=== ecc_kp_sequencer ===
==> ecc_kp_sequencer/io_placement.png <==
Pins as bars across the die edge, other pins in gray.
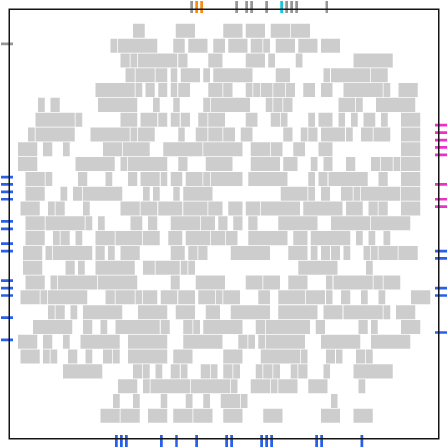

--- src/rtl/ecc_pkg.sv ---
// Shared definitions for the small-field ECC point-arithmetic control path:
// point-unit opcodes, kP sequencer state encoding and the default key width.
package ecc_pkg;

   localparam int KEY_W_DEF = 32;

   typedef enum logic [1:0] {
      OP_NOP  = 2'd0,
      OP_LOAD = 2'd1,
      OP_DBL  = 2'd2,
      OP_ADD  = 2'd3
   } op_e;

   typedef enum logic [2:0] {
      S_IDLE  = 3'd0,
      S_BIT   = 3'd1,
      S_ISSUE = 3'd2,
      S_WAIT  = 3'd3,
      S_DONE  = 3'd4
   } state_e;

   // PH_END marks a bit whose ops are finished, so BIT only has to advance.
   typedef enum logic [1:0] {
      PH_DBL = 2'd0,
      PH_ADD = 2'd1,
      PH_END = 2'd2
   } phase_e;

   function automatic int idx_width(input int w);
      return (w <= 2) ? 1 : $clog2(w);
   endfunction

endpackage

--- src/rtl/ecc_kp_bitsel.sv ---
// Key register and MSB-first bit selector for the kP sequencer: holds the
// captured scalar, the bit index down-counter, the current bit and a last-bit flag.
module ecc_kp_bitsel #(
   parameter int KEY_W = 32,
   parameter int IDX_W = 5
) (
   input  logic             clk,
   input  logic             reset,
   input  logic             load,
   input  logic             step,
   input  logic [KEY_W-1:0] key,
   output logic             bit_val,
   output logic             last
);

   logic [KEY_W-1:0] key_q;
   logic [IDX_W-1:0] idx;

   // The index never steps below zero; the sequencer finishes on the last bit.
   always_ff @(posedge clk) begin
      if (reset) begin
         key_q <= '0;
         idx   <= '0;
      end else if (load) begin
         key_q <= key;
         idx   <= IDX_W'(KEY_W - 1);
      end else if (step && (idx != '0)) begin
         idx <= idx - 1'b1;
      end
   end

   assign bit_val = key_q[idx];
   assign last    = (idx == '0);

endmodule

--- src/rtl/ecc_kp_sequencer.sv ---
// Left-to-right double-and-add sequencer for kP driving the shared point unit.
// Define ECC_KP_CONST_TIME_EN for the constant-time variant using dummy (uncommitted) ops.
module ecc_kp_sequencer
   import ecc_pkg::*;
#(
   parameter int KEY_W = KEY_W_DEF,
   parameter int CNT_W = 8
) (
   input  logic             clk,
   input  logic             reset,
   input  logic             start,
   input  logic [KEY_W-1:0] key,
   output logic             busy,
   output logic             done,
   output logic             result_inf,
   output logic             op_valid,
   input  logic             op_ready,
   output logic [1:0]       op_code,
   output logic             op_commit,
   input  logic             res_valid,
   input  logic             res_inf,
   output logic [CNT_W-1:0] op_count
);

   localparam int IDX_W = idx_width(KEY_W);

   state_e           state, state_d;
   phase_e           ph, ph_d;
   op_e              op_q, op_d;
   logic             inf, inf_d;
   logic             commit_q, commit_d;
   logic [CNT_W-1:0] count_q, count_d;
   logic             res_inf_q, res_inf_d;
   logic             load, step;
   logic             bit_val, last;
   logic             issue;
   op_e              sel_op;
   logic             sel_commit;

   ecc_kp_bitsel #(
      .KEY_W (KEY_W),
      .IDX_W (IDX_W)
   ) u_bitsel (
      .clk     (clk),
      .reset   (reset),
      .load    (load),
      .step    (step),
      .key     (key),
      .bit_val (bit_val),
      .last    (last)
   );

   // Op choice for the current bit and phase; no issue means the bit is finished.
   always_comb begin
      issue      = 1'b0;
      sel_op     = OP_NOP;
      sel_commit = 1'b0;
`ifdef ECC_KP_CONST_TIME_EN
      case (ph)
         PH_DBL: begin
            issue      = 1'b1;
            sel_op     = OP_DBL;
            sel_commit = !inf;
         end
         PH_ADD: begin
            issue      = 1'b1;
            sel_op     = (bit_val && inf) ? OP_LOAD : OP_ADD;
            sel_commit = bit_val;
         end
         default: ;
      endcase
`else
      if (ph != PH_END) begin
         if (inf) begin
            if (bit_val) begin
               issue      = 1'b1;
               sel_op     = OP_LOAD;
               sel_commit = 1'b1;
            end
         end else if (ph == PH_DBL) begin
            issue      = 1'b1;
            sel_op     = OP_DBL;
            sel_commit = 1'b1;
         end else if (bit_val) begin
            issue      = 1'b1;
            sel_op     = OP_ADD;
            sel_commit = 1'b1;
         end
      end
`endif
   end

   always_ff @(posedge clk) begin
      if (reset) begin
         state     <= S_IDLE;
         ph        <= PH_DBL;
         op_q      <= OP_NOP;
         inf       <= 1'b1;
         commit_q  <= 1'b0;
         count_q   <= '0;
         res_inf_q <= 1'b0;
      end else begin
         state     <= state_d;
         ph        <= ph_d;
         op_q      <= op_d;
         inf       <= inf_d;
         commit_q  <= commit_d;
         count_q   <= count_d;
         res_inf_q <= res_inf_d;
      end
   end

   always_comb begin
      state_d   = state;
      ph_d      = ph;
      op_d      = op_q;
      inf_d     = inf;
      commit_d  = commit_q;
      count_d   = count_q;
      res_inf_d = res_inf_q;
      load      = 1'b0;
      step      = 1'b0;
      busy      = (state != S_IDLE);
      done      = 1'b0;
      op_valid  = 1'b0;
      op_code   = OP_NOP;
      op_commit = 1'b0;

      case (state)
         S_IDLE: begin
            if (start) begin
               load      = 1'b1;
               inf_d     = 1'b1;
               ph_d      = PH_DBL;
               count_d   = '0;
               res_inf_d = 1'b0;
               state_d   = S_BIT;
            end
         end
         S_BIT: begin
            if (issue) begin
               op_d     = sel_op;
               commit_d = sel_commit;
               state_d  = S_ISSUE;
            end else if (last) begin
               res_inf_d = inf;
               state_d   = S_DONE;
            end else begin
               step = 1'b1;
               ph_d = PH_DBL;
            end
         end
         S_ISSUE: begin
            op_valid  = 1'b1;
            op_code   = op_q;
            op_commit = commit_q;
            if (op_ready) begin
               state_d = S_WAIT;
            end
         end
         // A dummy op's result never touches inf or the committed-op count.
         S_WAIT: begin
            if (res_valid) begin
               if (commit_q) begin
                  inf_d = res_inf;
                  if (count_q != '1) begin
                     count_d = count_q + 1'b1;
                  end
               end
               ph_d    = (op_q == OP_DBL) ? PH_ADD : PH_END;
               state_d = S_BIT;
            end
         end
         S_DONE: begin
            done    = 1'b1;
            state_d = S_IDLE;
         end
         default: state_d = S_IDLE;
      endcase
   end

   assign result_inf = res_inf_q;
   assign op_count   = count_q;

endmodule

--- config.mk ---
export PLATFORM = sky130hd
export DESIGN_NAME = ecc_kp_sequencer
export DESIGN_NICKNAME = d
export VERILOG_FILES = /design/src/rtl/ecc_pkg.sv /design/src/rtl/ecc_kp_bitsel.sv /design/src/rtl/ecc_kp_sequencer.sv
export SDC_FILE = /design/constraint.sdc
export NUM_CORES = 1
export LEC_CHECK = 0
export CAP_MARGIN = 20
export CORE_UTILIZATION = 45
export DETAILED_ROUTE_END_ITERATION = 10
export GPL_ROUTABILITY_DRIVEN = 1
export PLACE_DENSITY = 0.71
export SLEW_MARGIN = 10
export SYNTH_ARGS = -nofsm -noshare
export SYNTH_HDL_FRONTEND = slang
export SYNTH_SLANG_ARGS = --single-unit
--- constraint.sdc ---
create_clock -name clk -period 2.9 [get_ports clk]
set_input_delay 0.58 -clock clk [delete_from_list [all_inputs] [get_ports clk]]
set_output_delay 0.58 -clock clk [all_outputs]
set_load 0.02 [all_outputs]
=== seq_counter ===
### config.mk
export PLATFORM = sky130hd
export DESIGN_NAME = seq_counter
export DESIGN_NICKNAME = d
export VERILOG_FILES = /design/src/rtl/seq_counter.sv
export SDC_FILE = /design/constraint.sdc
export NUM_CORES = 1
export LEC_CHECK = 0
export CORE_MARGIN = 2
export CORE_UTILIZATION = 49
export CTS_CLUSTER_DIAMETER = 50
export DETAILED_ROUTE_END_ITERATION = 10
export MAX_ROUTING_LAYER = met4
export PLACE_DENSITY = 0.78
export SLEW_MARGIN = 20
export SYNTH_ARGS = -nofsm -noshare
export SYNTH_HDL_FRONTEND = slang
export SYNTH_SLANG_ARGS = --single-unit
### constraint.sdc
create_clock -name C -period 2 [get_ports C]
set_input_delay 0.6 -clock C [delete_from_list [all_inputs] [get_ports C]]
set_output_delay 0.6 -clock C [all_outputs]
set_load 0.1 [all_outputs]
### src/rtl/seq_counter.sv
// Programmable-table sequence counter: walks a DEPTH-entry table forward or backward,
// wrapping at a run-time last index, with synchronous load, table write and reset.
module seq_counter #(
  parameter int unsigned              WIDTH = 4,
  parameter int unsigned              DEPTH = 8,
  parameter logic [DEPTH*WIDTH-1:0]   INIT  = 32'h068E1F9F,
  localparam int unsigned             AW    = (DEPTH > 1) ? $clog2(DEPTH) : 1
) (
  input  logic             C,
  input  logic             R,
  input  logic             EN,
  input  logic             DIR,
  input  logic [AW-1:0]    LAST,
  input  logic             LD,
  input  logic [AW-1:0]    LDIDX,
  input  logic             WE,
  input  logic [AW-1:0]    WA,
  input  logic [WIDTH-1:0] WD,
  output logic [WIDTH-1:0] Q,
  output logic [AW-1:0]    IDX,
  output logic             WRAP
);

  localparam logic [AW-1:0] MaxIdx = AW'(DEPTH - 1);
  localparam logic [31:0]   DepthW = 32'(DEPTH);

  logic [WIDTH-1:0] r_table [DEPTH];
  logic [AW-1:0]    r_idx;
  logic             r_wrap;

  logic [AW-1:0]    w_last;
  logic [AW-1:0]    w_idx_next;
  logic             w_wrap_next;
  logic             w_wa_ok;

  // Out-of-range LAST only exists when DEPTH is not a power of two.
  always_comb begin
    w_last = LAST;
    if (32'(LAST) >= DepthW) begin
      w_last = MaxIdx;
    end
  end

  assign w_wa_ok = (32'(WA) < DepthW);

  always_comb begin
    w_idx_next  = r_idx;
    w_wrap_next = 1'b0;
    if (LD) begin
      w_idx_next = (LDIDX > w_last) ? w_last : LDIDX;
    end else if (EN) begin
      if (!DIR) begin
        if (r_idx >= w_last) begin
          w_idx_next  = '0;
          w_wrap_next = 1'b1;
        end else begin
          w_idx_next = r_idx + 1'b1;
        end
      end else begin
        if (r_idx == '0) begin
          w_idx_next  = w_last;
          w_wrap_next = 1'b1;
        end else if (r_idx > w_last) begin
          // Index stranded above a freshly lowered LAST: snap back without a wrap.
          w_idx_next = w_last;
        end else begin
          w_idx_next = r_idx - 1'b1;
        end
      end
    end
  end

  always_ff @(posedge C) begin
    if (R) begin
      r_idx  <= '0;
      r_wrap <= 1'b0;
      for (int k = 0; k < int'(DEPTH); k++) begin
        r_table[k] <= INIT[k*WIDTH +: WIDTH];
      end
    end else begin
      if (WE && w_wa_ok) begin
        r_table[WA] <= WD;
      end
      r_idx  <= w_idx_next;
      r_wrap <= w_wrap_next;
    end
  end

  assign Q    = r_table[r_idx];
  assign IDX  = r_idx;
  assign WRAP = r_wrap;

endmodule

==> ecc_kp_sequencer/wires.png <==
Bar = 20 um.
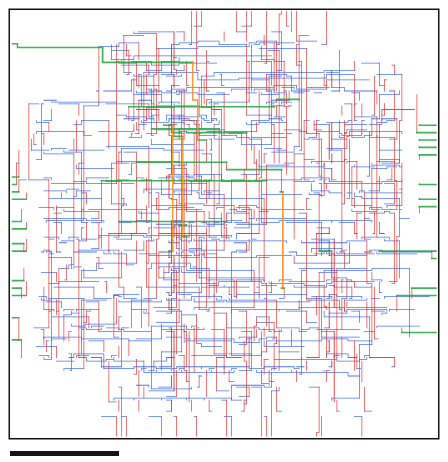
layer	color	wire length
metal 1	blue	2,740 um
metal 3	green	257 um
metal 2	red	2,610 um
metal 4	orange	74.4 um

## Picture notes: ecc_kp_sequencer/io_placement.png
port	color	pins	direction	edge
op_code	orange	2	output	north
op_count	magenta	8	output	east
key	blue	32	input	14 south, 13 west, 5 east
res_valid	cyan	1	input	north
all pins by edge	14 west, 14 south, 13 east, 12 north

==> qor.txt, ecc_kp_sequencer <==
Final core occ = 59.2%
Compound Share, Synth = 17.1%
Longest Clk Path Bufs = 2
Post-Syn Instances = 325
Number of antenna diodes = 0
Yosys Instances = 325
Highest routed layer = met4
Cts hold-fix bufs = 0
Setup Viol. Count Final = 0
MUX area fraction = 6.63%
Critical Path AT = 2.16 ns
Wire per inst = 12.8 um
Worst flop-to-flop path startpoint = u_bitsel.idx[1]
Register area = 0.00110 mm2
Crit end category = primary output
R2R cell count = 7
Synth unique cells = 48
Leakage power = 1.16 nW
First-pass detailed-route iteration total = 4
Placer Congestion = 0.901
Worst Path Max Fanout = 7
Most common cell in the synthesized netlist = nand2_1
Post-route ant nets = 0
Pre-CTS WS = 0.374 ns
Fp_density = 47.4%
DR iter-0 viols = 149
DRC = 0
Status = finished clean
Flip-flops = 55
Row count = 27
Fin nets = 415
Met2 Wirelength = 2.61 mm
HP Class = reg -> reg
Internal Pwr Total = 0.00125 W
Gate power share = 29.7%
## ecc_kp_sequencer: through the flow
| stage | total power, W | instances |
|---|---|---|
| after global routing | 0.00199 | 445 |
| after floorplan | 0.00133 | 325 |
| after detailed placement | 0.00150 | 439 |
| after global placement | 0.00149 | 439 |
| after CTS | 0.00188 | 445 |
| final | 0.00187 | 445 |
## ecc_kp_sequencer: power by group through the flow
| stage | clock network, W | registers [W] | logic [W] |
|---|---|---|---|
| floorplan | 0 | 0.000888 | 0.000440 |
| global placement | 0 | 0.000943 | 0.000551 |
| detailed placement | 0 | 0.000945 | 0.000557 |
| CTS | 0.000396 | 0.000928 | 0.000558 |
| global route | 0.000424 | 0.000943 | 0.000623 |
| finish | 0.000388 | 0.000928 | 0.000556 |
## ecc_kp_sequencer: worst max path at each step
stage / start / endpoint / slack (ns)
after floorplan: u_bitsel.idx[0] / state[0] / 0.80
after global placement: u_bitsel.idx[1] / u_bitsel.idx[4] / 0.41
after detailed placement: u_bitsel.idx[1] / u_bitsel.idx[4] / 0.37
after CTS: state[1] / op_code[0] / 0.13
after global routing: state[1] / op_code[0] / 0.02
final: state[1] / op_code[0] / 0.16
==> seq_counter/placement.png <==
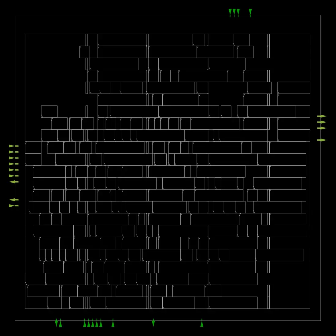
flip-flops: 39
Layout Cells excl Fill: 268
core box area: 0.00406 mm2
sequential fraction of total cell area: 38.3%

==> seq_counter/io_fan.png <==
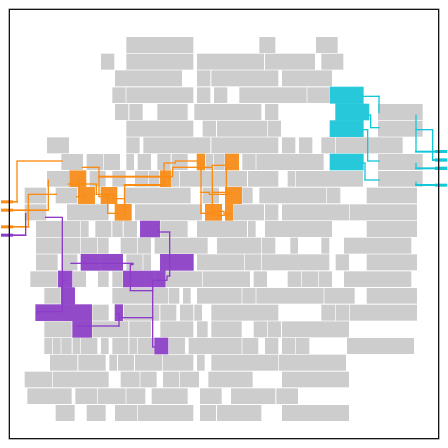
port	color	bits	direction	end cells	buffers	wire
WA	orange	3	input	10	3	152 um
DIR	purple	1	input	13	2	86.7 um
Q	cyan	4	output	4	4	48.7 um
io pins: 27
port bufs: 26

==> qor.txt, seq_counter <==
Status = complete, but fails checks
Failing checks = negative setup slack
Post-DP HPWL = 3.52 mm
Yosys chip area = 0.00211 mm2
GR peak layer = met2
Grt ovf = 0
Tool warnings = 30
Setup ws final = -0.336 ns
CTS buffer count = 5
Synth Net Count = 196
Final core occ = 71.4%
Setup Viol. Count Final = 4
Leakage power = 1.10 nW
Post-CTS setup buffer count = 1
Crit-path cells = buf_12 > mux4_2 > mux2_4 > buf_12
Worst path slowest cell = mux4_2
Clock Power = 0.000633 W
Number of antenna diodes = 0
P&R area growth vs syn = 37.4%
Row count = 23
==> seq_counter: cells in the final DEF, fill, tap and decap left out, types with 6 or more instances in the layout <==
master / count
and2_1: 14
buf_12: 9
buf_4: 19
clkdlybuf4s50_1: 12
edfxtp_1: 32
ha_1: 6
inv_1: 9
mux4_2: 8
nand2_1: 6
nand2b_1: 11
or2_2: 14
==> seq_counter: metrics by stage <==
step / total power (W) / setup WS [ns] / cell area [um2] / hold slack, ns
after floorplan: 0.00141 / 0.0229 / 2140 / 0.664
after global placement: 0.00165 / -0.512 / 2670 / 0.664
after detailed placement: 0.00168 / -0.665 / 2670 / 0.682
after CTS: 0.00233 / -0.359 / 2840 / 0.685
after global routing: 0.00244 / -0.387 / 2900 / 0.722
final: 0.00235 / -0.336 / 2900 / 0.688
==> seq_counter: cell type report <==
cell class,count,area [um2],area share [%]
clock buffer,6,72.6,2.50
clock inverter,2,37.5,1.29
inverter,11,41.3,1.42
multi-input combinational,114,1080,37.2
sequential,39,1110,38.3
tap,50,62.6,2.16
timing repair buffer,46,495,17.1
==> seq_counter: sequential cells by signal, indices dropped and copies added (netlist names), named ones only <==
register and count:
WRAP 1, r_table 32, IDX 3

=== if_pc_gen ===
==> if_pc_gen/wires.png <==
Bar = 50 um.
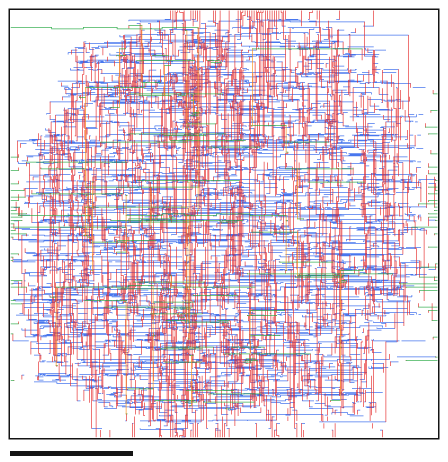

===== src/rtl/if_pc_gen.sv =====
// rtl/if_pc_gen.sv - Fetch PC generator with in-flight branch stash and mispredict redirect
//
// Purpose:
//   Holds the fetch PC, presents it to the branch predictor as pc_jmp, and picks
//   the next PC from the predictor verdict.
//   Every predicted branch is pushed into a FIFO stash. Each entry records the
//   branch PC, the alternate (not-chosen) PC and the prediction.
//   When EX resolves the oldest branch, the block drives predictor feedback.
//   On a mispredict it also redirects fetch to the stored alternate PC.
//
// Optional feature:
//   IF_PC_GEN_PERF_EN - adds the perf_branches / perf_mispredicts counters.
//
// Ports:
//   clk, reset            clock, asynchronous active-high reset
//   stall                 downstream hold: PC and stash push frozen
//   IF_is_branch          instruction at pc is a conditional branch
//   IF_branch_target      taken target of that branch
//   pc_prediction_take    predictor verdict for pc_jmp
//   EX_resolve, EX_taken  EX resolved the oldest branch, and its outcome
//   pc, pc_jmp            current fetch PC / predictor lookup PC
//   pc_jmp_feedback       predictor update strobe
//   pc_jmp_take           update outcome
//   pc_stash_base         PC of the branch being updated
//   flush                 mispredict, squash younger work
//   stash_full            stash holds STASH_DEPTH entries
//   perf_branches         (IF_PC_GEN_PERF_EN) resolved branch count
//   perf_mispredicts      (IF_PC_GEN_PERF_EN) mispredict count
module if_pc_gen #(
    parameter logic [31:0] RESET_PC    = 32'h0000_0000,
    parameter int          STASH_DEPTH = 4
) (
    input  logic        clk,
    input  logic        reset,
    input  logic        stall,
    input  logic        IF_is_branch,
    input  logic [31:0] IF_branch_target,
    input  logic        pc_prediction_take,
    input  logic        EX_resolve,
    input  logic        EX_taken,
    output logic [31:0] pc,
    output logic [31:0] pc_jmp,
    output logic        pc_jmp_feedback,
    output logic        pc_jmp_take,
    output logic [31:0] pc_stash_base,
    output logic        flush,
    output logic        stash_full
`ifdef IF_PC_GEN_PERF_EN
    ,
    output logic [31:0] perf_branches,
    output logic [31:0] perf_mispredicts
`endif
);

    localparam int PTR_W = (STASH_DEPTH > 1) ? $clog2(STASH_DEPTH) : 1;
    localparam int CNT_W = PTR_W + 1;

    logic [31:0]      pc_q, pc_d;
    logic [PTR_W-1:0] rd_ptr_q, rd_ptr_d;
    logic [PTR_W-1:0] wr_ptr_q, wr_ptr_d;
    logic [CNT_W-1:0] count_q, count_d;
    logic [31:0]      bpc_q  [STASH_DEPTH];
    logic [31:0]      bpc_d  [STASH_DEPTH];
    logic [31:0]      alt_q  [STASH_DEPTH];
    logic [31:0]      alt_d  [STASH_DEPTH];
    logic             pred_q [STASH_DEPTH];
    logic             pred_d [STASH_DEPTH];

    logic        valid_pop;
    logic        mispredict;
    logic        do_push;
    logic        do_pop;
    logic [31:0] pc_plus4;
    logic [31:0] head_bpc;
    logic [31:0] head_alt;
    logic        head_pred;

    assign pc_plus4   = pc_q + 32'd4;
    assign head_bpc   = bpc_q[rd_ptr_q];
    assign head_alt   = alt_q[rd_ptr_q];
    assign head_pred  = pred_q[rd_ptr_q];
    // A resolve with an empty stash has no branch to attach to and is dropped.
    assign valid_pop  = EX_resolve && (count_q != '0);
    assign mispredict = valid_pop && (EX_taken != head_pred);
    assign stash_full = (count_q == CNT_W'(STASH_DEPTH));

    assign pc              = pc_q;
    assign pc_jmp          = pc_q;
    assign pc_jmp_feedback = valid_pop;
    assign pc_jmp_take     = valid_pop && EX_taken;
    assign pc_stash_base   = valid_pop ? head_bpc : 32'd0;
    assign flush           = mispredict;

    always_comb begin
        pc_d     = pc_q;
        rd_ptr_d = rd_ptr_q;
        wr_ptr_d = wr_ptr_q;
        count_d  = count_q;
        bpc_d    = bpc_q;
        alt_d    = alt_q;
        pred_d   = pred_q;
        do_push  = 1'b0;
        do_pop   = 1'b0;

        if (mispredict) begin
            // Every younger entry was fetched down the wrong path, so drop them all.
            pc_d     = head_alt;
            rd_ptr_d = '0;
            wr_ptr_d = '0;
            count_d  = '0;
        end else begin
            do_pop = valid_pop;
            if (stall) begin
                pc_d = pc_q;
            end else if (IF_is_branch && stash_full && !valid_pop) begin
                // No room: hold fetch so the branch is re-presented next cycle.
                pc_d = pc_q;
            end else if (IF_is_branch) begin
                do_push = 1'b1;
                pc_d    = pc_prediction_take ? IF_branch_target : pc_plus4;
            end else begin
                pc_d = pc_plus4;
            end

            if (do_push) begin
                bpc_d[wr_ptr_q]  = pc_q;
                alt_d[wr_ptr_q]  = pc_prediction_take ? pc_plus4 : IF_branch_target;
                pred_d[wr_ptr_q] = pc_prediction_take;
                wr_ptr_d         = wr_ptr_q + PTR_W'(1);
            end
            if (do_pop) begin
                rd_ptr_d = rd_ptr_q + PTR_W'(1);
            end
            count_d = count_q + CNT_W'(do_push) - CNT_W'(do_pop);
        end
    end

    always_ff @(posedge clk or posedge reset) begin
        if (reset) begin
            pc_q     <= RESET_PC;
            rd_ptr_q <= '0;
            wr_ptr_q <= '0;
            count_q  <= '0;
            for (int i = 0; i < STASH_DEPTH; i++) begin
                bpc_q[i]  <= 32'd0;
                alt_q[i]  <= 32'd0;
                pred_q[i] <= 1'b0;
            end
        end else begin
            pc_q     <= pc_d;
            rd_ptr_q <= rd_ptr_d;
            wr_ptr_q <= wr_ptr_d;
            count_q  <= count_d;
            bpc_q    <= bpc_d;
            alt_q    <= alt_d;
            pred_q   <= pred_d;
        end
    end

`ifdef IF_PC_GEN_PERF_EN
    logic [31:0] perf_branches_q, perf_branches_d;
    logic [31:0] perf_mispredicts_q, perf_mispredicts_d;

    always_comb begin
        perf_branches_d    = perf_branches_q + (valid_pop ? 32'd1 : 32'd0);
        perf_mispredicts_d = perf_mispredicts_q + (mispredict ? 32'd1 : 32'd0);
    end

    always_ff @(posedge clk or posedge reset) begin
        if (reset) begin
            perf_branches_q    <= 32'd0;
            perf_mispredicts_q <= 32'd0;
        end else begin
            perf_branches_q    <= perf_branches_d;
            perf_mispredicts_q <= perf_mispredicts_d;
        end
    end

    assign perf_branches    = perf_branches_q;
    assign perf_mispredicts = perf_mispredicts_q;
`endif

endmodule

===== config.mk =====
export PLATFORM = sky130hd
export DESIGN_NAME = if_pc_gen
export DESIGN_NICKNAME = d
export VERILOG_FILES = /design/src/rtl/if_pc_gen.sv
export SDC_FILE = /design/constraint.sdc
export NUM_CORES = 1
export LEC_CHECK = 0
export CAP_MARGIN = 25
export CORE_MARGIN = 1
export CORE_UTILIZATION = 49
export DETAILED_ROUTE_END_ITERATION = 7
export PLACE_DENSITY = 0.66
export SLEW_MARGIN = 20
export SYNTH_ARGS = -nofsm -noshare
export SYNTH_HDL_FRONTEND = slang
export SYNTH_SLANG_ARGS = --single-unit

===== constraint.sdc =====
create_clock -name clk -period 11.3 [get_ports clk]
set_clock_uncertainty 0.05 [all_clocks]
set_input_delay 2.26 -clock clk [delete_from_list [all_inputs] [get_ports clk]]
set_output_delay 2.26 -clock clk [all_outputs]
set_load 0.05 [all_outputs]

=== rv32_alu_issue ===
File: config.mk
export PLATFORM = sky130hd
export DESIGN_NAME = rv32_alu_issue
export DESIGN_NICKNAME = d
export VERILOG_FILES = /design/src/rtl/rv32_alu_issue.sv
export SDC_FILE = /design/constraint.sdc
export NUM_CORES = 2
export LEC_CHECK = 0
export CELL_PAD_IN_SITES_DETAIL_PLACEMENT = 0
export CELL_PAD_IN_SITES_GLOBAL_PLACEMENT = 1
export CORE_MARGIN = 2
export CORE_UTILIZATION = 43
export CTS_CLUSTER_DIAMETER = 60
export DETAILED_ROUTE_END_ITERATION = 16
export PLACE_DENSITY = 0.82
export SYNTH_ARGS = -nofsm -noshare
export SYNTH_HDL_FRONTEND = slang
export SYNTH_SLANG_ARGS = --single-unit
File: constraint.sdc
create_clock -name clk -period 4.7 [get_ports clk]
set_input_delay 0.47 -clock clk [delete_from_list [all_inputs] [get_ports clk]]
set_output_delay 0.47 -clock clk [all_outputs]
set_load 0.02 [all_outputs]
File: src/rtl/rv32_alu_issue.sv
`default_nettype none
// ============================================================================
// Module   : rv32_alu_issue
// Brief    : RV32I decode/issue stage driving a registered ALU; owns RF and WB.
// Revision : 1.0
// ============================================================================
module rv32_alu_issue #(
  parameter int XLEN       = 32,
  parameter int RF_CLR_RST = 1
) (
  input  logic            clk,
  input  logic            rst_n,
  input  logic            i_instr_valid,
  input  logic [31:0]     i_instr,
  input  logic [31:0]     i_instr_pc,
  output logic            o_instr_ready,
  output logic            o_illegal,
  output logic            o_alu_enable,
  output logic [3:0]      o_alu_opsel,
  output logic [31:0]     o_alu_code_bus,
  output logic [31:0]     o_alu_pc,
  output logic [XLEN-1:0] o_alu_s1,
  output logic [XLEN-1:0] o_alu_s2,
  input  logic [XLEN-1:0] i_alu_result,
  output logic            o_wb_valid,
  output logic [4:0]      o_wb_rd,
  output logic [XLEN-1:0] o_wb_data
);

  localparam logic [6:0] c_OPC_R     = 7'b0110011;
  localparam logic [6:0] c_OPC_I     = 7'b0010011;
  localparam logic [6:0] c_OPC_LUI   = 7'b0110111;
  localparam logic [6:0] c_OPC_AUIPC = 7'b0010111;

  logic [XLEN-1:0] r_rf [32];

  logic            r_ex_valid;
  logic [4:0]      r_ex_rd;
  logic            r_wb_valid;
  logic [4:0]      r_wb_rd;
  logic            r_illegal;
  logic [3:0]      r_opsel;
  logic [31:0]     r_code_bus;
  logic [31:0]     r_pc;
  logic [XLEN-1:0] r_s1;
  logic [XLEN-1:0] r_s2;

  logic [6:0]      w_opc;
  logic [2:0]      w_f3;
  logic [6:0]      w_f7;
  logic [4:0]      w_rs1;
  logic [4:0]      w_rs2;
  logic [4:0]      w_rd;
  logic            w_legal;
  logic            w_use_rs1;
  logic            w_use_rs2;
  logic [3:0]      w_opsel;
  logic [XLEN-1:0] w_s1;
  logic [XLEN-1:0] w_s2;
  logic            w_hazard;
  logic            w_ready;
  logic            w_accept;
  logic            w_issue;

  assign w_opc = i_instr[6:0];
  assign w_rd  = i_instr[11:7];
  assign w_f3  = i_instr[14:12];
  assign w_rs1 = i_instr[19:15];
  assign w_rs2 = i_instr[24:20];
  assign w_f7  = i_instr[31:25];

  always_comb begin
    w_legal   = 1'b1;
    w_use_rs1 = 1'b0;
    w_use_rs2 = 1'b0;
    w_opsel   = 4'd0;
    case (w_opc)
      c_OPC_R: begin
        w_use_rs1 = 1'b1;
        w_use_rs2 = 1'b1;
        case (w_f3)
          3'b000: begin
            if (w_f7 == 7'h20)      w_opsel = 4'd1;
            else if (w_f7 != 7'h00) w_legal = 1'b0;
          end
          3'b111:  w_opsel = 4'd2;
          3'b110:  w_opsel = 4'd3;
          3'b100:  w_opsel = 4'd4;
          3'b010:  w_opsel = 4'd5;
          3'b011:  w_opsel = 4'd6;
          default: w_legal = 1'b0;
        endcase
        if (w_f3 != 3'b000 && w_f7 != 7'h00) w_legal = 1'b0;
      end
      c_OPC_I: begin
        w_use_rs1 = 1'b1;
        case (w_f3)
          3'b000:  w_opsel = 4'd7;
          3'b111:  w_opsel = 4'd9;
          3'b110:  w_opsel = 4'd10;
          3'b100:  w_opsel = 4'd11;
          3'b010:  w_opsel = 4'd12;
          3'b011:  w_opsel = 4'd13;
          default: w_legal = 1'b0;
        endcase
      end
      c_OPC_LUI:   w_opsel = 4'd14;
      c_OPC_AUIPC: w_opsel = 4'd15;
      default:     w_legal = 1'b0;
    endcase
    // Illegal words read nothing, so they can never stall on a hazard.
    if (!w_legal) begin
      w_use_rs1 = 1'b0;
      w_use_rs2 = 1'b0;
    end
  end

  // Register read with WB bypass: the value being written this cycle wins.
  always_comb begin
    w_s1 = '0;
    w_s2 = '0;
    if (w_use_rs1 && w_rs1 != 5'd0)
      w_s1 = (r_wb_valid && r_wb_rd == w_rs1) ? i_alu_result : r_rf[w_rs1];
    if (w_use_rs2 && w_rs2 != 5'd0)
      w_s2 = (r_wb_valid && r_wb_rd == w_rs2) ? i_alu_result : r_rf[w_rs2];
  end

  assign w_hazard = r_ex_valid && (r_ex_rd != 5'd0) &&
                    ((w_use_rs1 && w_rs1 == r_ex_rd) || (w_use_rs2 && w_rs2 == r_ex_rd));
  assign w_ready  = rst_n && !w_hazard;
  assign w_accept = i_instr_valid && w_ready;
  assign w_issue  = w_accept && w_legal;

  always_ff @(posedge clk) begin
    if (!rst_n) begin
      r_ex_valid <= 1'b0;
      r_ex_rd    <= 5'd0;
      r_wb_valid <= 1'b0;
      r_wb_rd    <= 5'd0;
      r_illegal  <= 1'b0;
      r_opsel    <= 4'd0;
      r_code_bus <= 32'd0;
      r_pc       <= 32'd0;
      r_s1       <= '0;
      r_s2       <= '0;
    end else begin
      r_ex_valid <= w_issue;
      r_illegal  <= w_accept && !w_legal;
      if (w_issue) begin
        r_ex_rd    <= w_rd;
        r_opsel    <= w_opsel;
        r_code_bus <= i_instr;
        r_pc       <= i_instr_pc;
        r_s1       <= w_s1;
        r_s2       <= w_s2;
      end
      r_wb_valid <= r_ex_valid && (r_ex_rd != 5'd0);
      r_wb_rd    <= r_ex_valid ? r_ex_rd : 5'd0;
    end
  end

  generate
    if (RF_CLR_RST != 0) begin : g_rf_clr
      always_ff @(posedge clk) begin
        if (!rst_n) begin
          for (int i = 0; i < 32; i++) r_rf[i] <= '0;
        end else if (r_wb_valid) begin
          r_rf[r_wb_rd] <= i_alu_result;
        end
      end
    end else begin : g_rf_keep
      always_ff @(posedge clk) begin
        if (rst_n && r_wb_valid) r_rf[r_wb_rd] <= i_alu_result;
      end
    end
  endgenerate

  assign o_instr_ready  = w_ready;
  assign o_illegal      = r_illegal;
  assign o_alu_enable   = r_ex_valid;
  assign o_alu_opsel    = r_opsel;
  assign o_alu_code_bus = r_code_bus;
  assign o_alu_pc       = r_pc;
  assign o_alu_s1       = r_s1;
  assign o_alu_s2       = r_s2;
  assign o_wb_valid     = r_wb_valid;
  assign o_wb_rd        = r_wb_rd;
  assign o_wb_data      = r_wb_valid ? i_alu_result : '0;

endmodule
`default_nettype wire

=== vga_apb_pixel_ctrl ===
**src/rtl/vga_apb_pixel_ctrl.sv**
```systemverilog
// APB slave that queues pixel-write commands (x, y, color) in a FIFO and
// drains them to the frame-buffer write port over a valid/ready handshake.
module vga_apb_pixel_ctrl #(
   parameter int unsigned APB_ADDR_WIDTH = 12,
   parameter int unsigned APB_DATA_WIDTH = 32,
   parameter int unsigned X_WIDTH        = 11,
   parameter int unsigned Y_WIDTH        = 11,
   parameter int unsigned COLOR_WIDTH    = 12,
   parameter int unsigned FIFO_DEPTH     = 8,
   parameter int unsigned H_RES          = 640,
   parameter int unsigned V_RES          = 480
) (
   input  logic                      clk_i,
   input  logic                      rstn_i,
   input  logic [APB_ADDR_WIDTH-1:0] apb_paddr_i,
   input  logic [APB_DATA_WIDTH-1:0] apb_pwdata_i,
   input  logic                      apb_pwrite_i,
   input  logic                      apb_psel_i,
   input  logic                      apb_penable_i,
   output logic [APB_DATA_WIDTH-1:0] apb_prdata_o,
   output logic                      apb_pready_o,
   output logic                      apb_pslverr_o,
   output logic                      pix_valid_o,
   input  logic                      pix_ready_i,
   output logic [X_WIDTH-1:0]        pix_x_o,
   output logic [Y_WIDTH-1:0]        pix_y_o,
   output logic [COLOR_WIDTH-1:0]    pix_color_o
);

   localparam int unsigned PTR_W   = $clog2(FIFO_DEPTH);
   localparam int unsigned LVL_W   = PTR_W + 1;
   localparam int unsigned ENTRY_W = X_WIDTH + Y_WIDTH + COLOR_WIDTH;

   localparam logic [APB_ADDR_WIDTH-1:0] ADDR_X      = APB_ADDR_WIDTH'('h00);
   localparam logic [APB_ADDR_WIDTH-1:0] ADDR_Y      = APB_ADDR_WIDTH'('h04);
   localparam logic [APB_ADDR_WIDTH-1:0] ADDR_COLOR  = APB_ADDR_WIDTH'('h08);
   localparam logic [APB_ADDR_WIDTH-1:0] ADDR_CTRL   = APB_ADDR_WIDTH'('h0C);
   localparam logic [APB_ADDR_WIDTH-1:0] ADDR_PUSH   = APB_ADDR_WIDTH'('h10);
   localparam logic [APB_ADDR_WIDTH-1:0] ADDR_PIXEL  = APB_ADDR_WIDTH'('h14);
   localparam logic [APB_ADDR_WIDTH-1:0] ADDR_STATUS = APB_ADDR_WIDTH'('h18);

   // software-visible registers
   logic [X_WIDTH-1:0]        x_q;
   logic [Y_WIDTH-1:0]        y_q;
   logic [COLOR_WIDTH-1:0]    color_q;
   logic                      autoinc_q;

   // command FIFO
   logic [ENTRY_W-1:0]        mem_q [FIFO_DEPTH];
   logic [PTR_W-1:0]          wr_ptr_q;
   logic [PTR_W-1:0]          rd_ptr_q;
   logic [LVL_W-1:0]          level_q;

   // APB response registers
   logic                      pready_q;
   logic                      pslverr_q;
   logic [APB_DATA_WIDTH-1:0] prdata_q;

   // decode and handshake helpers
   logic sel_x_c, sel_y_c, sel_color_c, sel_ctrl_c, sel_push_c, sel_pixel_c, sel_status_c;
   logic access_c, err_c, push_req_c, commit_c, wr_en_c, push_c, pop_c, flush_c;
   logic empty_c, full_c, x_wrap_c;
   logic [COLOR_WIDTH-1:0]    push_color_c;
   logic [X_WIDTH-1:0]        x_inc_c;
   logic [Y_WIDTH-1:0]        y_inc_c;
   logic [APB_DATA_WIDTH-1:0] rdata_c;
   logic                      unused_pwdata_c;

   assign unused_pwdata_c = ^apb_pwdata_i;

   assign sel_x_c      = (apb_paddr_i == ADDR_X);
   assign sel_y_c      = (apb_paddr_i == ADDR_Y);
   assign sel_color_c  = (apb_paddr_i == ADDR_COLOR);
   assign sel_ctrl_c   = (apb_paddr_i == ADDR_CTRL);
   assign sel_push_c   = (apb_paddr_i == ADDR_PUSH);
   assign sel_pixel_c  = (apb_paddr_i == ADDR_PIXEL);
   assign sel_status_c = (apb_paddr_i == ADDR_STATUS);

   assign empty_c = (level_q == '0);
   assign full_c  = (level_q == LVL_W'(FIFO_DEPTH));

   // A push-type write waits while the FIFO is full; everything else commits at once.
   assign access_c   = apb_psel_i & apb_penable_i & ~pready_q;
   assign err_c      = ~(sel_x_c | sel_y_c | sel_color_c | sel_ctrl_c | sel_push_c |
                         sel_pixel_c | sel_status_c) | (apb_pwrite_i & sel_status_c);
   assign push_req_c = apb_pwrite_i & (sel_push_c | sel_pixel_c);
   assign commit_c   = access_c & ~(push_req_c & full_c);
   assign wr_en_c    = commit_c & apb_pwrite_i & ~err_c;
   assign push_c     = wr_en_c & (sel_push_c | sel_pixel_c);
   assign flush_c    = wr_en_c & sel_ctrl_c & apb_pwdata_i[1];
   assign pop_c      = ~empty_c & pix_ready_i;

   assign push_color_c = sel_pixel_c ? apb_pwdata_i[COLOR_WIDTH-1:0] : color_q;

   // raster advance: x wraps at (or beyond) the last column, carrying into y
   assign x_wrap_c = (x_q >= X_WIDTH'(H_RES - 32'd1));
   assign x_inc_c  = x_wrap_c ? '0 : x_q + X_WIDTH'(1);
   assign y_inc_c  = !x_wrap_c ? y_q :
                     (y_q == Y_WIDTH'(V_RES - 32'd1)) ? '0 : y_q + Y_WIDTH'(1);

   // read-data mux; unused bits and write-only addresses read as zero
   always_comb begin
      rdata_c = '0;
      if (sel_x_c)     rdata_c[X_WIDTH-1:0]     = x_q;
      if (sel_y_c)     rdata_c[Y_WIDTH-1:0]     = y_q;
      if (sel_color_c) rdata_c[COLOR_WIDTH-1:0] = color_q;
      if (sel_ctrl_c)  rdata_c[0]               = autoinc_q;
      if (sel_status_c) begin
         rdata_c[0]    = empty_c;
         rdata_c[1]    = full_c;
         rdata_c[15:8] = 8'(level_q);
      end
   end

   // register writes and post-push auto-increment
   always_ff @(posedge clk_i or negedge rstn_i) begin
      if (!rstn_i) begin
         x_q       <= '0;
         y_q       <= '0;
         color_q   <= '0;
         autoinc_q <= 1'b0;
      end else if (wr_en_c) begin
         if (sel_x_c)     x_q       <= apb_pwdata_i[X_WIDTH-1:0];
         if (sel_y_c)     y_q       <= apb_pwdata_i[Y_WIDTH-1:0];
         if (sel_color_c) color_q   <= apb_pwdata_i[COLOR_WIDTH-1:0];
         if (sel_ctrl_c)  autoinc_q <= apb_pwdata_i[0];
         if (sel_pixel_c) color_q   <= apb_pwdata_i[COLOR_WIDTH-1:0];
         if (push_c && autoinc_q) begin
            x_q <= x_inc_c;
            y_q <= y_inc_c;
         end
      end
   end

   // APB response: one-cycle pready, prdata/pslverr only alongside it
   always_ff @(posedge clk_i or negedge rstn_i) begin
      if (!rstn_i) begin
         pready_q  <= 1'b0;
         pslverr_q <= 1'b0;
         prdata_q  <= '0;
      end else begin
         pready_q  <= commit_c;
         pslverr_q <= commit_c & err_c;
         prdata_q  <= (commit_c & ~apb_pwrite_i & ~err_c) ? rdata_c : '0;
      end
   end

   // FIFO storage; cleared in reset so the head outputs start at zero
   always_ff @(posedge clk_i or negedge rstn_i) begin
      if (!rstn_i) begin
         for (int i = 0; i < int'(FIFO_DEPTH); i++) mem_q[i] <= '0;
      end else if (push_c) begin
         mem_q[wr_ptr_q] <= {x_q, y_q, push_color_c};
      end
   end

   // FIFO pointers and level; flush wins over a same-cycle pop
   always_ff @(posedge clk_i or negedge rstn_i) begin
      if (!rstn_i) begin
         wr_ptr_q <= '0;
         rd_ptr_q <= '0;
         level_q  <= '0;
      end else if (flush_c) begin
         wr_ptr_q <= '0;
         rd_ptr_q <= '0;
         level_q  <= '0;
      end else begin
         if (push_c) wr_ptr_q <= wr_ptr_q + PTR_W'(1);
         if (pop_c)  rd_ptr_q <= rd_ptr_q + PTR_W'(1);
         case ({push_c, pop_c})
            2'b10:   level_q <= level_q + LVL_W'(1);
            2'b01:   level_q <= level_q - LVL_W'(1);
            default: level_q <= level_q;
         endcase
      end
   end

   assign apb_prdata_o  = prdata_q;
   assign apb_pready_o  = pready_q;
   assign apb_pslverr_o = pslverr_q;
   assign pix_valid_o   = ~empty_c;
   assign {pix_x_o, pix_y_o, pix_color_o} = mem_q[rd_ptr_q];

endmodule
```
**config.mk**
```make
export PLATFORM = sky130hd
export DESIGN_NAME = vga_apb_pixel_ctrl
export DESIGN_NICKNAME = d
export VERILOG_FILES = /design/src/rtl/vga_apb_pixel_ctrl.sv
export SDC_FILE = /design/constraint.sdc
export NUM_CORES = 1
export LEC_CHECK = 0
export CELL_PAD_IN_SITES_DETAIL_PLACEMENT = 0
export CELL_PAD_IN_SITES_GLOBAL_PLACEMENT = 1
export CORE_MARGIN = 2
export CORE_UTILIZATION = 43
export DETAILED_ROUTE_END_ITERATION = 16
export PLACE_DENSITY = 0.79
export SYNTH_ARGS = -nofsm -noshare
export SYNTH_HDL_FRONTEND = slang
export SYNTH_SLANG_ARGS = --single-unit
export TNS_END_PERCENT = 1
```
**constraint.sdc**
```tcl
create_clock -name clk_i -period 3.1 [get_ports clk_i]
set_input_delay 0.31 -clock clk_i [delete_from_list [all_inputs] [get_ports clk_i]]
set_output_delay 0.31 -clock clk_i [all_outputs]
set_load 0.01 [all_outputs]
```
==> vga_apb_pixel_ctrl/clk_routes.png <==
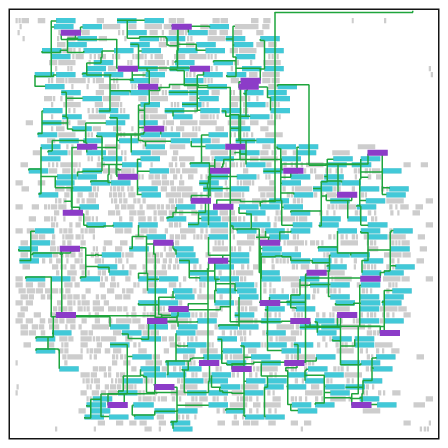
[flip-flops] cyan | count: 331
[clock wires] green | length: 4,170 um
[clock drivers] purple | count: 37
flops lie	widely spread

==> qor.txt, vga_apb_pixel_ctrl <==
DP Area = 0.0172 mm2
Met2 usage = 35.4%
Setup Viol. Count Final = 0
P&R area growth vs syn = 19.9%
Stages on worst setup path = 4
HP Class = in -> reg
Commonest cells in the netlist = 358 x nand2_1, 331 x dfrtp_1, 174 x o21ai_0
CTS root buf = clkbuf_16
Worst skew pair latency = 0.54 ns
GR peak layer = met2
Yosys Instances = 1,415
MI comb cells = 961
Sequential fraction of the synthesis area = 53.4%
Share of layout cells above drive strength 1 = 23.3%
TritonCTS clock tree = yes
Met3 WL post-DR = 1.91 mm
RSZ-0062 raised after global routing = false
Crit end category = primary output
Status = finished clean
Post-Syn Instances = 1,415
DRC = 0
H-Tree Depth = 2
Worst path slowest cell = dfrtp_4
Die Width = 194 um
==> vga_apb_pixel_ctrl: repair_timing <==
item / 4_1_cts / 5_1_grt
setup endpoints to repair: 26 / 0
endpoints found under the hold margin: 89 / 0
setup buffers: 2 / 0
hold buffers: 1 / 0
==> vga_apb_pixel_ctrl: cells in the final DEF (no fill, tap or decap), drive strengths merged, types with 6 or more instances in the layout <==
cell / Yosys / layout
clkbuf: 87 / 54
ha: 6 / 6
o22ai: 7 / 7
clkinv: 0 / 6
dfrtp: 331 / 331
a21oi: 26 / 26
inv: 14 / 16
nor4: 15 / 15
a31oi: 9 / 9
or4: 7 / 7
and3: 8 / 8
a222oi: 10 / 10
conb: 1 / 20
nand3: 15 / 15
nor3: 12 / 12
or2: 7 / 7
nand2b: 7 / 7
or3: 6 / 6
buf: 41 / 87
mux2: 105 / 105
nor2: 31 / 31
mux4: 69 / 69
clkdlybuf4s50: 0 / 77
nand2: 358 / 358
mux2i: 15 / 15
o21ai: 183 / 183
==> vga_apb_pixel_ctrl: logic make-up after synthesis <==
family,count (synthesis)
AND-OR/OR-AND,251
XOR/XNOR,7
adder cells (fa/ha/maj),6
buffers and inverters,142
flip-flops,331
multiplexers,189
other,1
AND/OR/NAND/NOR,488
==> if_pc_gen/placement.png <==
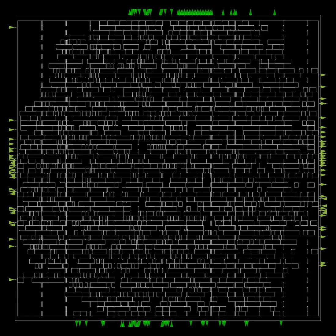
flip-flops: 299
core box area: 0.0290 mm2

Notes on if_pc_gen/wires.png above:
layer	color	wire length
metal 1	blue	16,400 um
metal 4	orange	760 um
metal 2	red	16,300 um
metal 3	green	1,940 um

==> qor.txt, if_pc_gen <==
Placed cell count = 1,666
Row count = 62
Netlist Area Pre-Place = 0.0146 mm2
Layout Cells excl Fill = 1,723
EDFF count, synth = 0
Met3 WL post-DR = 1.94 mm
Longest Clk Path Bufs = 3
Clock share of power = 20.2%
First-pass detailed-route iteration total = 5
Maxcap violations = 0
Io pins = 139
DRC = 0
TritonCTS clock tree = yes
Sequential fraction of total cell area = 43.8%
Filler instances = 2,466
Worst flop-to-flop path startpoint = rd_ptr_q[0]
DR vias = 9,901
Clock buffers = 51
Port bufs = 138
Setup_tns = 0 ns
Tool warnings = 33
Worst path slowest cell = clkdlybuf4s50_1
H-Tree Depth = 2
Post-Syn Instances = 1,263
Fp_density = 50.4%
Synthesized registers = 299
Post-cts resize count = 0
Final Hold Viols = 0
Critical Path AT = 4.55 ns
Worst skew pair latency = 0.50 ns
Worst Path Max Fanout = 22
Post-CTS setup buffer count = 0
Invs w/o clock = 15
Status = finished clean
Grt ovf = 0
First-pass GRT wire length = 56.1 mm
CTS buffer count = 34
[if_pc_gen: worst max path at each step]
stage              from       end  cells past startpoint
4_1_cts        EX_taken     flush                      7
6_report       EX_taken     flush                      7
2_1_floorplan     reset  alt_q[0]                      1
3_5_place_dp   EX_taken     flush                      7
5_1_grt        EX_taken     flush                      7
3_3_place_gp   EX_taken     flush                      7
[if_pc_gen: worst max-delay path: cells and delay by family]
| family | cells | cell delay (ns) |
|---|---|---|
| buf+inv | 4 | 1.69 |
| simple gates | 2 | 0.29 |
| mux | 1 | 0.29 |
[if_pc_gen: kinds of logic after synthesis]
group / Yosys count
AOI/OAI and AO/OA: 239
and+or+nand+nor: 312
xor gates and xnor gates: 32
DFF: 299
buffers and inverters: 151
muxes: 222
adders and majority gates: 8
[if_pc_gen: power by group through the flow]
stage                     Combinational, W  Sequential (W)  Clock [W]
after floorplan                    0.00178         0.00196          0
after global placement             0.00236         0.00199          0
after detailed placement           0.00239         0.00202          0
after CTS                          0.00240         0.00200    0.00113
after global routing               0.00257         0.00207    0.00117
final                              0.00239         0.00200    0.00111
==> rv32_alu_issue/placement.png <==
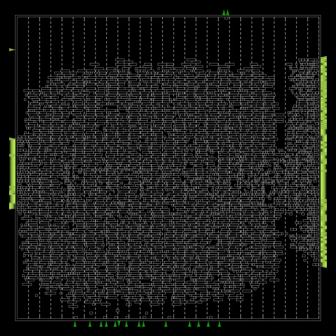
filler instances: 11,456
final core occ: 49.8%
Layout Cells excl Fill: 6,140
num tapcells: 1,876

==> rv32_alu_issue/clk_routes.png <==
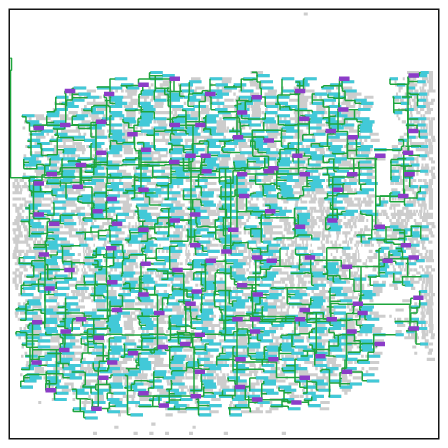
[clock drivers] purple | count: 121
[flip-flops] cyan | count: 1,164
[clock wires] green | length: 14,500 um
routed clock nets	122
Final Skew: 0.0159 ns
clock share of power: 41.0%
worst skew pair latency: 0.75 ns

==> qor.txt, rv32_alu_issue <==
Register area = 0.0336 mm2
Wire per inst = 31.7 um
Maxcap violations = 0
Slew HR = 15.5%
Post-Syn Instances = 4,041
DR vias = 38,889
Largest net degree at the start of global routing = 113
Setup_tns = 0 ns
Power, Total = 0.0241 W
Most used flip-flop cell = edfxtp_1
Status = finished clean
Number of antenna diodes = 4
HP Class = in -> reg
Synth Net Count = 4,140
Setup ws final = 1.08 ns
Period utilisation layout = 77.0%
Avg Inst Size Synth = 14.8 um2
Biggest Area Class = registers
Vias in the first global route = 38,472
Clk sinks = 1,164
Placed cell count = 5,908
Hold Path Depth = 3
Compound Share, Synth = 4.38%
Die height = 377 um
Row count = 137
Synth unique cells = 65
CTS root buf = clkbuf_16
Fin nets = 4,254
WS Path Type = in -> out
Leakage power = 23.6 nW
Delay-heaviest family, CP = simple AND/OR/NAND/NOR gates
Internal Pwr Total = 0.0184 W
Crit path from = i_instr[31]
Synth async-reset ratio = 0%
Vias per Instance = 6.33
Largest register by flop count = r_rf
Worst hold slack = 0.149 ns
Tool warnings = 30
[rv32_alu_issue: cell usage after synthesis, drive strengths merged (2+ instances only)]
library cell  number  area [um2]
nand4b             3        26.3
o31ai             33         248
clkbuf           309        1160
nand2b             3        18.8
o21ai            131         656
a22oi             62         465
nor4               4        31.3
mux4             595       13400
nand4              8        56.3
xnor2              5        43.8
nand3b             3        22.5
mux2i             19         190
a2111oi            2        17.5
and2            1027        6430
nor2             148         558
or3                3        18.8
o22ai             63         394
inv                8        30.0
nand2             41         154
mux2               5        56.3
edfxtp          1024       30700
a31oi              7        43.8
nand3             66         330
dfxtp            140        2800
a311oi             2        17.5
xor2              15         131
a22o              32         280
nor3              35         186
and3               7        43.8
or2                3        18.8
o32ai              2        17.5
buf              142         797
o2111ai            2        23.8
a21oi             68         340
nor2b              6        40.0
o21a               3        22.5
[rv32_alu_issue: per-layer routing]
layer  global-route usage [%]  vias up  share of wire, %
met5                        0        -             0.011
met4                     10.6        4               4.2
met3                     7.17      404                13
met2                     41.1     2772                45
met1                     37.7    19959                38
li1                         -    15750                 -

==> notes/layouts.md <==
Pictures saved along the way, in no particular order.

Pin placement.
Pins as bars across the die edge, other pins in gray.
shot_01.png
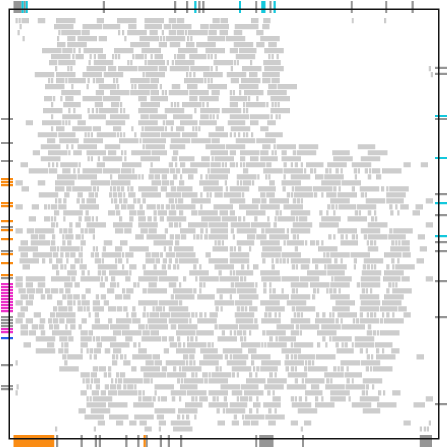
shot_02.png
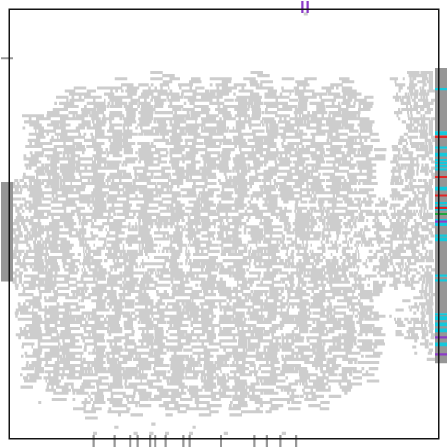
shot_03.png
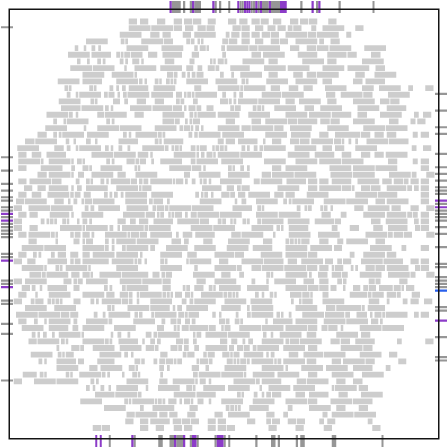
- most pins: shot_02.png
- fewest pins: shot_01.png
shot_02.png: rv32_alu_issue
shot_01.png: vga_apb_pixel_ctrl
shot_03.png: if_pc_gen

Key to shot_01.png:
port	color	pins	direction	edge
apb_pwdata_i	orange	32	input	21 south, 11 west
apb_pslverr_o	blue	1	output	west
pix_x_o	cyan	11	output	7 north, 4 east
apb_paddr_i	magenta	12	input	west


=== wb_arbiter ===
==> wb_arbiter/wires.png <==
Bar = 50 um.
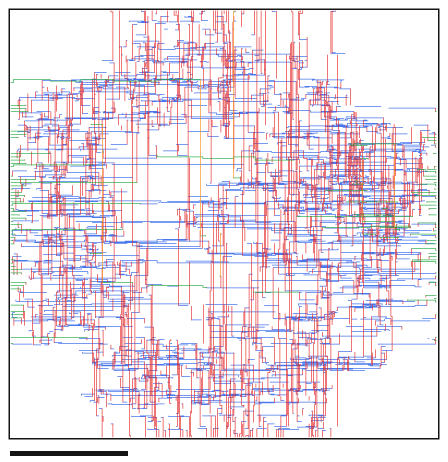

File: src/rtl/wb_pkg.sv
// Shared definitions for the register-file writeback path: address width,
// the x0 constant, the source encoding and the default queued-entry layout.
package wb_pkg;
  localparam int REG_ADDR_W = 5;
  localparam logic [REG_ADDR_W-1:0] REG_X0 = 5'd0;
  localparam int WB_DATA_W = 32;

  typedef enum logic {
    SRC_ALU = 1'b0,
    SRC_LSU = 1'b1
  } src_e;

  typedef struct packed {
    logic [REG_ADDR_W-1:0] addr;
    logic [WB_DATA_W-1:0]  data;
  } wb_entry_t;
endpackage

File: src/rtl/wb_fifo.sv
// Small synchronous FIFO holding pending register writes from one producer.
// Exposes every slot's valid bit and address so the owner can answer pending-write queries.
module wb_fifo
  import wb_pkg::*;
#(
  parameter int DEPTH = 2,
  parameter type entry_t = wb_entry_t,
  localparam int PW = $clog2(DEPTH)
) (
  input  logic                               clk,
  input  logic                               rst,
  input  logic                               push,
  input  entry_t                             push_entry,
  input  logic                               pop,
  output logic                               head_valid,
  output entry_t                             head_entry,
  output logic                               full,
  output logic [PW:0]                        count,
  output logic [DEPTH-1:0]                   ent_valid,
  output logic [DEPTH-1:0][REG_ADDR_W-1:0]   ent_addr
);
  entry_t        mem [DEPTH];
  logic [PW-1:0] wr_ptr_r;
  logic [PW-1:0] rd_ptr_r;
  logic [PW:0]   cnt_r;

  // Storage, pointers and occupancy; caller guarantees push only when not full, pop only when non-empty.
  always_ff @(posedge clk or posedge rst) begin
    if (rst) begin
      for (int i = 0; i < DEPTH; i++) mem[i] <= '0;
      wr_ptr_r <= '0;
      rd_ptr_r <= '0;
      cnt_r    <= '0;
    end else begin
      if (push) begin
        mem[wr_ptr_r] <= push_entry;
        wr_ptr_r      <= wr_ptr_r + PW'(1);
      end
      if (pop) rd_ptr_r <= rd_ptr_r + PW'(1);
      case ({push, pop})
        2'b10:   cnt_r <= cnt_r + (PW+1)'(1);
        2'b01:   cnt_r <= cnt_r - (PW+1)'(1);
        default: cnt_r <= cnt_r;
      endcase
    end
  end

  assign head_valid = (cnt_r != '0);
  assign head_entry = mem[rd_ptr_r];
  assign full       = (cnt_r == (PW+1)'(DEPTH));
  assign count      = cnt_r;

  // A slot is live when its distance from the read pointer is below the occupancy.
  always_comb begin
    for (int i = 0; i < DEPTH; i++) begin
      ent_valid[i] = ({1'b0, PW'(i) - rd_ptr_r} < cnt_r);
      ent_addr[i]  = mem[i].addr;
    end
  end
endmodule

File: src/rtl/wb_arbiter.sv
// Writeback arbiter: queues ALU and LSU results, round-robins them onto the
// single register-file write port, and answers bypass / pending-write queries.
module wb_arbiter
  import wb_pkg::*;
#(
  parameter int DATA_WIDTH = 32,
  parameter int FIFO_DEPTH = 2
) (
  input  logic                   clk,
  input  logic                   rst,
  input  logic                   alu_valid,
  output logic                   alu_ready,
  input  logic [4:0]             alu_rd_addr,
  input  logic [DATA_WIDTH-1:0]  alu_rd_data,
  input  logic                   lsu_valid,
  output logic                   lsu_ready,
  input  logic [4:0]             lsu_rd_addr,
  input  logic [DATA_WIDTH-1:0]  lsu_rd_data,
  output logic                   rd_we,
  output logic [4:0]             rd_addr,
  output logic [DATA_WIDTH-1:0]  rd_data,
  input  logic [4:0]             rs1_addr,
  input  logic [4:0]             rs2_addr,
  output logic                   rs1_fwd_hit,
  output logic                   rs2_fwd_hit,
  output logic [DATA_WIDTH-1:0]  fwd_data,
  output logic                   rs1_pending,
  output logic                   rs2_pending,
  output logic [3:0]             pending_cnt
);
  localparam int CW = $clog2(FIFO_DEPTH) + 1;

  typedef struct packed {
    logic [REG_ADDR_W-1:0] addr;
    logic [DATA_WIDTH-1:0] data;
  } entry_t;

  entry_t                                alu_head_s, lsu_head_s, gnt_entry_s;
  logic                                  alu_head_v_s, lsu_head_v_s;
  logic                                  alu_full_s, lsu_full_s;
  logic [CW-1:0]                         alu_cnt_s, lsu_cnt_s;
  logic [FIFO_DEPTH-1:0]                 alu_ent_v_s, lsu_ent_v_s;
  logic [FIFO_DEPTH-1:0][REG_ADDR_W-1:0] alu_ent_a_s, lsu_ent_a_s;
  logic                                  gnt_v_s, alu_pop_s, lsu_pop_s;
  logic                                  rs1_match_s, rs2_match_s;
  src_e                                  gnt_src_s, last_grant_r;

  assign alu_ready = !alu_full_s;
  assign lsu_ready = !lsu_full_s;

  wb_fifo #(.DEPTH(FIFO_DEPTH), .entry_t(entry_t)) u_alu_fifo (
    .clk(clk), .rst(rst),
    .push(alu_valid && alu_ready), .push_entry('{addr: alu_rd_addr, data: alu_rd_data}),
    .pop(alu_pop_s), .head_valid(alu_head_v_s), .head_entry(alu_head_s),
    .full(alu_full_s), .count(alu_cnt_s), .ent_valid(alu_ent_v_s), .ent_addr(alu_ent_a_s)
  );

  wb_fifo #(.DEPTH(FIFO_DEPTH), .entry_t(entry_t)) u_lsu_fifo (
    .clk(clk), .rst(rst),
    .push(lsu_valid && lsu_ready), .push_entry('{addr: lsu_rd_addr, data: lsu_rd_data}),
    .pop(lsu_pop_s), .head_valid(lsu_head_v_s), .head_entry(lsu_head_s),
    .full(lsu_full_s), .count(lsu_cnt_s), .ent_valid(lsu_ent_v_s), .ent_addr(lsu_ent_a_s)
  );

  // Round-robin grant: on a conflict the source that did not win last time goes first.
  always_comb begin
    gnt_v_s   = 1'b0;
    gnt_src_s = SRC_ALU;
    if (alu_head_v_s && lsu_head_v_s) begin
      gnt_v_s   = 1'b1;
      gnt_src_s = (last_grant_r == SRC_ALU) ? SRC_LSU : SRC_ALU;
    end else if (alu_head_v_s) begin
      gnt_v_s   = 1'b1;
      gnt_src_s = SRC_ALU;
    end else if (lsu_head_v_s) begin
      gnt_v_s   = 1'b1;
      gnt_src_s = SRC_LSU;
    end else begin
      gnt_v_s   = 1'b0;
      gnt_src_s = SRC_ALU;
    end
  end

  assign alu_pop_s   = gnt_v_s && (gnt_src_s == SRC_ALU);
  assign lsu_pop_s   = gnt_v_s && (gnt_src_s == SRC_LSU);
  assign gnt_entry_s = (gnt_src_s == SRC_ALU) ? alu_head_s : lsu_head_s;

  // Output register; an x0 entry still takes its slot but never raises the write enable.
  always_ff @(posedge clk or posedge rst) begin
    if (rst) begin
      rd_we        <= 1'b0;
      rd_addr      <= 5'd0;
      rd_data      <= '0;
      last_grant_r <= SRC_LSU;
    end else if (gnt_v_s) begin
      rd_we        <= (gnt_entry_s.addr != REG_X0);
      rd_addr      <= gnt_entry_s.addr;
      rd_data      <= gnt_entry_s.data;
      last_grant_r <= gnt_src_s;
    end else begin
      rd_we        <= 1'b0;
    end
  end

  assign rs1_fwd_hit = rd_we && (rd_addr == rs1_addr);
  assign rs2_fwd_hit = rd_we && (rd_addr == rs2_addr);
  assign fwd_data    = rd_data;

  // Pending scan over every live queued entry; the issued entry has already left its FIFO.
  always_comb begin
    rs1_match_s = 1'b0;
    rs2_match_s = 1'b0;
    for (int i = 0; i < FIFO_DEPTH; i++) begin
      rs1_match_s = rs1_match_s | (alu_ent_v_s[i] && (alu_ent_a_s[i] == rs1_addr))
                                | (lsu_ent_v_s[i] && (lsu_ent_a_s[i] == rs1_addr));
      rs2_match_s = rs2_match_s | (alu_ent_v_s[i] && (alu_ent_a_s[i] == rs2_addr))
                                | (lsu_ent_v_s[i] && (lsu_ent_a_s[i] == rs2_addr));
    end
  end

  assign rs1_pending = rs1_match_s && (rs1_addr != REG_X0);
  assign rs2_pending = rs2_match_s && (rs2_addr != REG_X0);
  assign pending_cnt = 4'(alu_cnt_s) + 4'(lsu_cnt_s);
endmodule
File: config.mk
export PLATFORM = sky130hd
export DESIGN_NAME = wb_arbiter
export DESIGN_NICKNAME = d
export VERILOG_FILES = /design/src/rtl/wb_pkg.sv /design/src/rtl/wb_fifo.sv /design/src/rtl/wb_arbiter.sv
export SDC_FILE = /design/constraint.sdc
export NUM_CORES = 1
export LEC_CHECK = 0
export ABC_CLOCK_PERIOD_IN_PS = 7300
export CORE_MARGIN = 1
export CORE_UTILIZATION = 29
export CTS_CLUSTER_DIAMETER = 30
export DETAILED_ROUTE_END_ITERATION = 8
export GPL_TIMING_DRIVEN = 0
export PLACE_DENSITY = 0.6
export SYNTH_ARGS = -nofsm -noshare
export SYNTH_HDL_FRONTEND = slang
export SYNTH_SLANG_ARGS = --single-unit
File: constraint.sdc
create_clock -name clk -period 7.3 [get_ports clk]
set_clock_uncertainty 0.15 [all_clocks]
set_input_delay 1.095 -clock clk [delete_from_list [all_inputs] [get_ports clk]]
set_output_delay 1.095 -clock clk [all_outputs]
set_load 0.05 [all_outputs]
=== ps2_keyboard_rx ===
--- src/rtl/ps2_keyboard_rx.sv ---
// PS/2 keyboard receiver: synchronizes the pins, deframes 11-bit frames and folds the E0/F0
// prefixes into key_ext/key_make attributes on the following scan code.
module ps2_keyboard_rx #(
  parameter logic [25:0] TIMEOUT_CYCLES = 26'd50_000
) (
  input  logic       clk,
  input  logic       reset,
  input  logic       ps2_clk,
  input  logic       ps2_dat,
  output logic [7:0] keycode,
  output logic       key_make,
  output logic       key_ext,
  output logic       key_valid,
  output logic       rx_err
);

  typedef enum logic [1:0] {StIdle, StData, StParity, StStop} state_e;

  logic [1:0]  clk_sync_q, dat_sync_q;
  logic        clk_prev_q;
  state_e      state_q, state_d;
  logic [2:0]  bit_cnt_q, bit_cnt_d;
  logic [7:0]  shift_q, shift_d;
  logic        parity_q, parity_d;
  logic [25:0] wd_cnt_q, wd_cnt_d;
  logic        ext_q, ext_d;
  logic        brk_q, brk_d;
  logic [7:0]  keycode_d;
  logic        key_make_d, key_ext_d, key_valid_d, rx_err_d;

  logic fall, sample, timeout;

  assign fall    = clk_prev_q & ~clk_sync_q[1];
  assign sample  = dat_sync_q[1];
  // A fall in the same cycle proves the keyboard is still clocking, so it wins.
  assign timeout = (state_q != StIdle) && !fall && (wd_cnt_q == TIMEOUT_CYCLES);

  always_comb begin
    state_d     = state_q;
    bit_cnt_d   = bit_cnt_q;
    shift_d     = shift_q;
    parity_d    = parity_q;
    ext_d       = ext_q;
    brk_d       = brk_q;
    keycode_d   = keycode;
    key_make_d  = key_make;
    key_ext_d   = key_ext;
    key_valid_d = 1'b0;
    rx_err_d    = 1'b0;
    wd_cnt_d    = (state_q == StIdle || fall) ? 26'd0 : wd_cnt_q + 26'd1;

    if (timeout) begin
      state_d  = StIdle;
      rx_err_d = 1'b1;
      ext_d    = 1'b0;
      brk_d    = 1'b0;
      wd_cnt_d = 26'd0;
    end else if (fall) begin
      unique case (state_q)
        StIdle: begin
          if (!sample) begin
            state_d   = StData;
            bit_cnt_d = 3'd0;
          end
        end
        StData: begin
          shift_d   = {sample, shift_q[7:1]};
          bit_cnt_d = bit_cnt_q + 3'd1;
          if (bit_cnt_q == 3'd7) state_d = StParity;
        end
        StParity: begin
          parity_d = sample;
          state_d  = StStop;
        end
        StStop: begin
          state_d = StIdle;
          if (sample && (^{shift_q, parity_q})) begin
            if (shift_q == 8'hE0) begin
              ext_d = 1'b1;
            end else if (shift_q == 8'hF0) begin
              brk_d = 1'b1;
            end else begin
              keycode_d   = shift_q;
              key_make_d  = ~brk_q;
              key_ext_d   = ext_q;
              key_valid_d = 1'b1;
              ext_d       = 1'b0;
              brk_d       = 1'b0;
            end
          end else begin
            rx_err_d = 1'b1;
            ext_d    = 1'b0;
            brk_d    = 1'b0;
          end
        end
        default: state_d = StIdle;
      endcase
    end
  end

  always_ff @(posedge clk) begin
    if (reset) begin
      // Idle level, so releasing reset cannot fake a falling edge.
      clk_sync_q <= 2'b11;
      dat_sync_q <= 2'b11;
      clk_prev_q <= 1'b1;
      state_q    <= StIdle;
      bit_cnt_q  <= 3'd0;
      shift_q    <= 8'h00;
      parity_q   <= 1'b0;
      wd_cnt_q   <= 26'd0;
      ext_q      <= 1'b0;
      brk_q      <= 1'b0;
      keycode    <= 8'h00;
      key_make   <= 1'b0;
      key_ext    <= 1'b0;
      key_valid  <= 1'b0;
      rx_err     <= 1'b0;
    end else begin
      clk_sync_q <= {clk_sync_q[0], ps2_clk};
      dat_sync_q <= {dat_sync_q[0], ps2_dat};
      clk_prev_q <= clk_sync_q[1];
      state_q    <= state_d;
      bit_cnt_q  <= bit_cnt_d;
      shift_q    <= shift_d;
      parity_q   <= parity_d;
      wd_cnt_q   <= wd_cnt_d;
      ext_q      <= ext_d;
      brk_q      <= brk_d;
      keycode    <= keycode_d;
      key_make   <= key_make_d;
      key_ext    <= key_ext_d;
      key_valid  <= key_valid_d;
      rx_err     <= rx_err_d;
    end
  end

endmodule

--- config.mk ---
export PLATFORM = sky130hd
export DESIGN_NAME = ps2_keyboard_rx
export DESIGN_NICKNAME = d
export VERILOG_FILES = /design/src/rtl/ps2_keyboard_rx.sv
export SDC_FILE = /design/constraint.sdc
export NUM_CORES = 1
export LEC_CHECK = 0
export CAP_MARGIN = 20
export CORE_MARGIN = 3
export CORE_UTILIZATION = 59
export CTS_CLUSTER_DIAMETER = 120
export DETAILED_ROUTE_END_ITERATION = 8
export GPL_TIMING_DRIVEN = 1
export PLACE_DENSITY_LB_ADDON = 0.08
export SLEW_MARGIN = 20
export SYNTH_ARGS = -nofsm -noshare
export SYNTH_HDL_FRONTEND = slang
export SYNTH_SLANG_ARGS = --single-unit
export TNS_END_PERCENT = 30
--- constraint.sdc ---
create_clock -name clk -period 2.3 [get_ports clk]
set_input_delay 0.46 -clock clk [delete_from_list [all_inputs] [get_ports clk]]
set_output_delay 0.46 -clock clk [all_outputs]
set_load 0.02 [all_outputs]
=== mmio_rr_arbiter ===
--- config.mk ---
export PLATFORM = sky130hd
export DESIGN_NAME = mmio_rr_arbiter
export DESIGN_NICKNAME = d
export VERILOG_FILES = /design/src/rtl/mmio_rr_arbiter.sv
export SDC_FILE = /design/constraint.sdc
export NUM_CORES = 1
export LEC_CHECK = 0
export ABC_AREA = 1
export ABC_CLOCK_PERIOD_IN_PS = 5100
export CAP_MARGIN = 30
export CORE_AREA = 2 2 119 121
export DETAILED_ROUTE_END_ITERATION = 6
export DIE_AREA = 0 0 121 123
export SLEW_MARGIN = 25
export SYNTH_ARGS = -nofsm -noshare
export SYNTH_HDL_FRONTEND = slang
export SYNTH_SLANG_ARGS = --single-unit
--- constraint.sdc ---
create_clock -name clk -period 5.1 [get_ports clk]
set_input_delay 1.53 -clock clk [delete_from_list [all_inputs] [get_ports clk]]
set_output_delay 1.53 -clock clk [all_outputs]
set_load 0.01 [all_outputs]
--- src/rtl/mmio_rr_arbiter.sv ---
// Two-master round-robin arbiter in front of a single MMIO slave port.
// Adds a bus timeout that completes a hung access with ERR_DATA.
module mmio_rr_arbiter #(
  parameter int ADDR_W = 32,
  parameter int XLEN = 32,
  parameter int TIMEOUT = 255,
  parameter logic [XLEN-1:0] ERR_DATA = XLEN'(32'hDEAD_BEEF)
) (
  input  logic              clk,
  input  logic              rst,
  input  logic              m0_req,
  input  logic              m0_we,
  input  logic [ADDR_W-1:0] m0_addr,
  input  logic [XLEN-1:0]   m0_wdata,
  output logic [XLEN-1:0]   m0_rdata,
  output logic              m0_ready,
  input  logic              m1_req,
  input  logic              m1_we,
  input  logic [ADDR_W-1:0] m1_addr,
  input  logic [XLEN-1:0]   m1_wdata,
  output logic [XLEN-1:0]   m1_rdata,
  output logic              m1_ready,
  output logic              s_req,
  output logic              s_we,
  output logic [ADDR_W-1:0] s_addr,
  output logic [XLEN-1:0]   s_wdata,
  input  logic [XLEN-1:0]   s_rdata,
  input  logic              s_ready,
  output logic [1:0]        grant,
  output logic              err,
  input  logic              err_clr
);

  localparam int CW = (TIMEOUT > 1) ? $clog2(TIMEOUT) : 1;
  localparam logic [CW-1:0] TLAST = CW'((TIMEOUT > 0) ? TIMEOUT - 1 : 0);
  localparam logic TEN = (TIMEOUT != 0);

  typedef enum logic [1:0] {IDLE, BUSY, RELEASE} state_t;

  state_t        state;
  logic          own;
  logic          last;
  logic [CW-1:0] cnt;
  logic          busy;
  logic          tmo;
  logic          done;
  logic [XLEN-1:0] rdata;

  assign busy = (state == BUSY);
  // s_ready takes priority over a coinciding timeout
  assign tmo = busy && TEN && !s_ready && (cnt == TLAST);
  assign done = busy && (s_ready || tmo);
  assign rdata = s_ready ? s_rdata : ERR_DATA;

  assign s_req = busy;
  assign s_we = busy && (own ? m1_we : m0_we);
  assign s_addr = own ? m1_addr : m0_addr;
  assign s_wdata = own ? m1_wdata : m0_wdata;

  assign m0_ready = done && !own;
  assign m1_ready = done && own;
  assign m0_rdata = m0_ready ? rdata : '0;
  assign m1_rdata = m1_ready ? rdata : '0;

  assign grant = busy ? (own ? 2'b10 : 2'b01) : 2'b00;

  always_ff @(posedge clk) begin
    if (rst) begin
      state <= IDLE;
      own <= 1'b0;
      last <= 1'b1;
      cnt <= '0;
      err <= 1'b0;
    end else begin
      if (err_clr) err <= 1'b0;
      if (tmo) err <= 1'b1;
      case (state)
        IDLE: begin
          cnt <= '0;
          if (m0_req || m1_req) begin
            state <= BUSY;
            own <= (m0_req && m1_req) ? !last : m1_req;
          end
        end
        BUSY: begin
          if (done) begin
            state <= RELEASE;
            last <= own;
          end else begin
            cnt <= cnt + 1'b1;
          end
        end
        RELEASE: state <= IDLE;
        default: state <= IDLE;
      endcase
    end
  end

endmodule

=== vector_addsub_nx1 ===
**src/rtl/kalman_pkg.sv**
```systemverilog
// rtl/kalman_pkg.sv - shared Kalman datapath types and saturation helpers
//
// Purpose: the stage-control state enum used by the multiplier and add/sub
//          stages, the saturation limits for the default element width, and
//          a reference saturating add/sub helper at that width.
// Ports:   none (package).
package kalman_pkg;

  typedef enum logic [1:0] {
    IDLE = 2'd0,
    RUN  = 2'd1,
    DONE = 2'd2
  } state_t;

  localparam int SAT_WIDTH = 16;

  localparam logic signed [SAT_WIDTH-1:0] MAX_POS = {1'b0, {(SAT_WIDTH-1){1'b1}}};
  localparam logic signed [SAT_WIDTH-1:0] MAX_NEG = {1'b1, {(SAT_WIDTH-1){1'b0}}};

  // Returns {ovf, result}. One guard bit is enough to hold any sum or
  // difference of two SAT_WIDTH operands exactly, so the guard and sign
  // bits disagree exactly when the true result is out of range.
  function automatic logic [SAT_WIDTH:0] sat_add(
    input logic signed [SAT_WIDTH-1:0] a,
    input logic signed [SAT_WIDTH-1:0] b,
    input logic                        sub
  );
    logic signed [SAT_WIDTH:0]   s;
    logic        [SAT_WIDTH-1:0] y;
    logic                        o;
    s = sub ? ({a[SAT_WIDTH-1], a} - {b[SAT_WIDTH-1], b})
            : ({a[SAT_WIDTH-1], a} + {b[SAT_WIDTH-1], b});
    o = s[SAT_WIDTH] ^ s[SAT_WIDTH-1];
    if (!o) begin
      y = s[SAT_WIDTH-1:0];
    end else if (s[SAT_WIDTH]) begin
      y = MAX_NEG;
    end else begin
      y = MAX_POS;
    end
    return {o, y};
  endfunction

endpackage

```
**src/rtl/sat_addsub.sv**
```systemverilog
// rtl/sat_addsub.sv - combinational saturating add/sub of one signed element
//
// Purpose: y = sat(a + b) or sat(a - b) at WIDTH bits, ovf when clamped.
// Ports:
//   a, b  in  WIDTH  signed operands
//   sub   in  1      0: a + b, 1: a - b
//   y     out WIDTH  saturated result
//   ovf   out 1      result was clamped to max positive / max negative
module sat_addsub #(
  parameter int WIDTH = 16
) (
  input  logic signed [WIDTH-1:0] a,
  input  logic signed [WIDTH-1:0] b,
  input  logic                    sub,
  output logic signed [WIDTH-1:0] y,
  output logic                    ovf
);

  logic signed [WIDTH:0] s;

  always_comb begin
    s   = sub ? ({a[WIDTH-1], a} - {b[WIDTH-1], b})
              : ({a[WIDTH-1], a} + {b[WIDTH-1], b});
    // Guard bit is the true sign; a disagreement with bit WIDTH-1 means
    // the value does not fit in WIDTH bits.
    ovf = s[WIDTH] ^ s[WIDTH-1];
    if (!ovf) begin
      y = s[WIDTH-1:0];
    end else if (s[WIDTH]) begin
      y = {1'b1, {(WIDTH-1){1'b0}}};
    end else begin
      y = {1'b0, {(WIDTH-1){1'b1}}};
    end
  end

endmodule

```
**src/rtl/vector_addsub_nx1.sv**
```systemverilog
// rtl/vector_addsub_nx1.sv - sequential saturating n-element vector add/sub
//
// Purpose: Res = A +/- B element by element, one element per clock, for the
//          fixed-point Kalman datapath (innovation and state update).
// Ports:
//   clk       in  1            rising-edge clock
//   rst_n     in  1            asynchronous active-low reset
//   startAdd  in  1            start request, honoured only when idle
//   subMode   in  1            0: A + B, 1: A - B (captured with startAdd)
//   A, B      in  WIDTH x nos  operand vectors (captured with startAdd)
//   Res       out WIDTH x nos  registered result vector
//   ovf       out 1            sticky saturation flag for current operation
//   busy      out 1            operation in progress (RUN or DONE)
//   endAdd    out 1            one-cycle completion pulse
module vector_addsub_nx1
  import kalman_pkg::*;
#(
  parameter int WIDTH     = 16,
  parameter int nos       = 4,
  parameter int intDigits = 16
) (
  input  logic                    clk,
  input  logic                    rst_n,
  input  logic                    startAdd,
  input  logic                    subMode,
  input  logic signed [WIDTH-1:0] A   [0:nos-1],
  input  logic signed [WIDTH-1:0] B   [0:nos-1],
  output logic signed [WIDTH-1:0] Res [0:nos-1],
  output logic                    ovf,
  output logic                    busy,
  output logic                    endAdd
);

  // The fixed-point format only matters for consistency with neighbouring
  // stages; add/sub of same-format operands is format-agnostic.
  if (nos < 1 || intDigits < 1 || intDigits > WIDTH) begin : g_bad_cfg
    $error("vector_addsub_nx1: illegal nos/intDigits configuration");
  end

  localparam int               IDX_W    = (nos > 1) ? $clog2(nos) : 1;
  localparam logic [IDX_W-1:0] LAST_IDX = IDX_W'(nos - 1);

  state_t                  state;
  state_t                  state_nxt;
  logic [IDX_W-1:0]        idx;
  logic signed [WIDTH-1:0] a_cap [0:nos-1];
  logic signed [WIDTH-1:0] b_cap [0:nos-1];
  logic                    sub_cap;
  logic signed [WIDTH-1:0] elem_y;
  logic                    elem_ovf;
  logic                    last_elem;

  assign last_elem = (idx == LAST_IDX);

  // Single element unit, time-multiplexed over the captured operands.
  sat_addsub #(
    .WIDTH(WIDTH)
  ) u_sat_addsub (
    .a  (a_cap[idx]),
    .b  (b_cap[idx]),
    .sub(sub_cap),
    .y  (elem_y),
    .ovf(elem_ovf)
  );

  always_ff @(posedge clk or negedge rst_n) begin
    if (!rst_n) begin
      state <= IDLE;
    end else begin
      state <= state_nxt;
    end
  end

  always_comb begin
    state_nxt = state;
    busy      = 1'b0;
    endAdd    = 1'b0;
    case (state)
      IDLE: begin
        if (startAdd) begin
          state_nxt = RUN;
        end
      end
      RUN: begin
        busy = 1'b1;
        if (last_elem) begin
          state_nxt = DONE;
        end
      end
      DONE: begin
        busy      = 1'b1;
        endAdd    = 1'b1;
        state_nxt = IDLE;
      end
      default: state_nxt = IDLE;
    endcase
  end

  always_ff @(posedge clk or negedge rst_n) begin
    if (!rst_n) begin
      idx     <= '0;
      sub_cap <= 1'b0;
      ovf     <= 1'b0;
      for (int i = 0; i < nos; i++) begin
        a_cap[i] <= '0;
        b_cap[i] <= '0;
        Res[i]   <= '0;
      end
    end else begin
      case (state)
        IDLE: begin
          if (startAdd) begin
            sub_cap <= subMode;
            ovf     <= 1'b0;
            idx     <= '0;
            for (int i = 0; i < nos; i++) begin
              a_cap[i] <= A[i];
              b_cap[i] <= B[i];
              Res[i]   <= '0;
            end
          end
        end
        RUN: begin
          Res[idx] <= elem_y;
          if (elem_ovf) begin
            ovf <= 1'b1;
          end
          idx <= last_elem ? '0 : idx + 1'b1;
        end
        default: ;
      endcase
    end
  end

endmodule

```
**config.mk**
```make
export PLATFORM = sky130hd
export DESIGN_NAME = vector_addsub_nx1
export DESIGN_NICKNAME = d
export VERILOG_FILES = /design/src/rtl/kalman_pkg.sv /design/src/rtl/sat_addsub.sv /design/src/rtl/vector_addsub_nx1.sv
export SDC_FILE = /design/constraint.sdc
export NUM_CORES = 1
export LEC_CHECK = 0
export ABC_AREA = 1
export CAP_MARGIN = 40
export CELL_PAD_IN_SITES_DETAIL_PLACEMENT = 1
export CELL_PAD_IN_SITES_GLOBAL_PLACEMENT = 1
export CORE_MARGIN = 2
export CORE_UTILIZATION = 35
export CTS_BUF_LIST = sky130_fd_sc_hd__clkbuf_8
export DETAILED_ROUTE_END_ITERATION = 10
export PLACE_DENSITY = 0.72
export SYNTH_ARGS = -nofsm -noshare
export SYNTH_HDL_FRONTEND = slang
export SYNTH_SLANG_ARGS = --single-unit
```
**constraint.sdc**
```tcl
create_clock -name clk -period 4.9 [get_ports clk]
set_input_delay 0.49 -clock clk [delete_from_list [all_inputs] [get_ports clk]]
set_output_delay 0.49 -clock clk [all_outputs]
set_load 0.1 [all_outputs]
```
==> vector_addsub_nx1/clk_routes.png <==
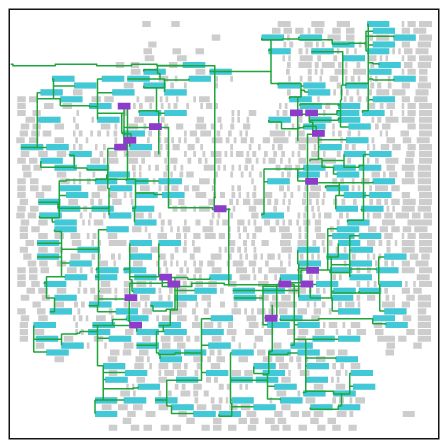
[flip-flops] cyan | count: 198
[clock drivers] purple | count: 17
[clock wires] green | length: 2,600 um
routed clock nets	18
flops lie	widely spread
worst skew pair latency: 0.47 ns

==> vector_addsub_nx1/io_placement.png <==
Pins as bars across the die edge, other pins in gray.
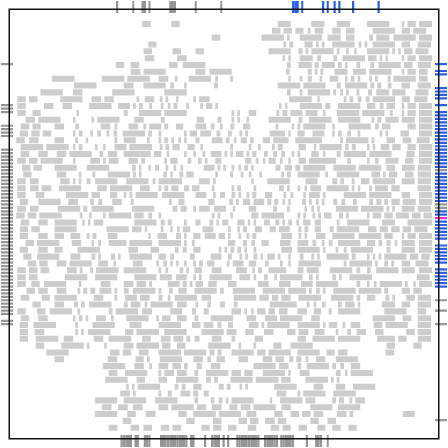
port	color	pins	direction	edge
startAdd	magenta	1	input	east
Res	blue	64	output	54 east, 10 north
Die Width: 170 um
die height: 170 um
port bufs: 198

==> qor.txt, vector_addsub_nx1 <==
Status = finished clean
Invs w/o clock = 45
Slew HR = 40.5%
HP Class = in -> async
Num tapcells = 341
Setup ws final = 0.501 ns
Synth unique cells = 38
DR vias = 7,947
Met2 Wirelength = 15.1 mm
H-Tree Depth = 4
Yosys top cell by area = dfrtp_1
CP startpoint kind = register
Cell repeated most along the worst path = nand2_1
Global Route Usage Sum = 21.5%
CTS buffer count = 17
WS Path Type = reg -> reg
Clock buffers = 19
Final Skew = 0.0189 ns
Top cells by area = dfrtp_1 51%, mux2_2 15%, nand2_1 9.6%, o21ai_0 3.7%, ha_1 3.1%
Met2 usage = 37.8%
Worst flop-to-flop path startpoint = idx[0]
## vector_addsub_nx1: registers in the layout, indices dropped and copies added (netlist names)
register  count
Res          64
state         2
idx           2
ovf           1
sub_cap       1
b_cap        64
a_cap        64
## vector_addsub_nx1: cell usage after synthesis (all sizes together)
library cell / n
o211ai: 2
a21o: 1
a32o: 1
nand2: 258
nor3: 4
inv: 45
fa: 1
a21boi: 1
o31ai: 1
nand3: 54
nand4: 1
a21oi: 26
a32oi: 1
o22ai: 14
clkbuf: 31
o21a: 1
xnor2: 11
nor2: 49
ha: 24
dfrtp: 198
a31oi: 2
o21ai: 97
buf: 15
xor2: 18
mux2: 125
o21bai: 2
## vector_addsub_nx1: what timing repair did
| item | CTS | global route |
|---|---|---|
| endpoints found under the hold margin | 0 | 0 |
| gates resized | 0 | 1 |
| setup endpoints to repair | 0 | 4 |
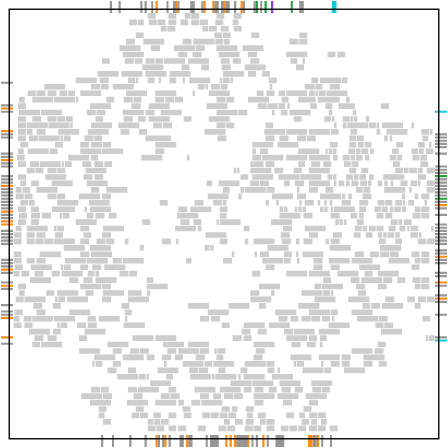
(wb_arbiter/io_placement.png)
Pins as bars across the die edge, other pins in gray.
port	color	pins	direction	edge
alu_ready	purple	1	output	north
alu_rd_addr	green	5	input	3 north, 2 east
pending_cnt	cyan	4	output	2 north, 2 east
fwd_data	orange	32	output	11 south, 11 west, 6 north, 4 east
all pins by edge	47 west, 44 east, 43 south, 34 north

About wb_arbiter/wires.png:
layer	color	wire length
metal 2	red	11,100 um
metal 1	blue	10,800 um
metal 4	orange	283 um
metal 3	green	1,010 um
Total Routed Length: 23.3 mm
DR vias: 6,057
Global Route Usage Sum: 14.7%

==> qor.txt, wb_arbiter <==
Yosys warns = 0
Post-cts resize count = 0
Worst path slowest cell = clkdlybuf4s50_1
Met1 Use GR = 19.6%
Die height = 181 um
H-Tree Depth = 4
Synthesized registers = 195
Post-route ant nets = 0
Crit end category = primary output
Post-synth top area share = 52.5%
DR iter-0 viols = 298
Core box area = 0.0315 mm2
Clk sinks = 195
Highest routed layer = met4
CP startpoint kind = primary input
Tightest Pin Transition = 0.845 ns
Most numerous logic cell after layout = dfrtp_1
Share of layout cells above drive strength 1 = 28.8%
Hold Path Depth = 1
First-pass GRT wire length = 37.0 mm
Pre-CTS WS = 2.76 ns
Status = finished clean
R2R setup slack = 4.58 ns
Synth unique cells = 35
Largest net degree at the start of global routing = 117
Io pins = 168
Crit path from = rs1_addr[1]
Reg-to-reg endpoint = u_alu_fifo.count[1]
Vias in the first global route = 6,274
CTS root buf = clkbuf_16
Maxcap violations = 0
Netlist Area Pre-Place = 0.00925 mm2
Most common cell in the synthesized netlist = dfrtp_1
Setup Viol. Count Final = 0
Crit path capture = rs1_pending
-- wb_arbiter: kinds of logic after synthesis --
family | count (synthesis)
muxes | 222
AOI/OAI and AO/OA | 60
other | 1
and+or+nand+nor | 79
buffers and inverters | 85
adders and majority gates | 4
DFF | 195
xor gates and xnor gates | 60
-- wb_arbiter: area by class of cell --
| cell class | count | area (um2) |
|---|---|---|
| Multi-Input combinational cell | 426 | 3840 |
| Tap cell | 402 | 503 |
| Antenna cell | 4 | 10.0 |
| Timing Repair Buffer | 157 | 1590 |
| Inverter | 5 | 26.3 |
| Sequential cell | 195 | 4880 |
| Clock inverter | 14 | 165 |
| Clock buffer | 18 | 439 |
| Fill cell | 3038 | 19500 |
| Buffer | 80 | 514 |
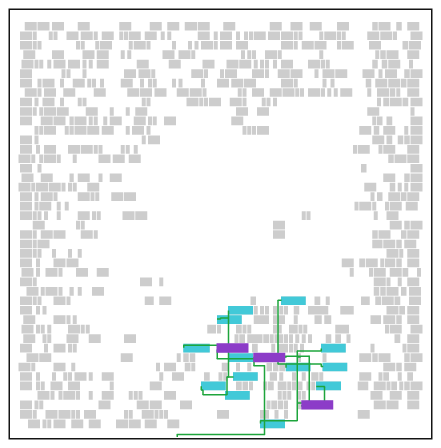
(mmio_rr_arbiter/clk_routes.png)
[clock wires] green | length: 243 um
[clock drivers] purple | count: 3
[flip-flops] cyan | count: 13
routed clock nets	4
flops lie	south
Final Skew: 0.00653 ns

==> qor.txt, mmio_rr_arbiter <==
Status = finished clean
Die Width = 121 um
Layout Cells excl Fill = 890
Setup Viol. Count Final = 0
Most numerous logic cell after layout = clkdlybuf4s50_1
Stages on worst setup path = 5
Pre-CTS WS = 0.523 ns
Top cells excl fill/tap = 301 x clkdlybuf4s50_1, 226 x nand2_1, 53 x a21oi_1
Tightest Pin Transition = 0.710 ns
Clock slew at reported path FFs = 0.05 ns
Crit-path cells = buf_2 > buf_4 > nand2_1 > nor2_1 > clkdlybuf4s50_1
Total Routed Length = 12.2 mm
CTS root buf = clkbuf_16
EDFF count, synth = 0
H-Tree Depth = 1
Worst flop-to-flop path startpoint = cnt[0]
Largest register by flop count = cnt
Crit path from = s_ready
Wire per inst = 13.7 um
Fin nets = 881
Post-CTS setup buffer count = 0
[mmio_rr_arbiter: logic make-up (layout without fill, tap and decap cells)]
kind of cell    after synthesis  count (layout)  synth area share (%)
compound gates               63              63                  17.0
xor+xnor                      1               1                 0.433
fa+ha+maj                     2               2                  1.24
buf+inv                      70             354                  14.5
flops                        13              13                  12.9
simple gates                277             277                  53.9
[mmio_rr_arbiter: tightest hold or removal path, delay by kind of cell (launching register included)]
family / cells / cell delay [ns]
flip-flops: 1 / 0.31
AND-OR/OR-AND: 1 / 0.05
AND/OR/NAND/NOR: 1 / 0.06
[mmio_rr_arbiter: routing by layer]
metal / wire [um] / share of wire [%] / vias up / global-route usage (%)
met4: 61 / 0.50 / 0 / 1.38
met1: 4640 / 38 / 1425 / 16.3
met2: 6040 / 50 / 194 / 26.6
li1: - / - / 1866 / -
met5: 0 / 0 / - / 0
met3: 1460 / 12 / 6 / 6.04
[mmio_rr_arbiter: layout make-up]
class	count	area (um2)	area share [%]
clock buffer	4	78.8	1.50
inverter	45	169	3.22
multi-input combinational	343	1470	28.0
sequential	13	262	4.99
tap	180	225	4.30
timing repair buffer	305	3040	58.0
==> ps2_keyboard_rx/io_placement.png <==
Pins as bars across the die edge, other pins in gray.
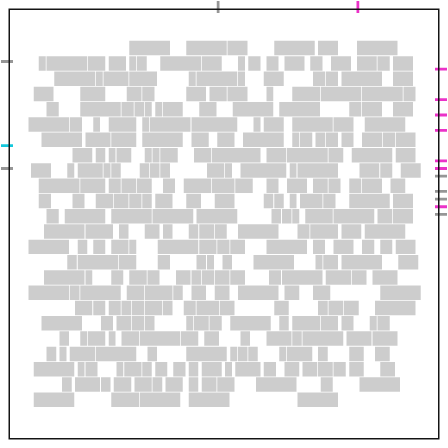
port	color	pins	direction	edge
keycode	magenta	8	output	7 east, 1 north
ps2_dat	cyan	1	input	west
all pins by edge	11 east, 3 west, 2 north
Die Width: 76.1 um
die height: 76.1 um

==> ps2_keyboard_rx/io_fan.png <==
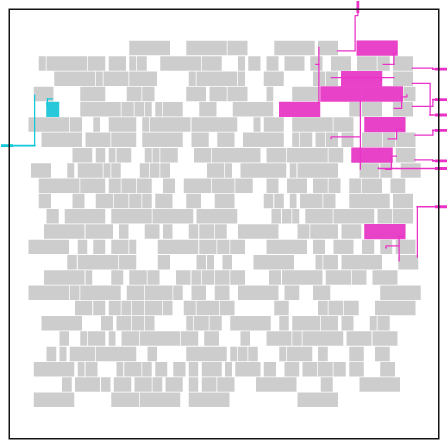
port	color	bits	direction	end cells	buffers	wire
keycode	magenta	8	output	8	8	130 um
ps2_dat	cyan	1	input	1	1	15.2 um

==> qor.txt, ps2_keyboard_rx <==
First-pass GRT wire length = 9.57 mm
CTS root buf = clkbuf_8
Met2 Wirelength = 2.29 mm
Clk sinks = 59
WS Path Type = reg -> reg
Wire per inst = 13.9 um
Critical Path AT = 2.30 ns
Final Hold Viols = 0
Number of antenna diodes = 0
Setup Viol. Count Final = 0
Worst path bufs/invs = 0
Adder Area Share = 3.45%
Crit path capture = wd_cnt_q[25]
Most common cell in the synthesized netlist = dfxtp_1
DRC = 0
Synth unique cells = 49
Status = finished clean
Grt ovf = 0
Row count = 24
Layout Cells excl Fill = 388
Total Routed Length = 5.38 mm
Fin nets = 331
Clock slew at reported path FFs = 0.06 ns
[ps2_keyboard_rx: state kept, by name, summed over array words and instances (netlist names)]
| name | flops |
|---|---|
| parity_q | 1 |
| dat_sync_q | 2 |
| clk_prev_q | 1 |
| clk_sync_q | 2 |
| brk_q | 1 |
| state_q | 2 |
| key_valid | 1 |
| key_make | 1 |
| wd_cnt_q | 26 |
| keycode | 8 |
| bit_cnt_q | 3 |
| ext_q | 1 |
| rx_err | 1 |
| shift_q | 8 |
| key_ext | 1 |
[ps2_keyboard_rx: final cells by class]
class                           count  area [um2]
Tap cell                           65        81.3
Fill cell                         379        1300
Clock buffer                       12         145
Clock inverter                      3        15.0
Inverter                            8        30.0
Multi-Input combinational cell    214        1560
Sequential cell                    59        1180
Timing Repair Buffer               27         253


==> gallery <==
Signal wires by layer.
Plate I
Bar = 20 um.
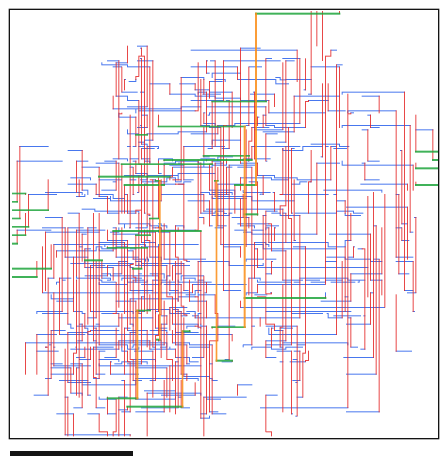
Plate II
Bar = 100 um.
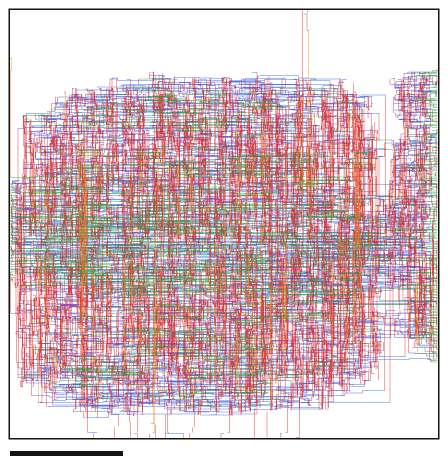
Plate III
Bar = 20 um.
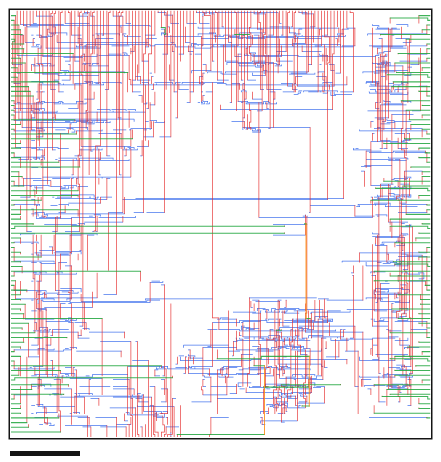
Plate IV
Bar = 50 um.
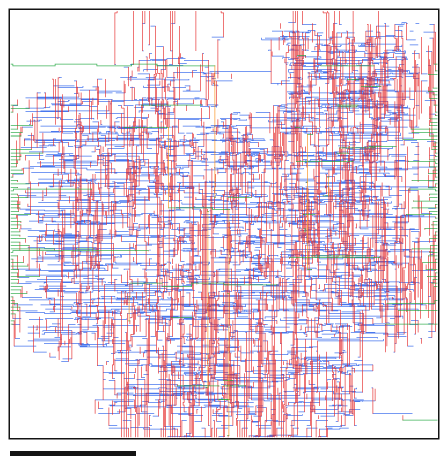
Plate V
Bar = 20 um.
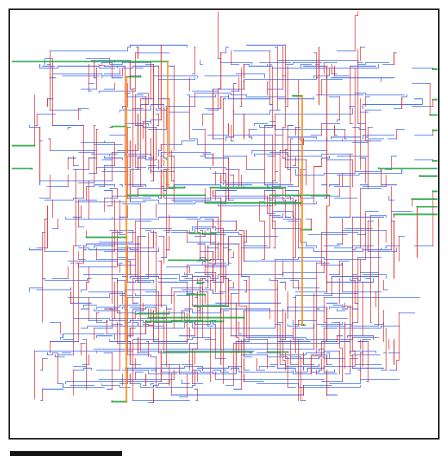
Plate VI
Bar = 50 um.
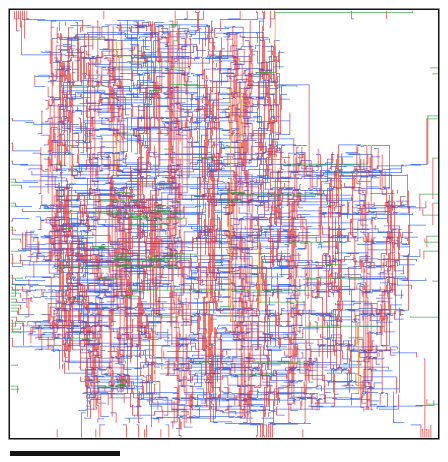
rv32_alu_issue -> Plate II
vector_addsub_nx1 -> Plate IV
vga_apb_pixel_ctrl -> Plate VI
seq_counter -> Plate I
mmio_rr_arbiter -> Plate III
ps2_keyboard_rx -> Plate V
The one with the smallest die is Plate I.


==> notes/layouts.md <==
Pictures saved along the way, in no particular order.

I/O nets highlighted.
panel A
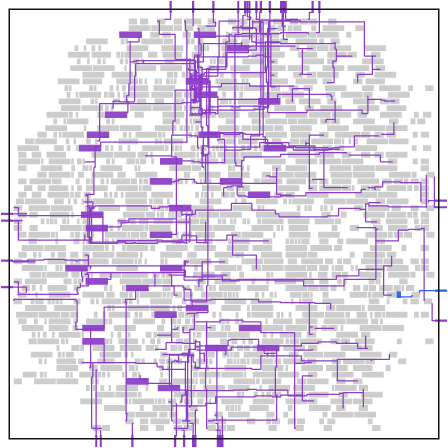
panel B
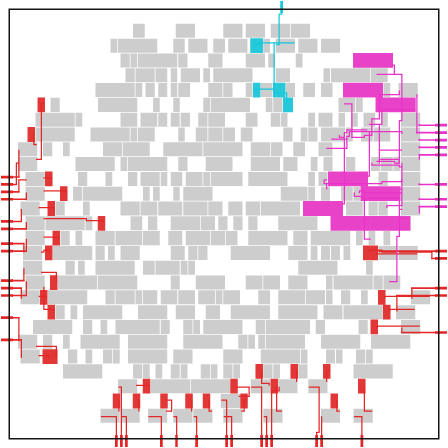
panel C
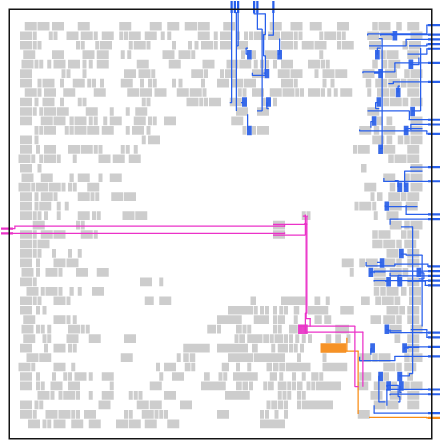
panel D
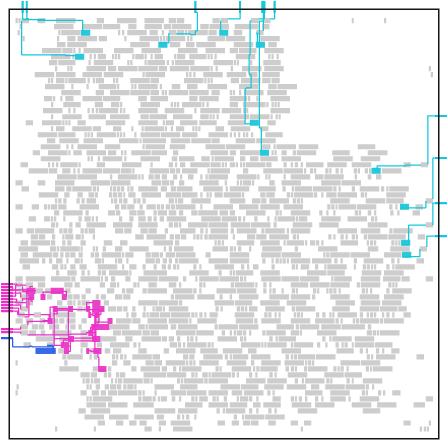
panel E
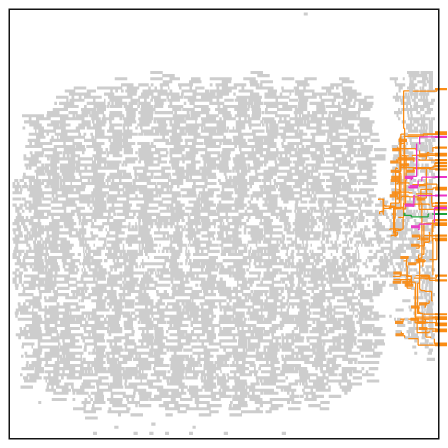
panel F
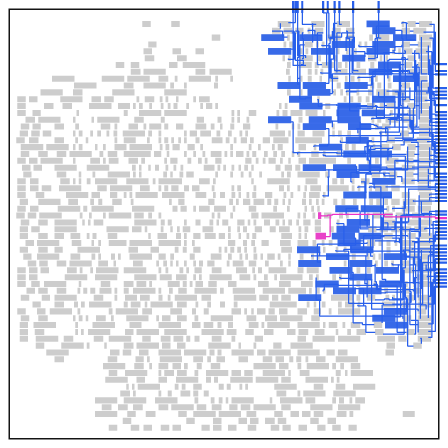
- panel B = ecc_kp_sequencer
- panel F = vector_addsub_nx1
- panel D = vga_apb_pixel_ctrl
- panel E = rv32_alu_issue
- panel A = if_pc_gen
- panel C = mmio_rr_arbiter

Power and IR drop assume default switching activity.
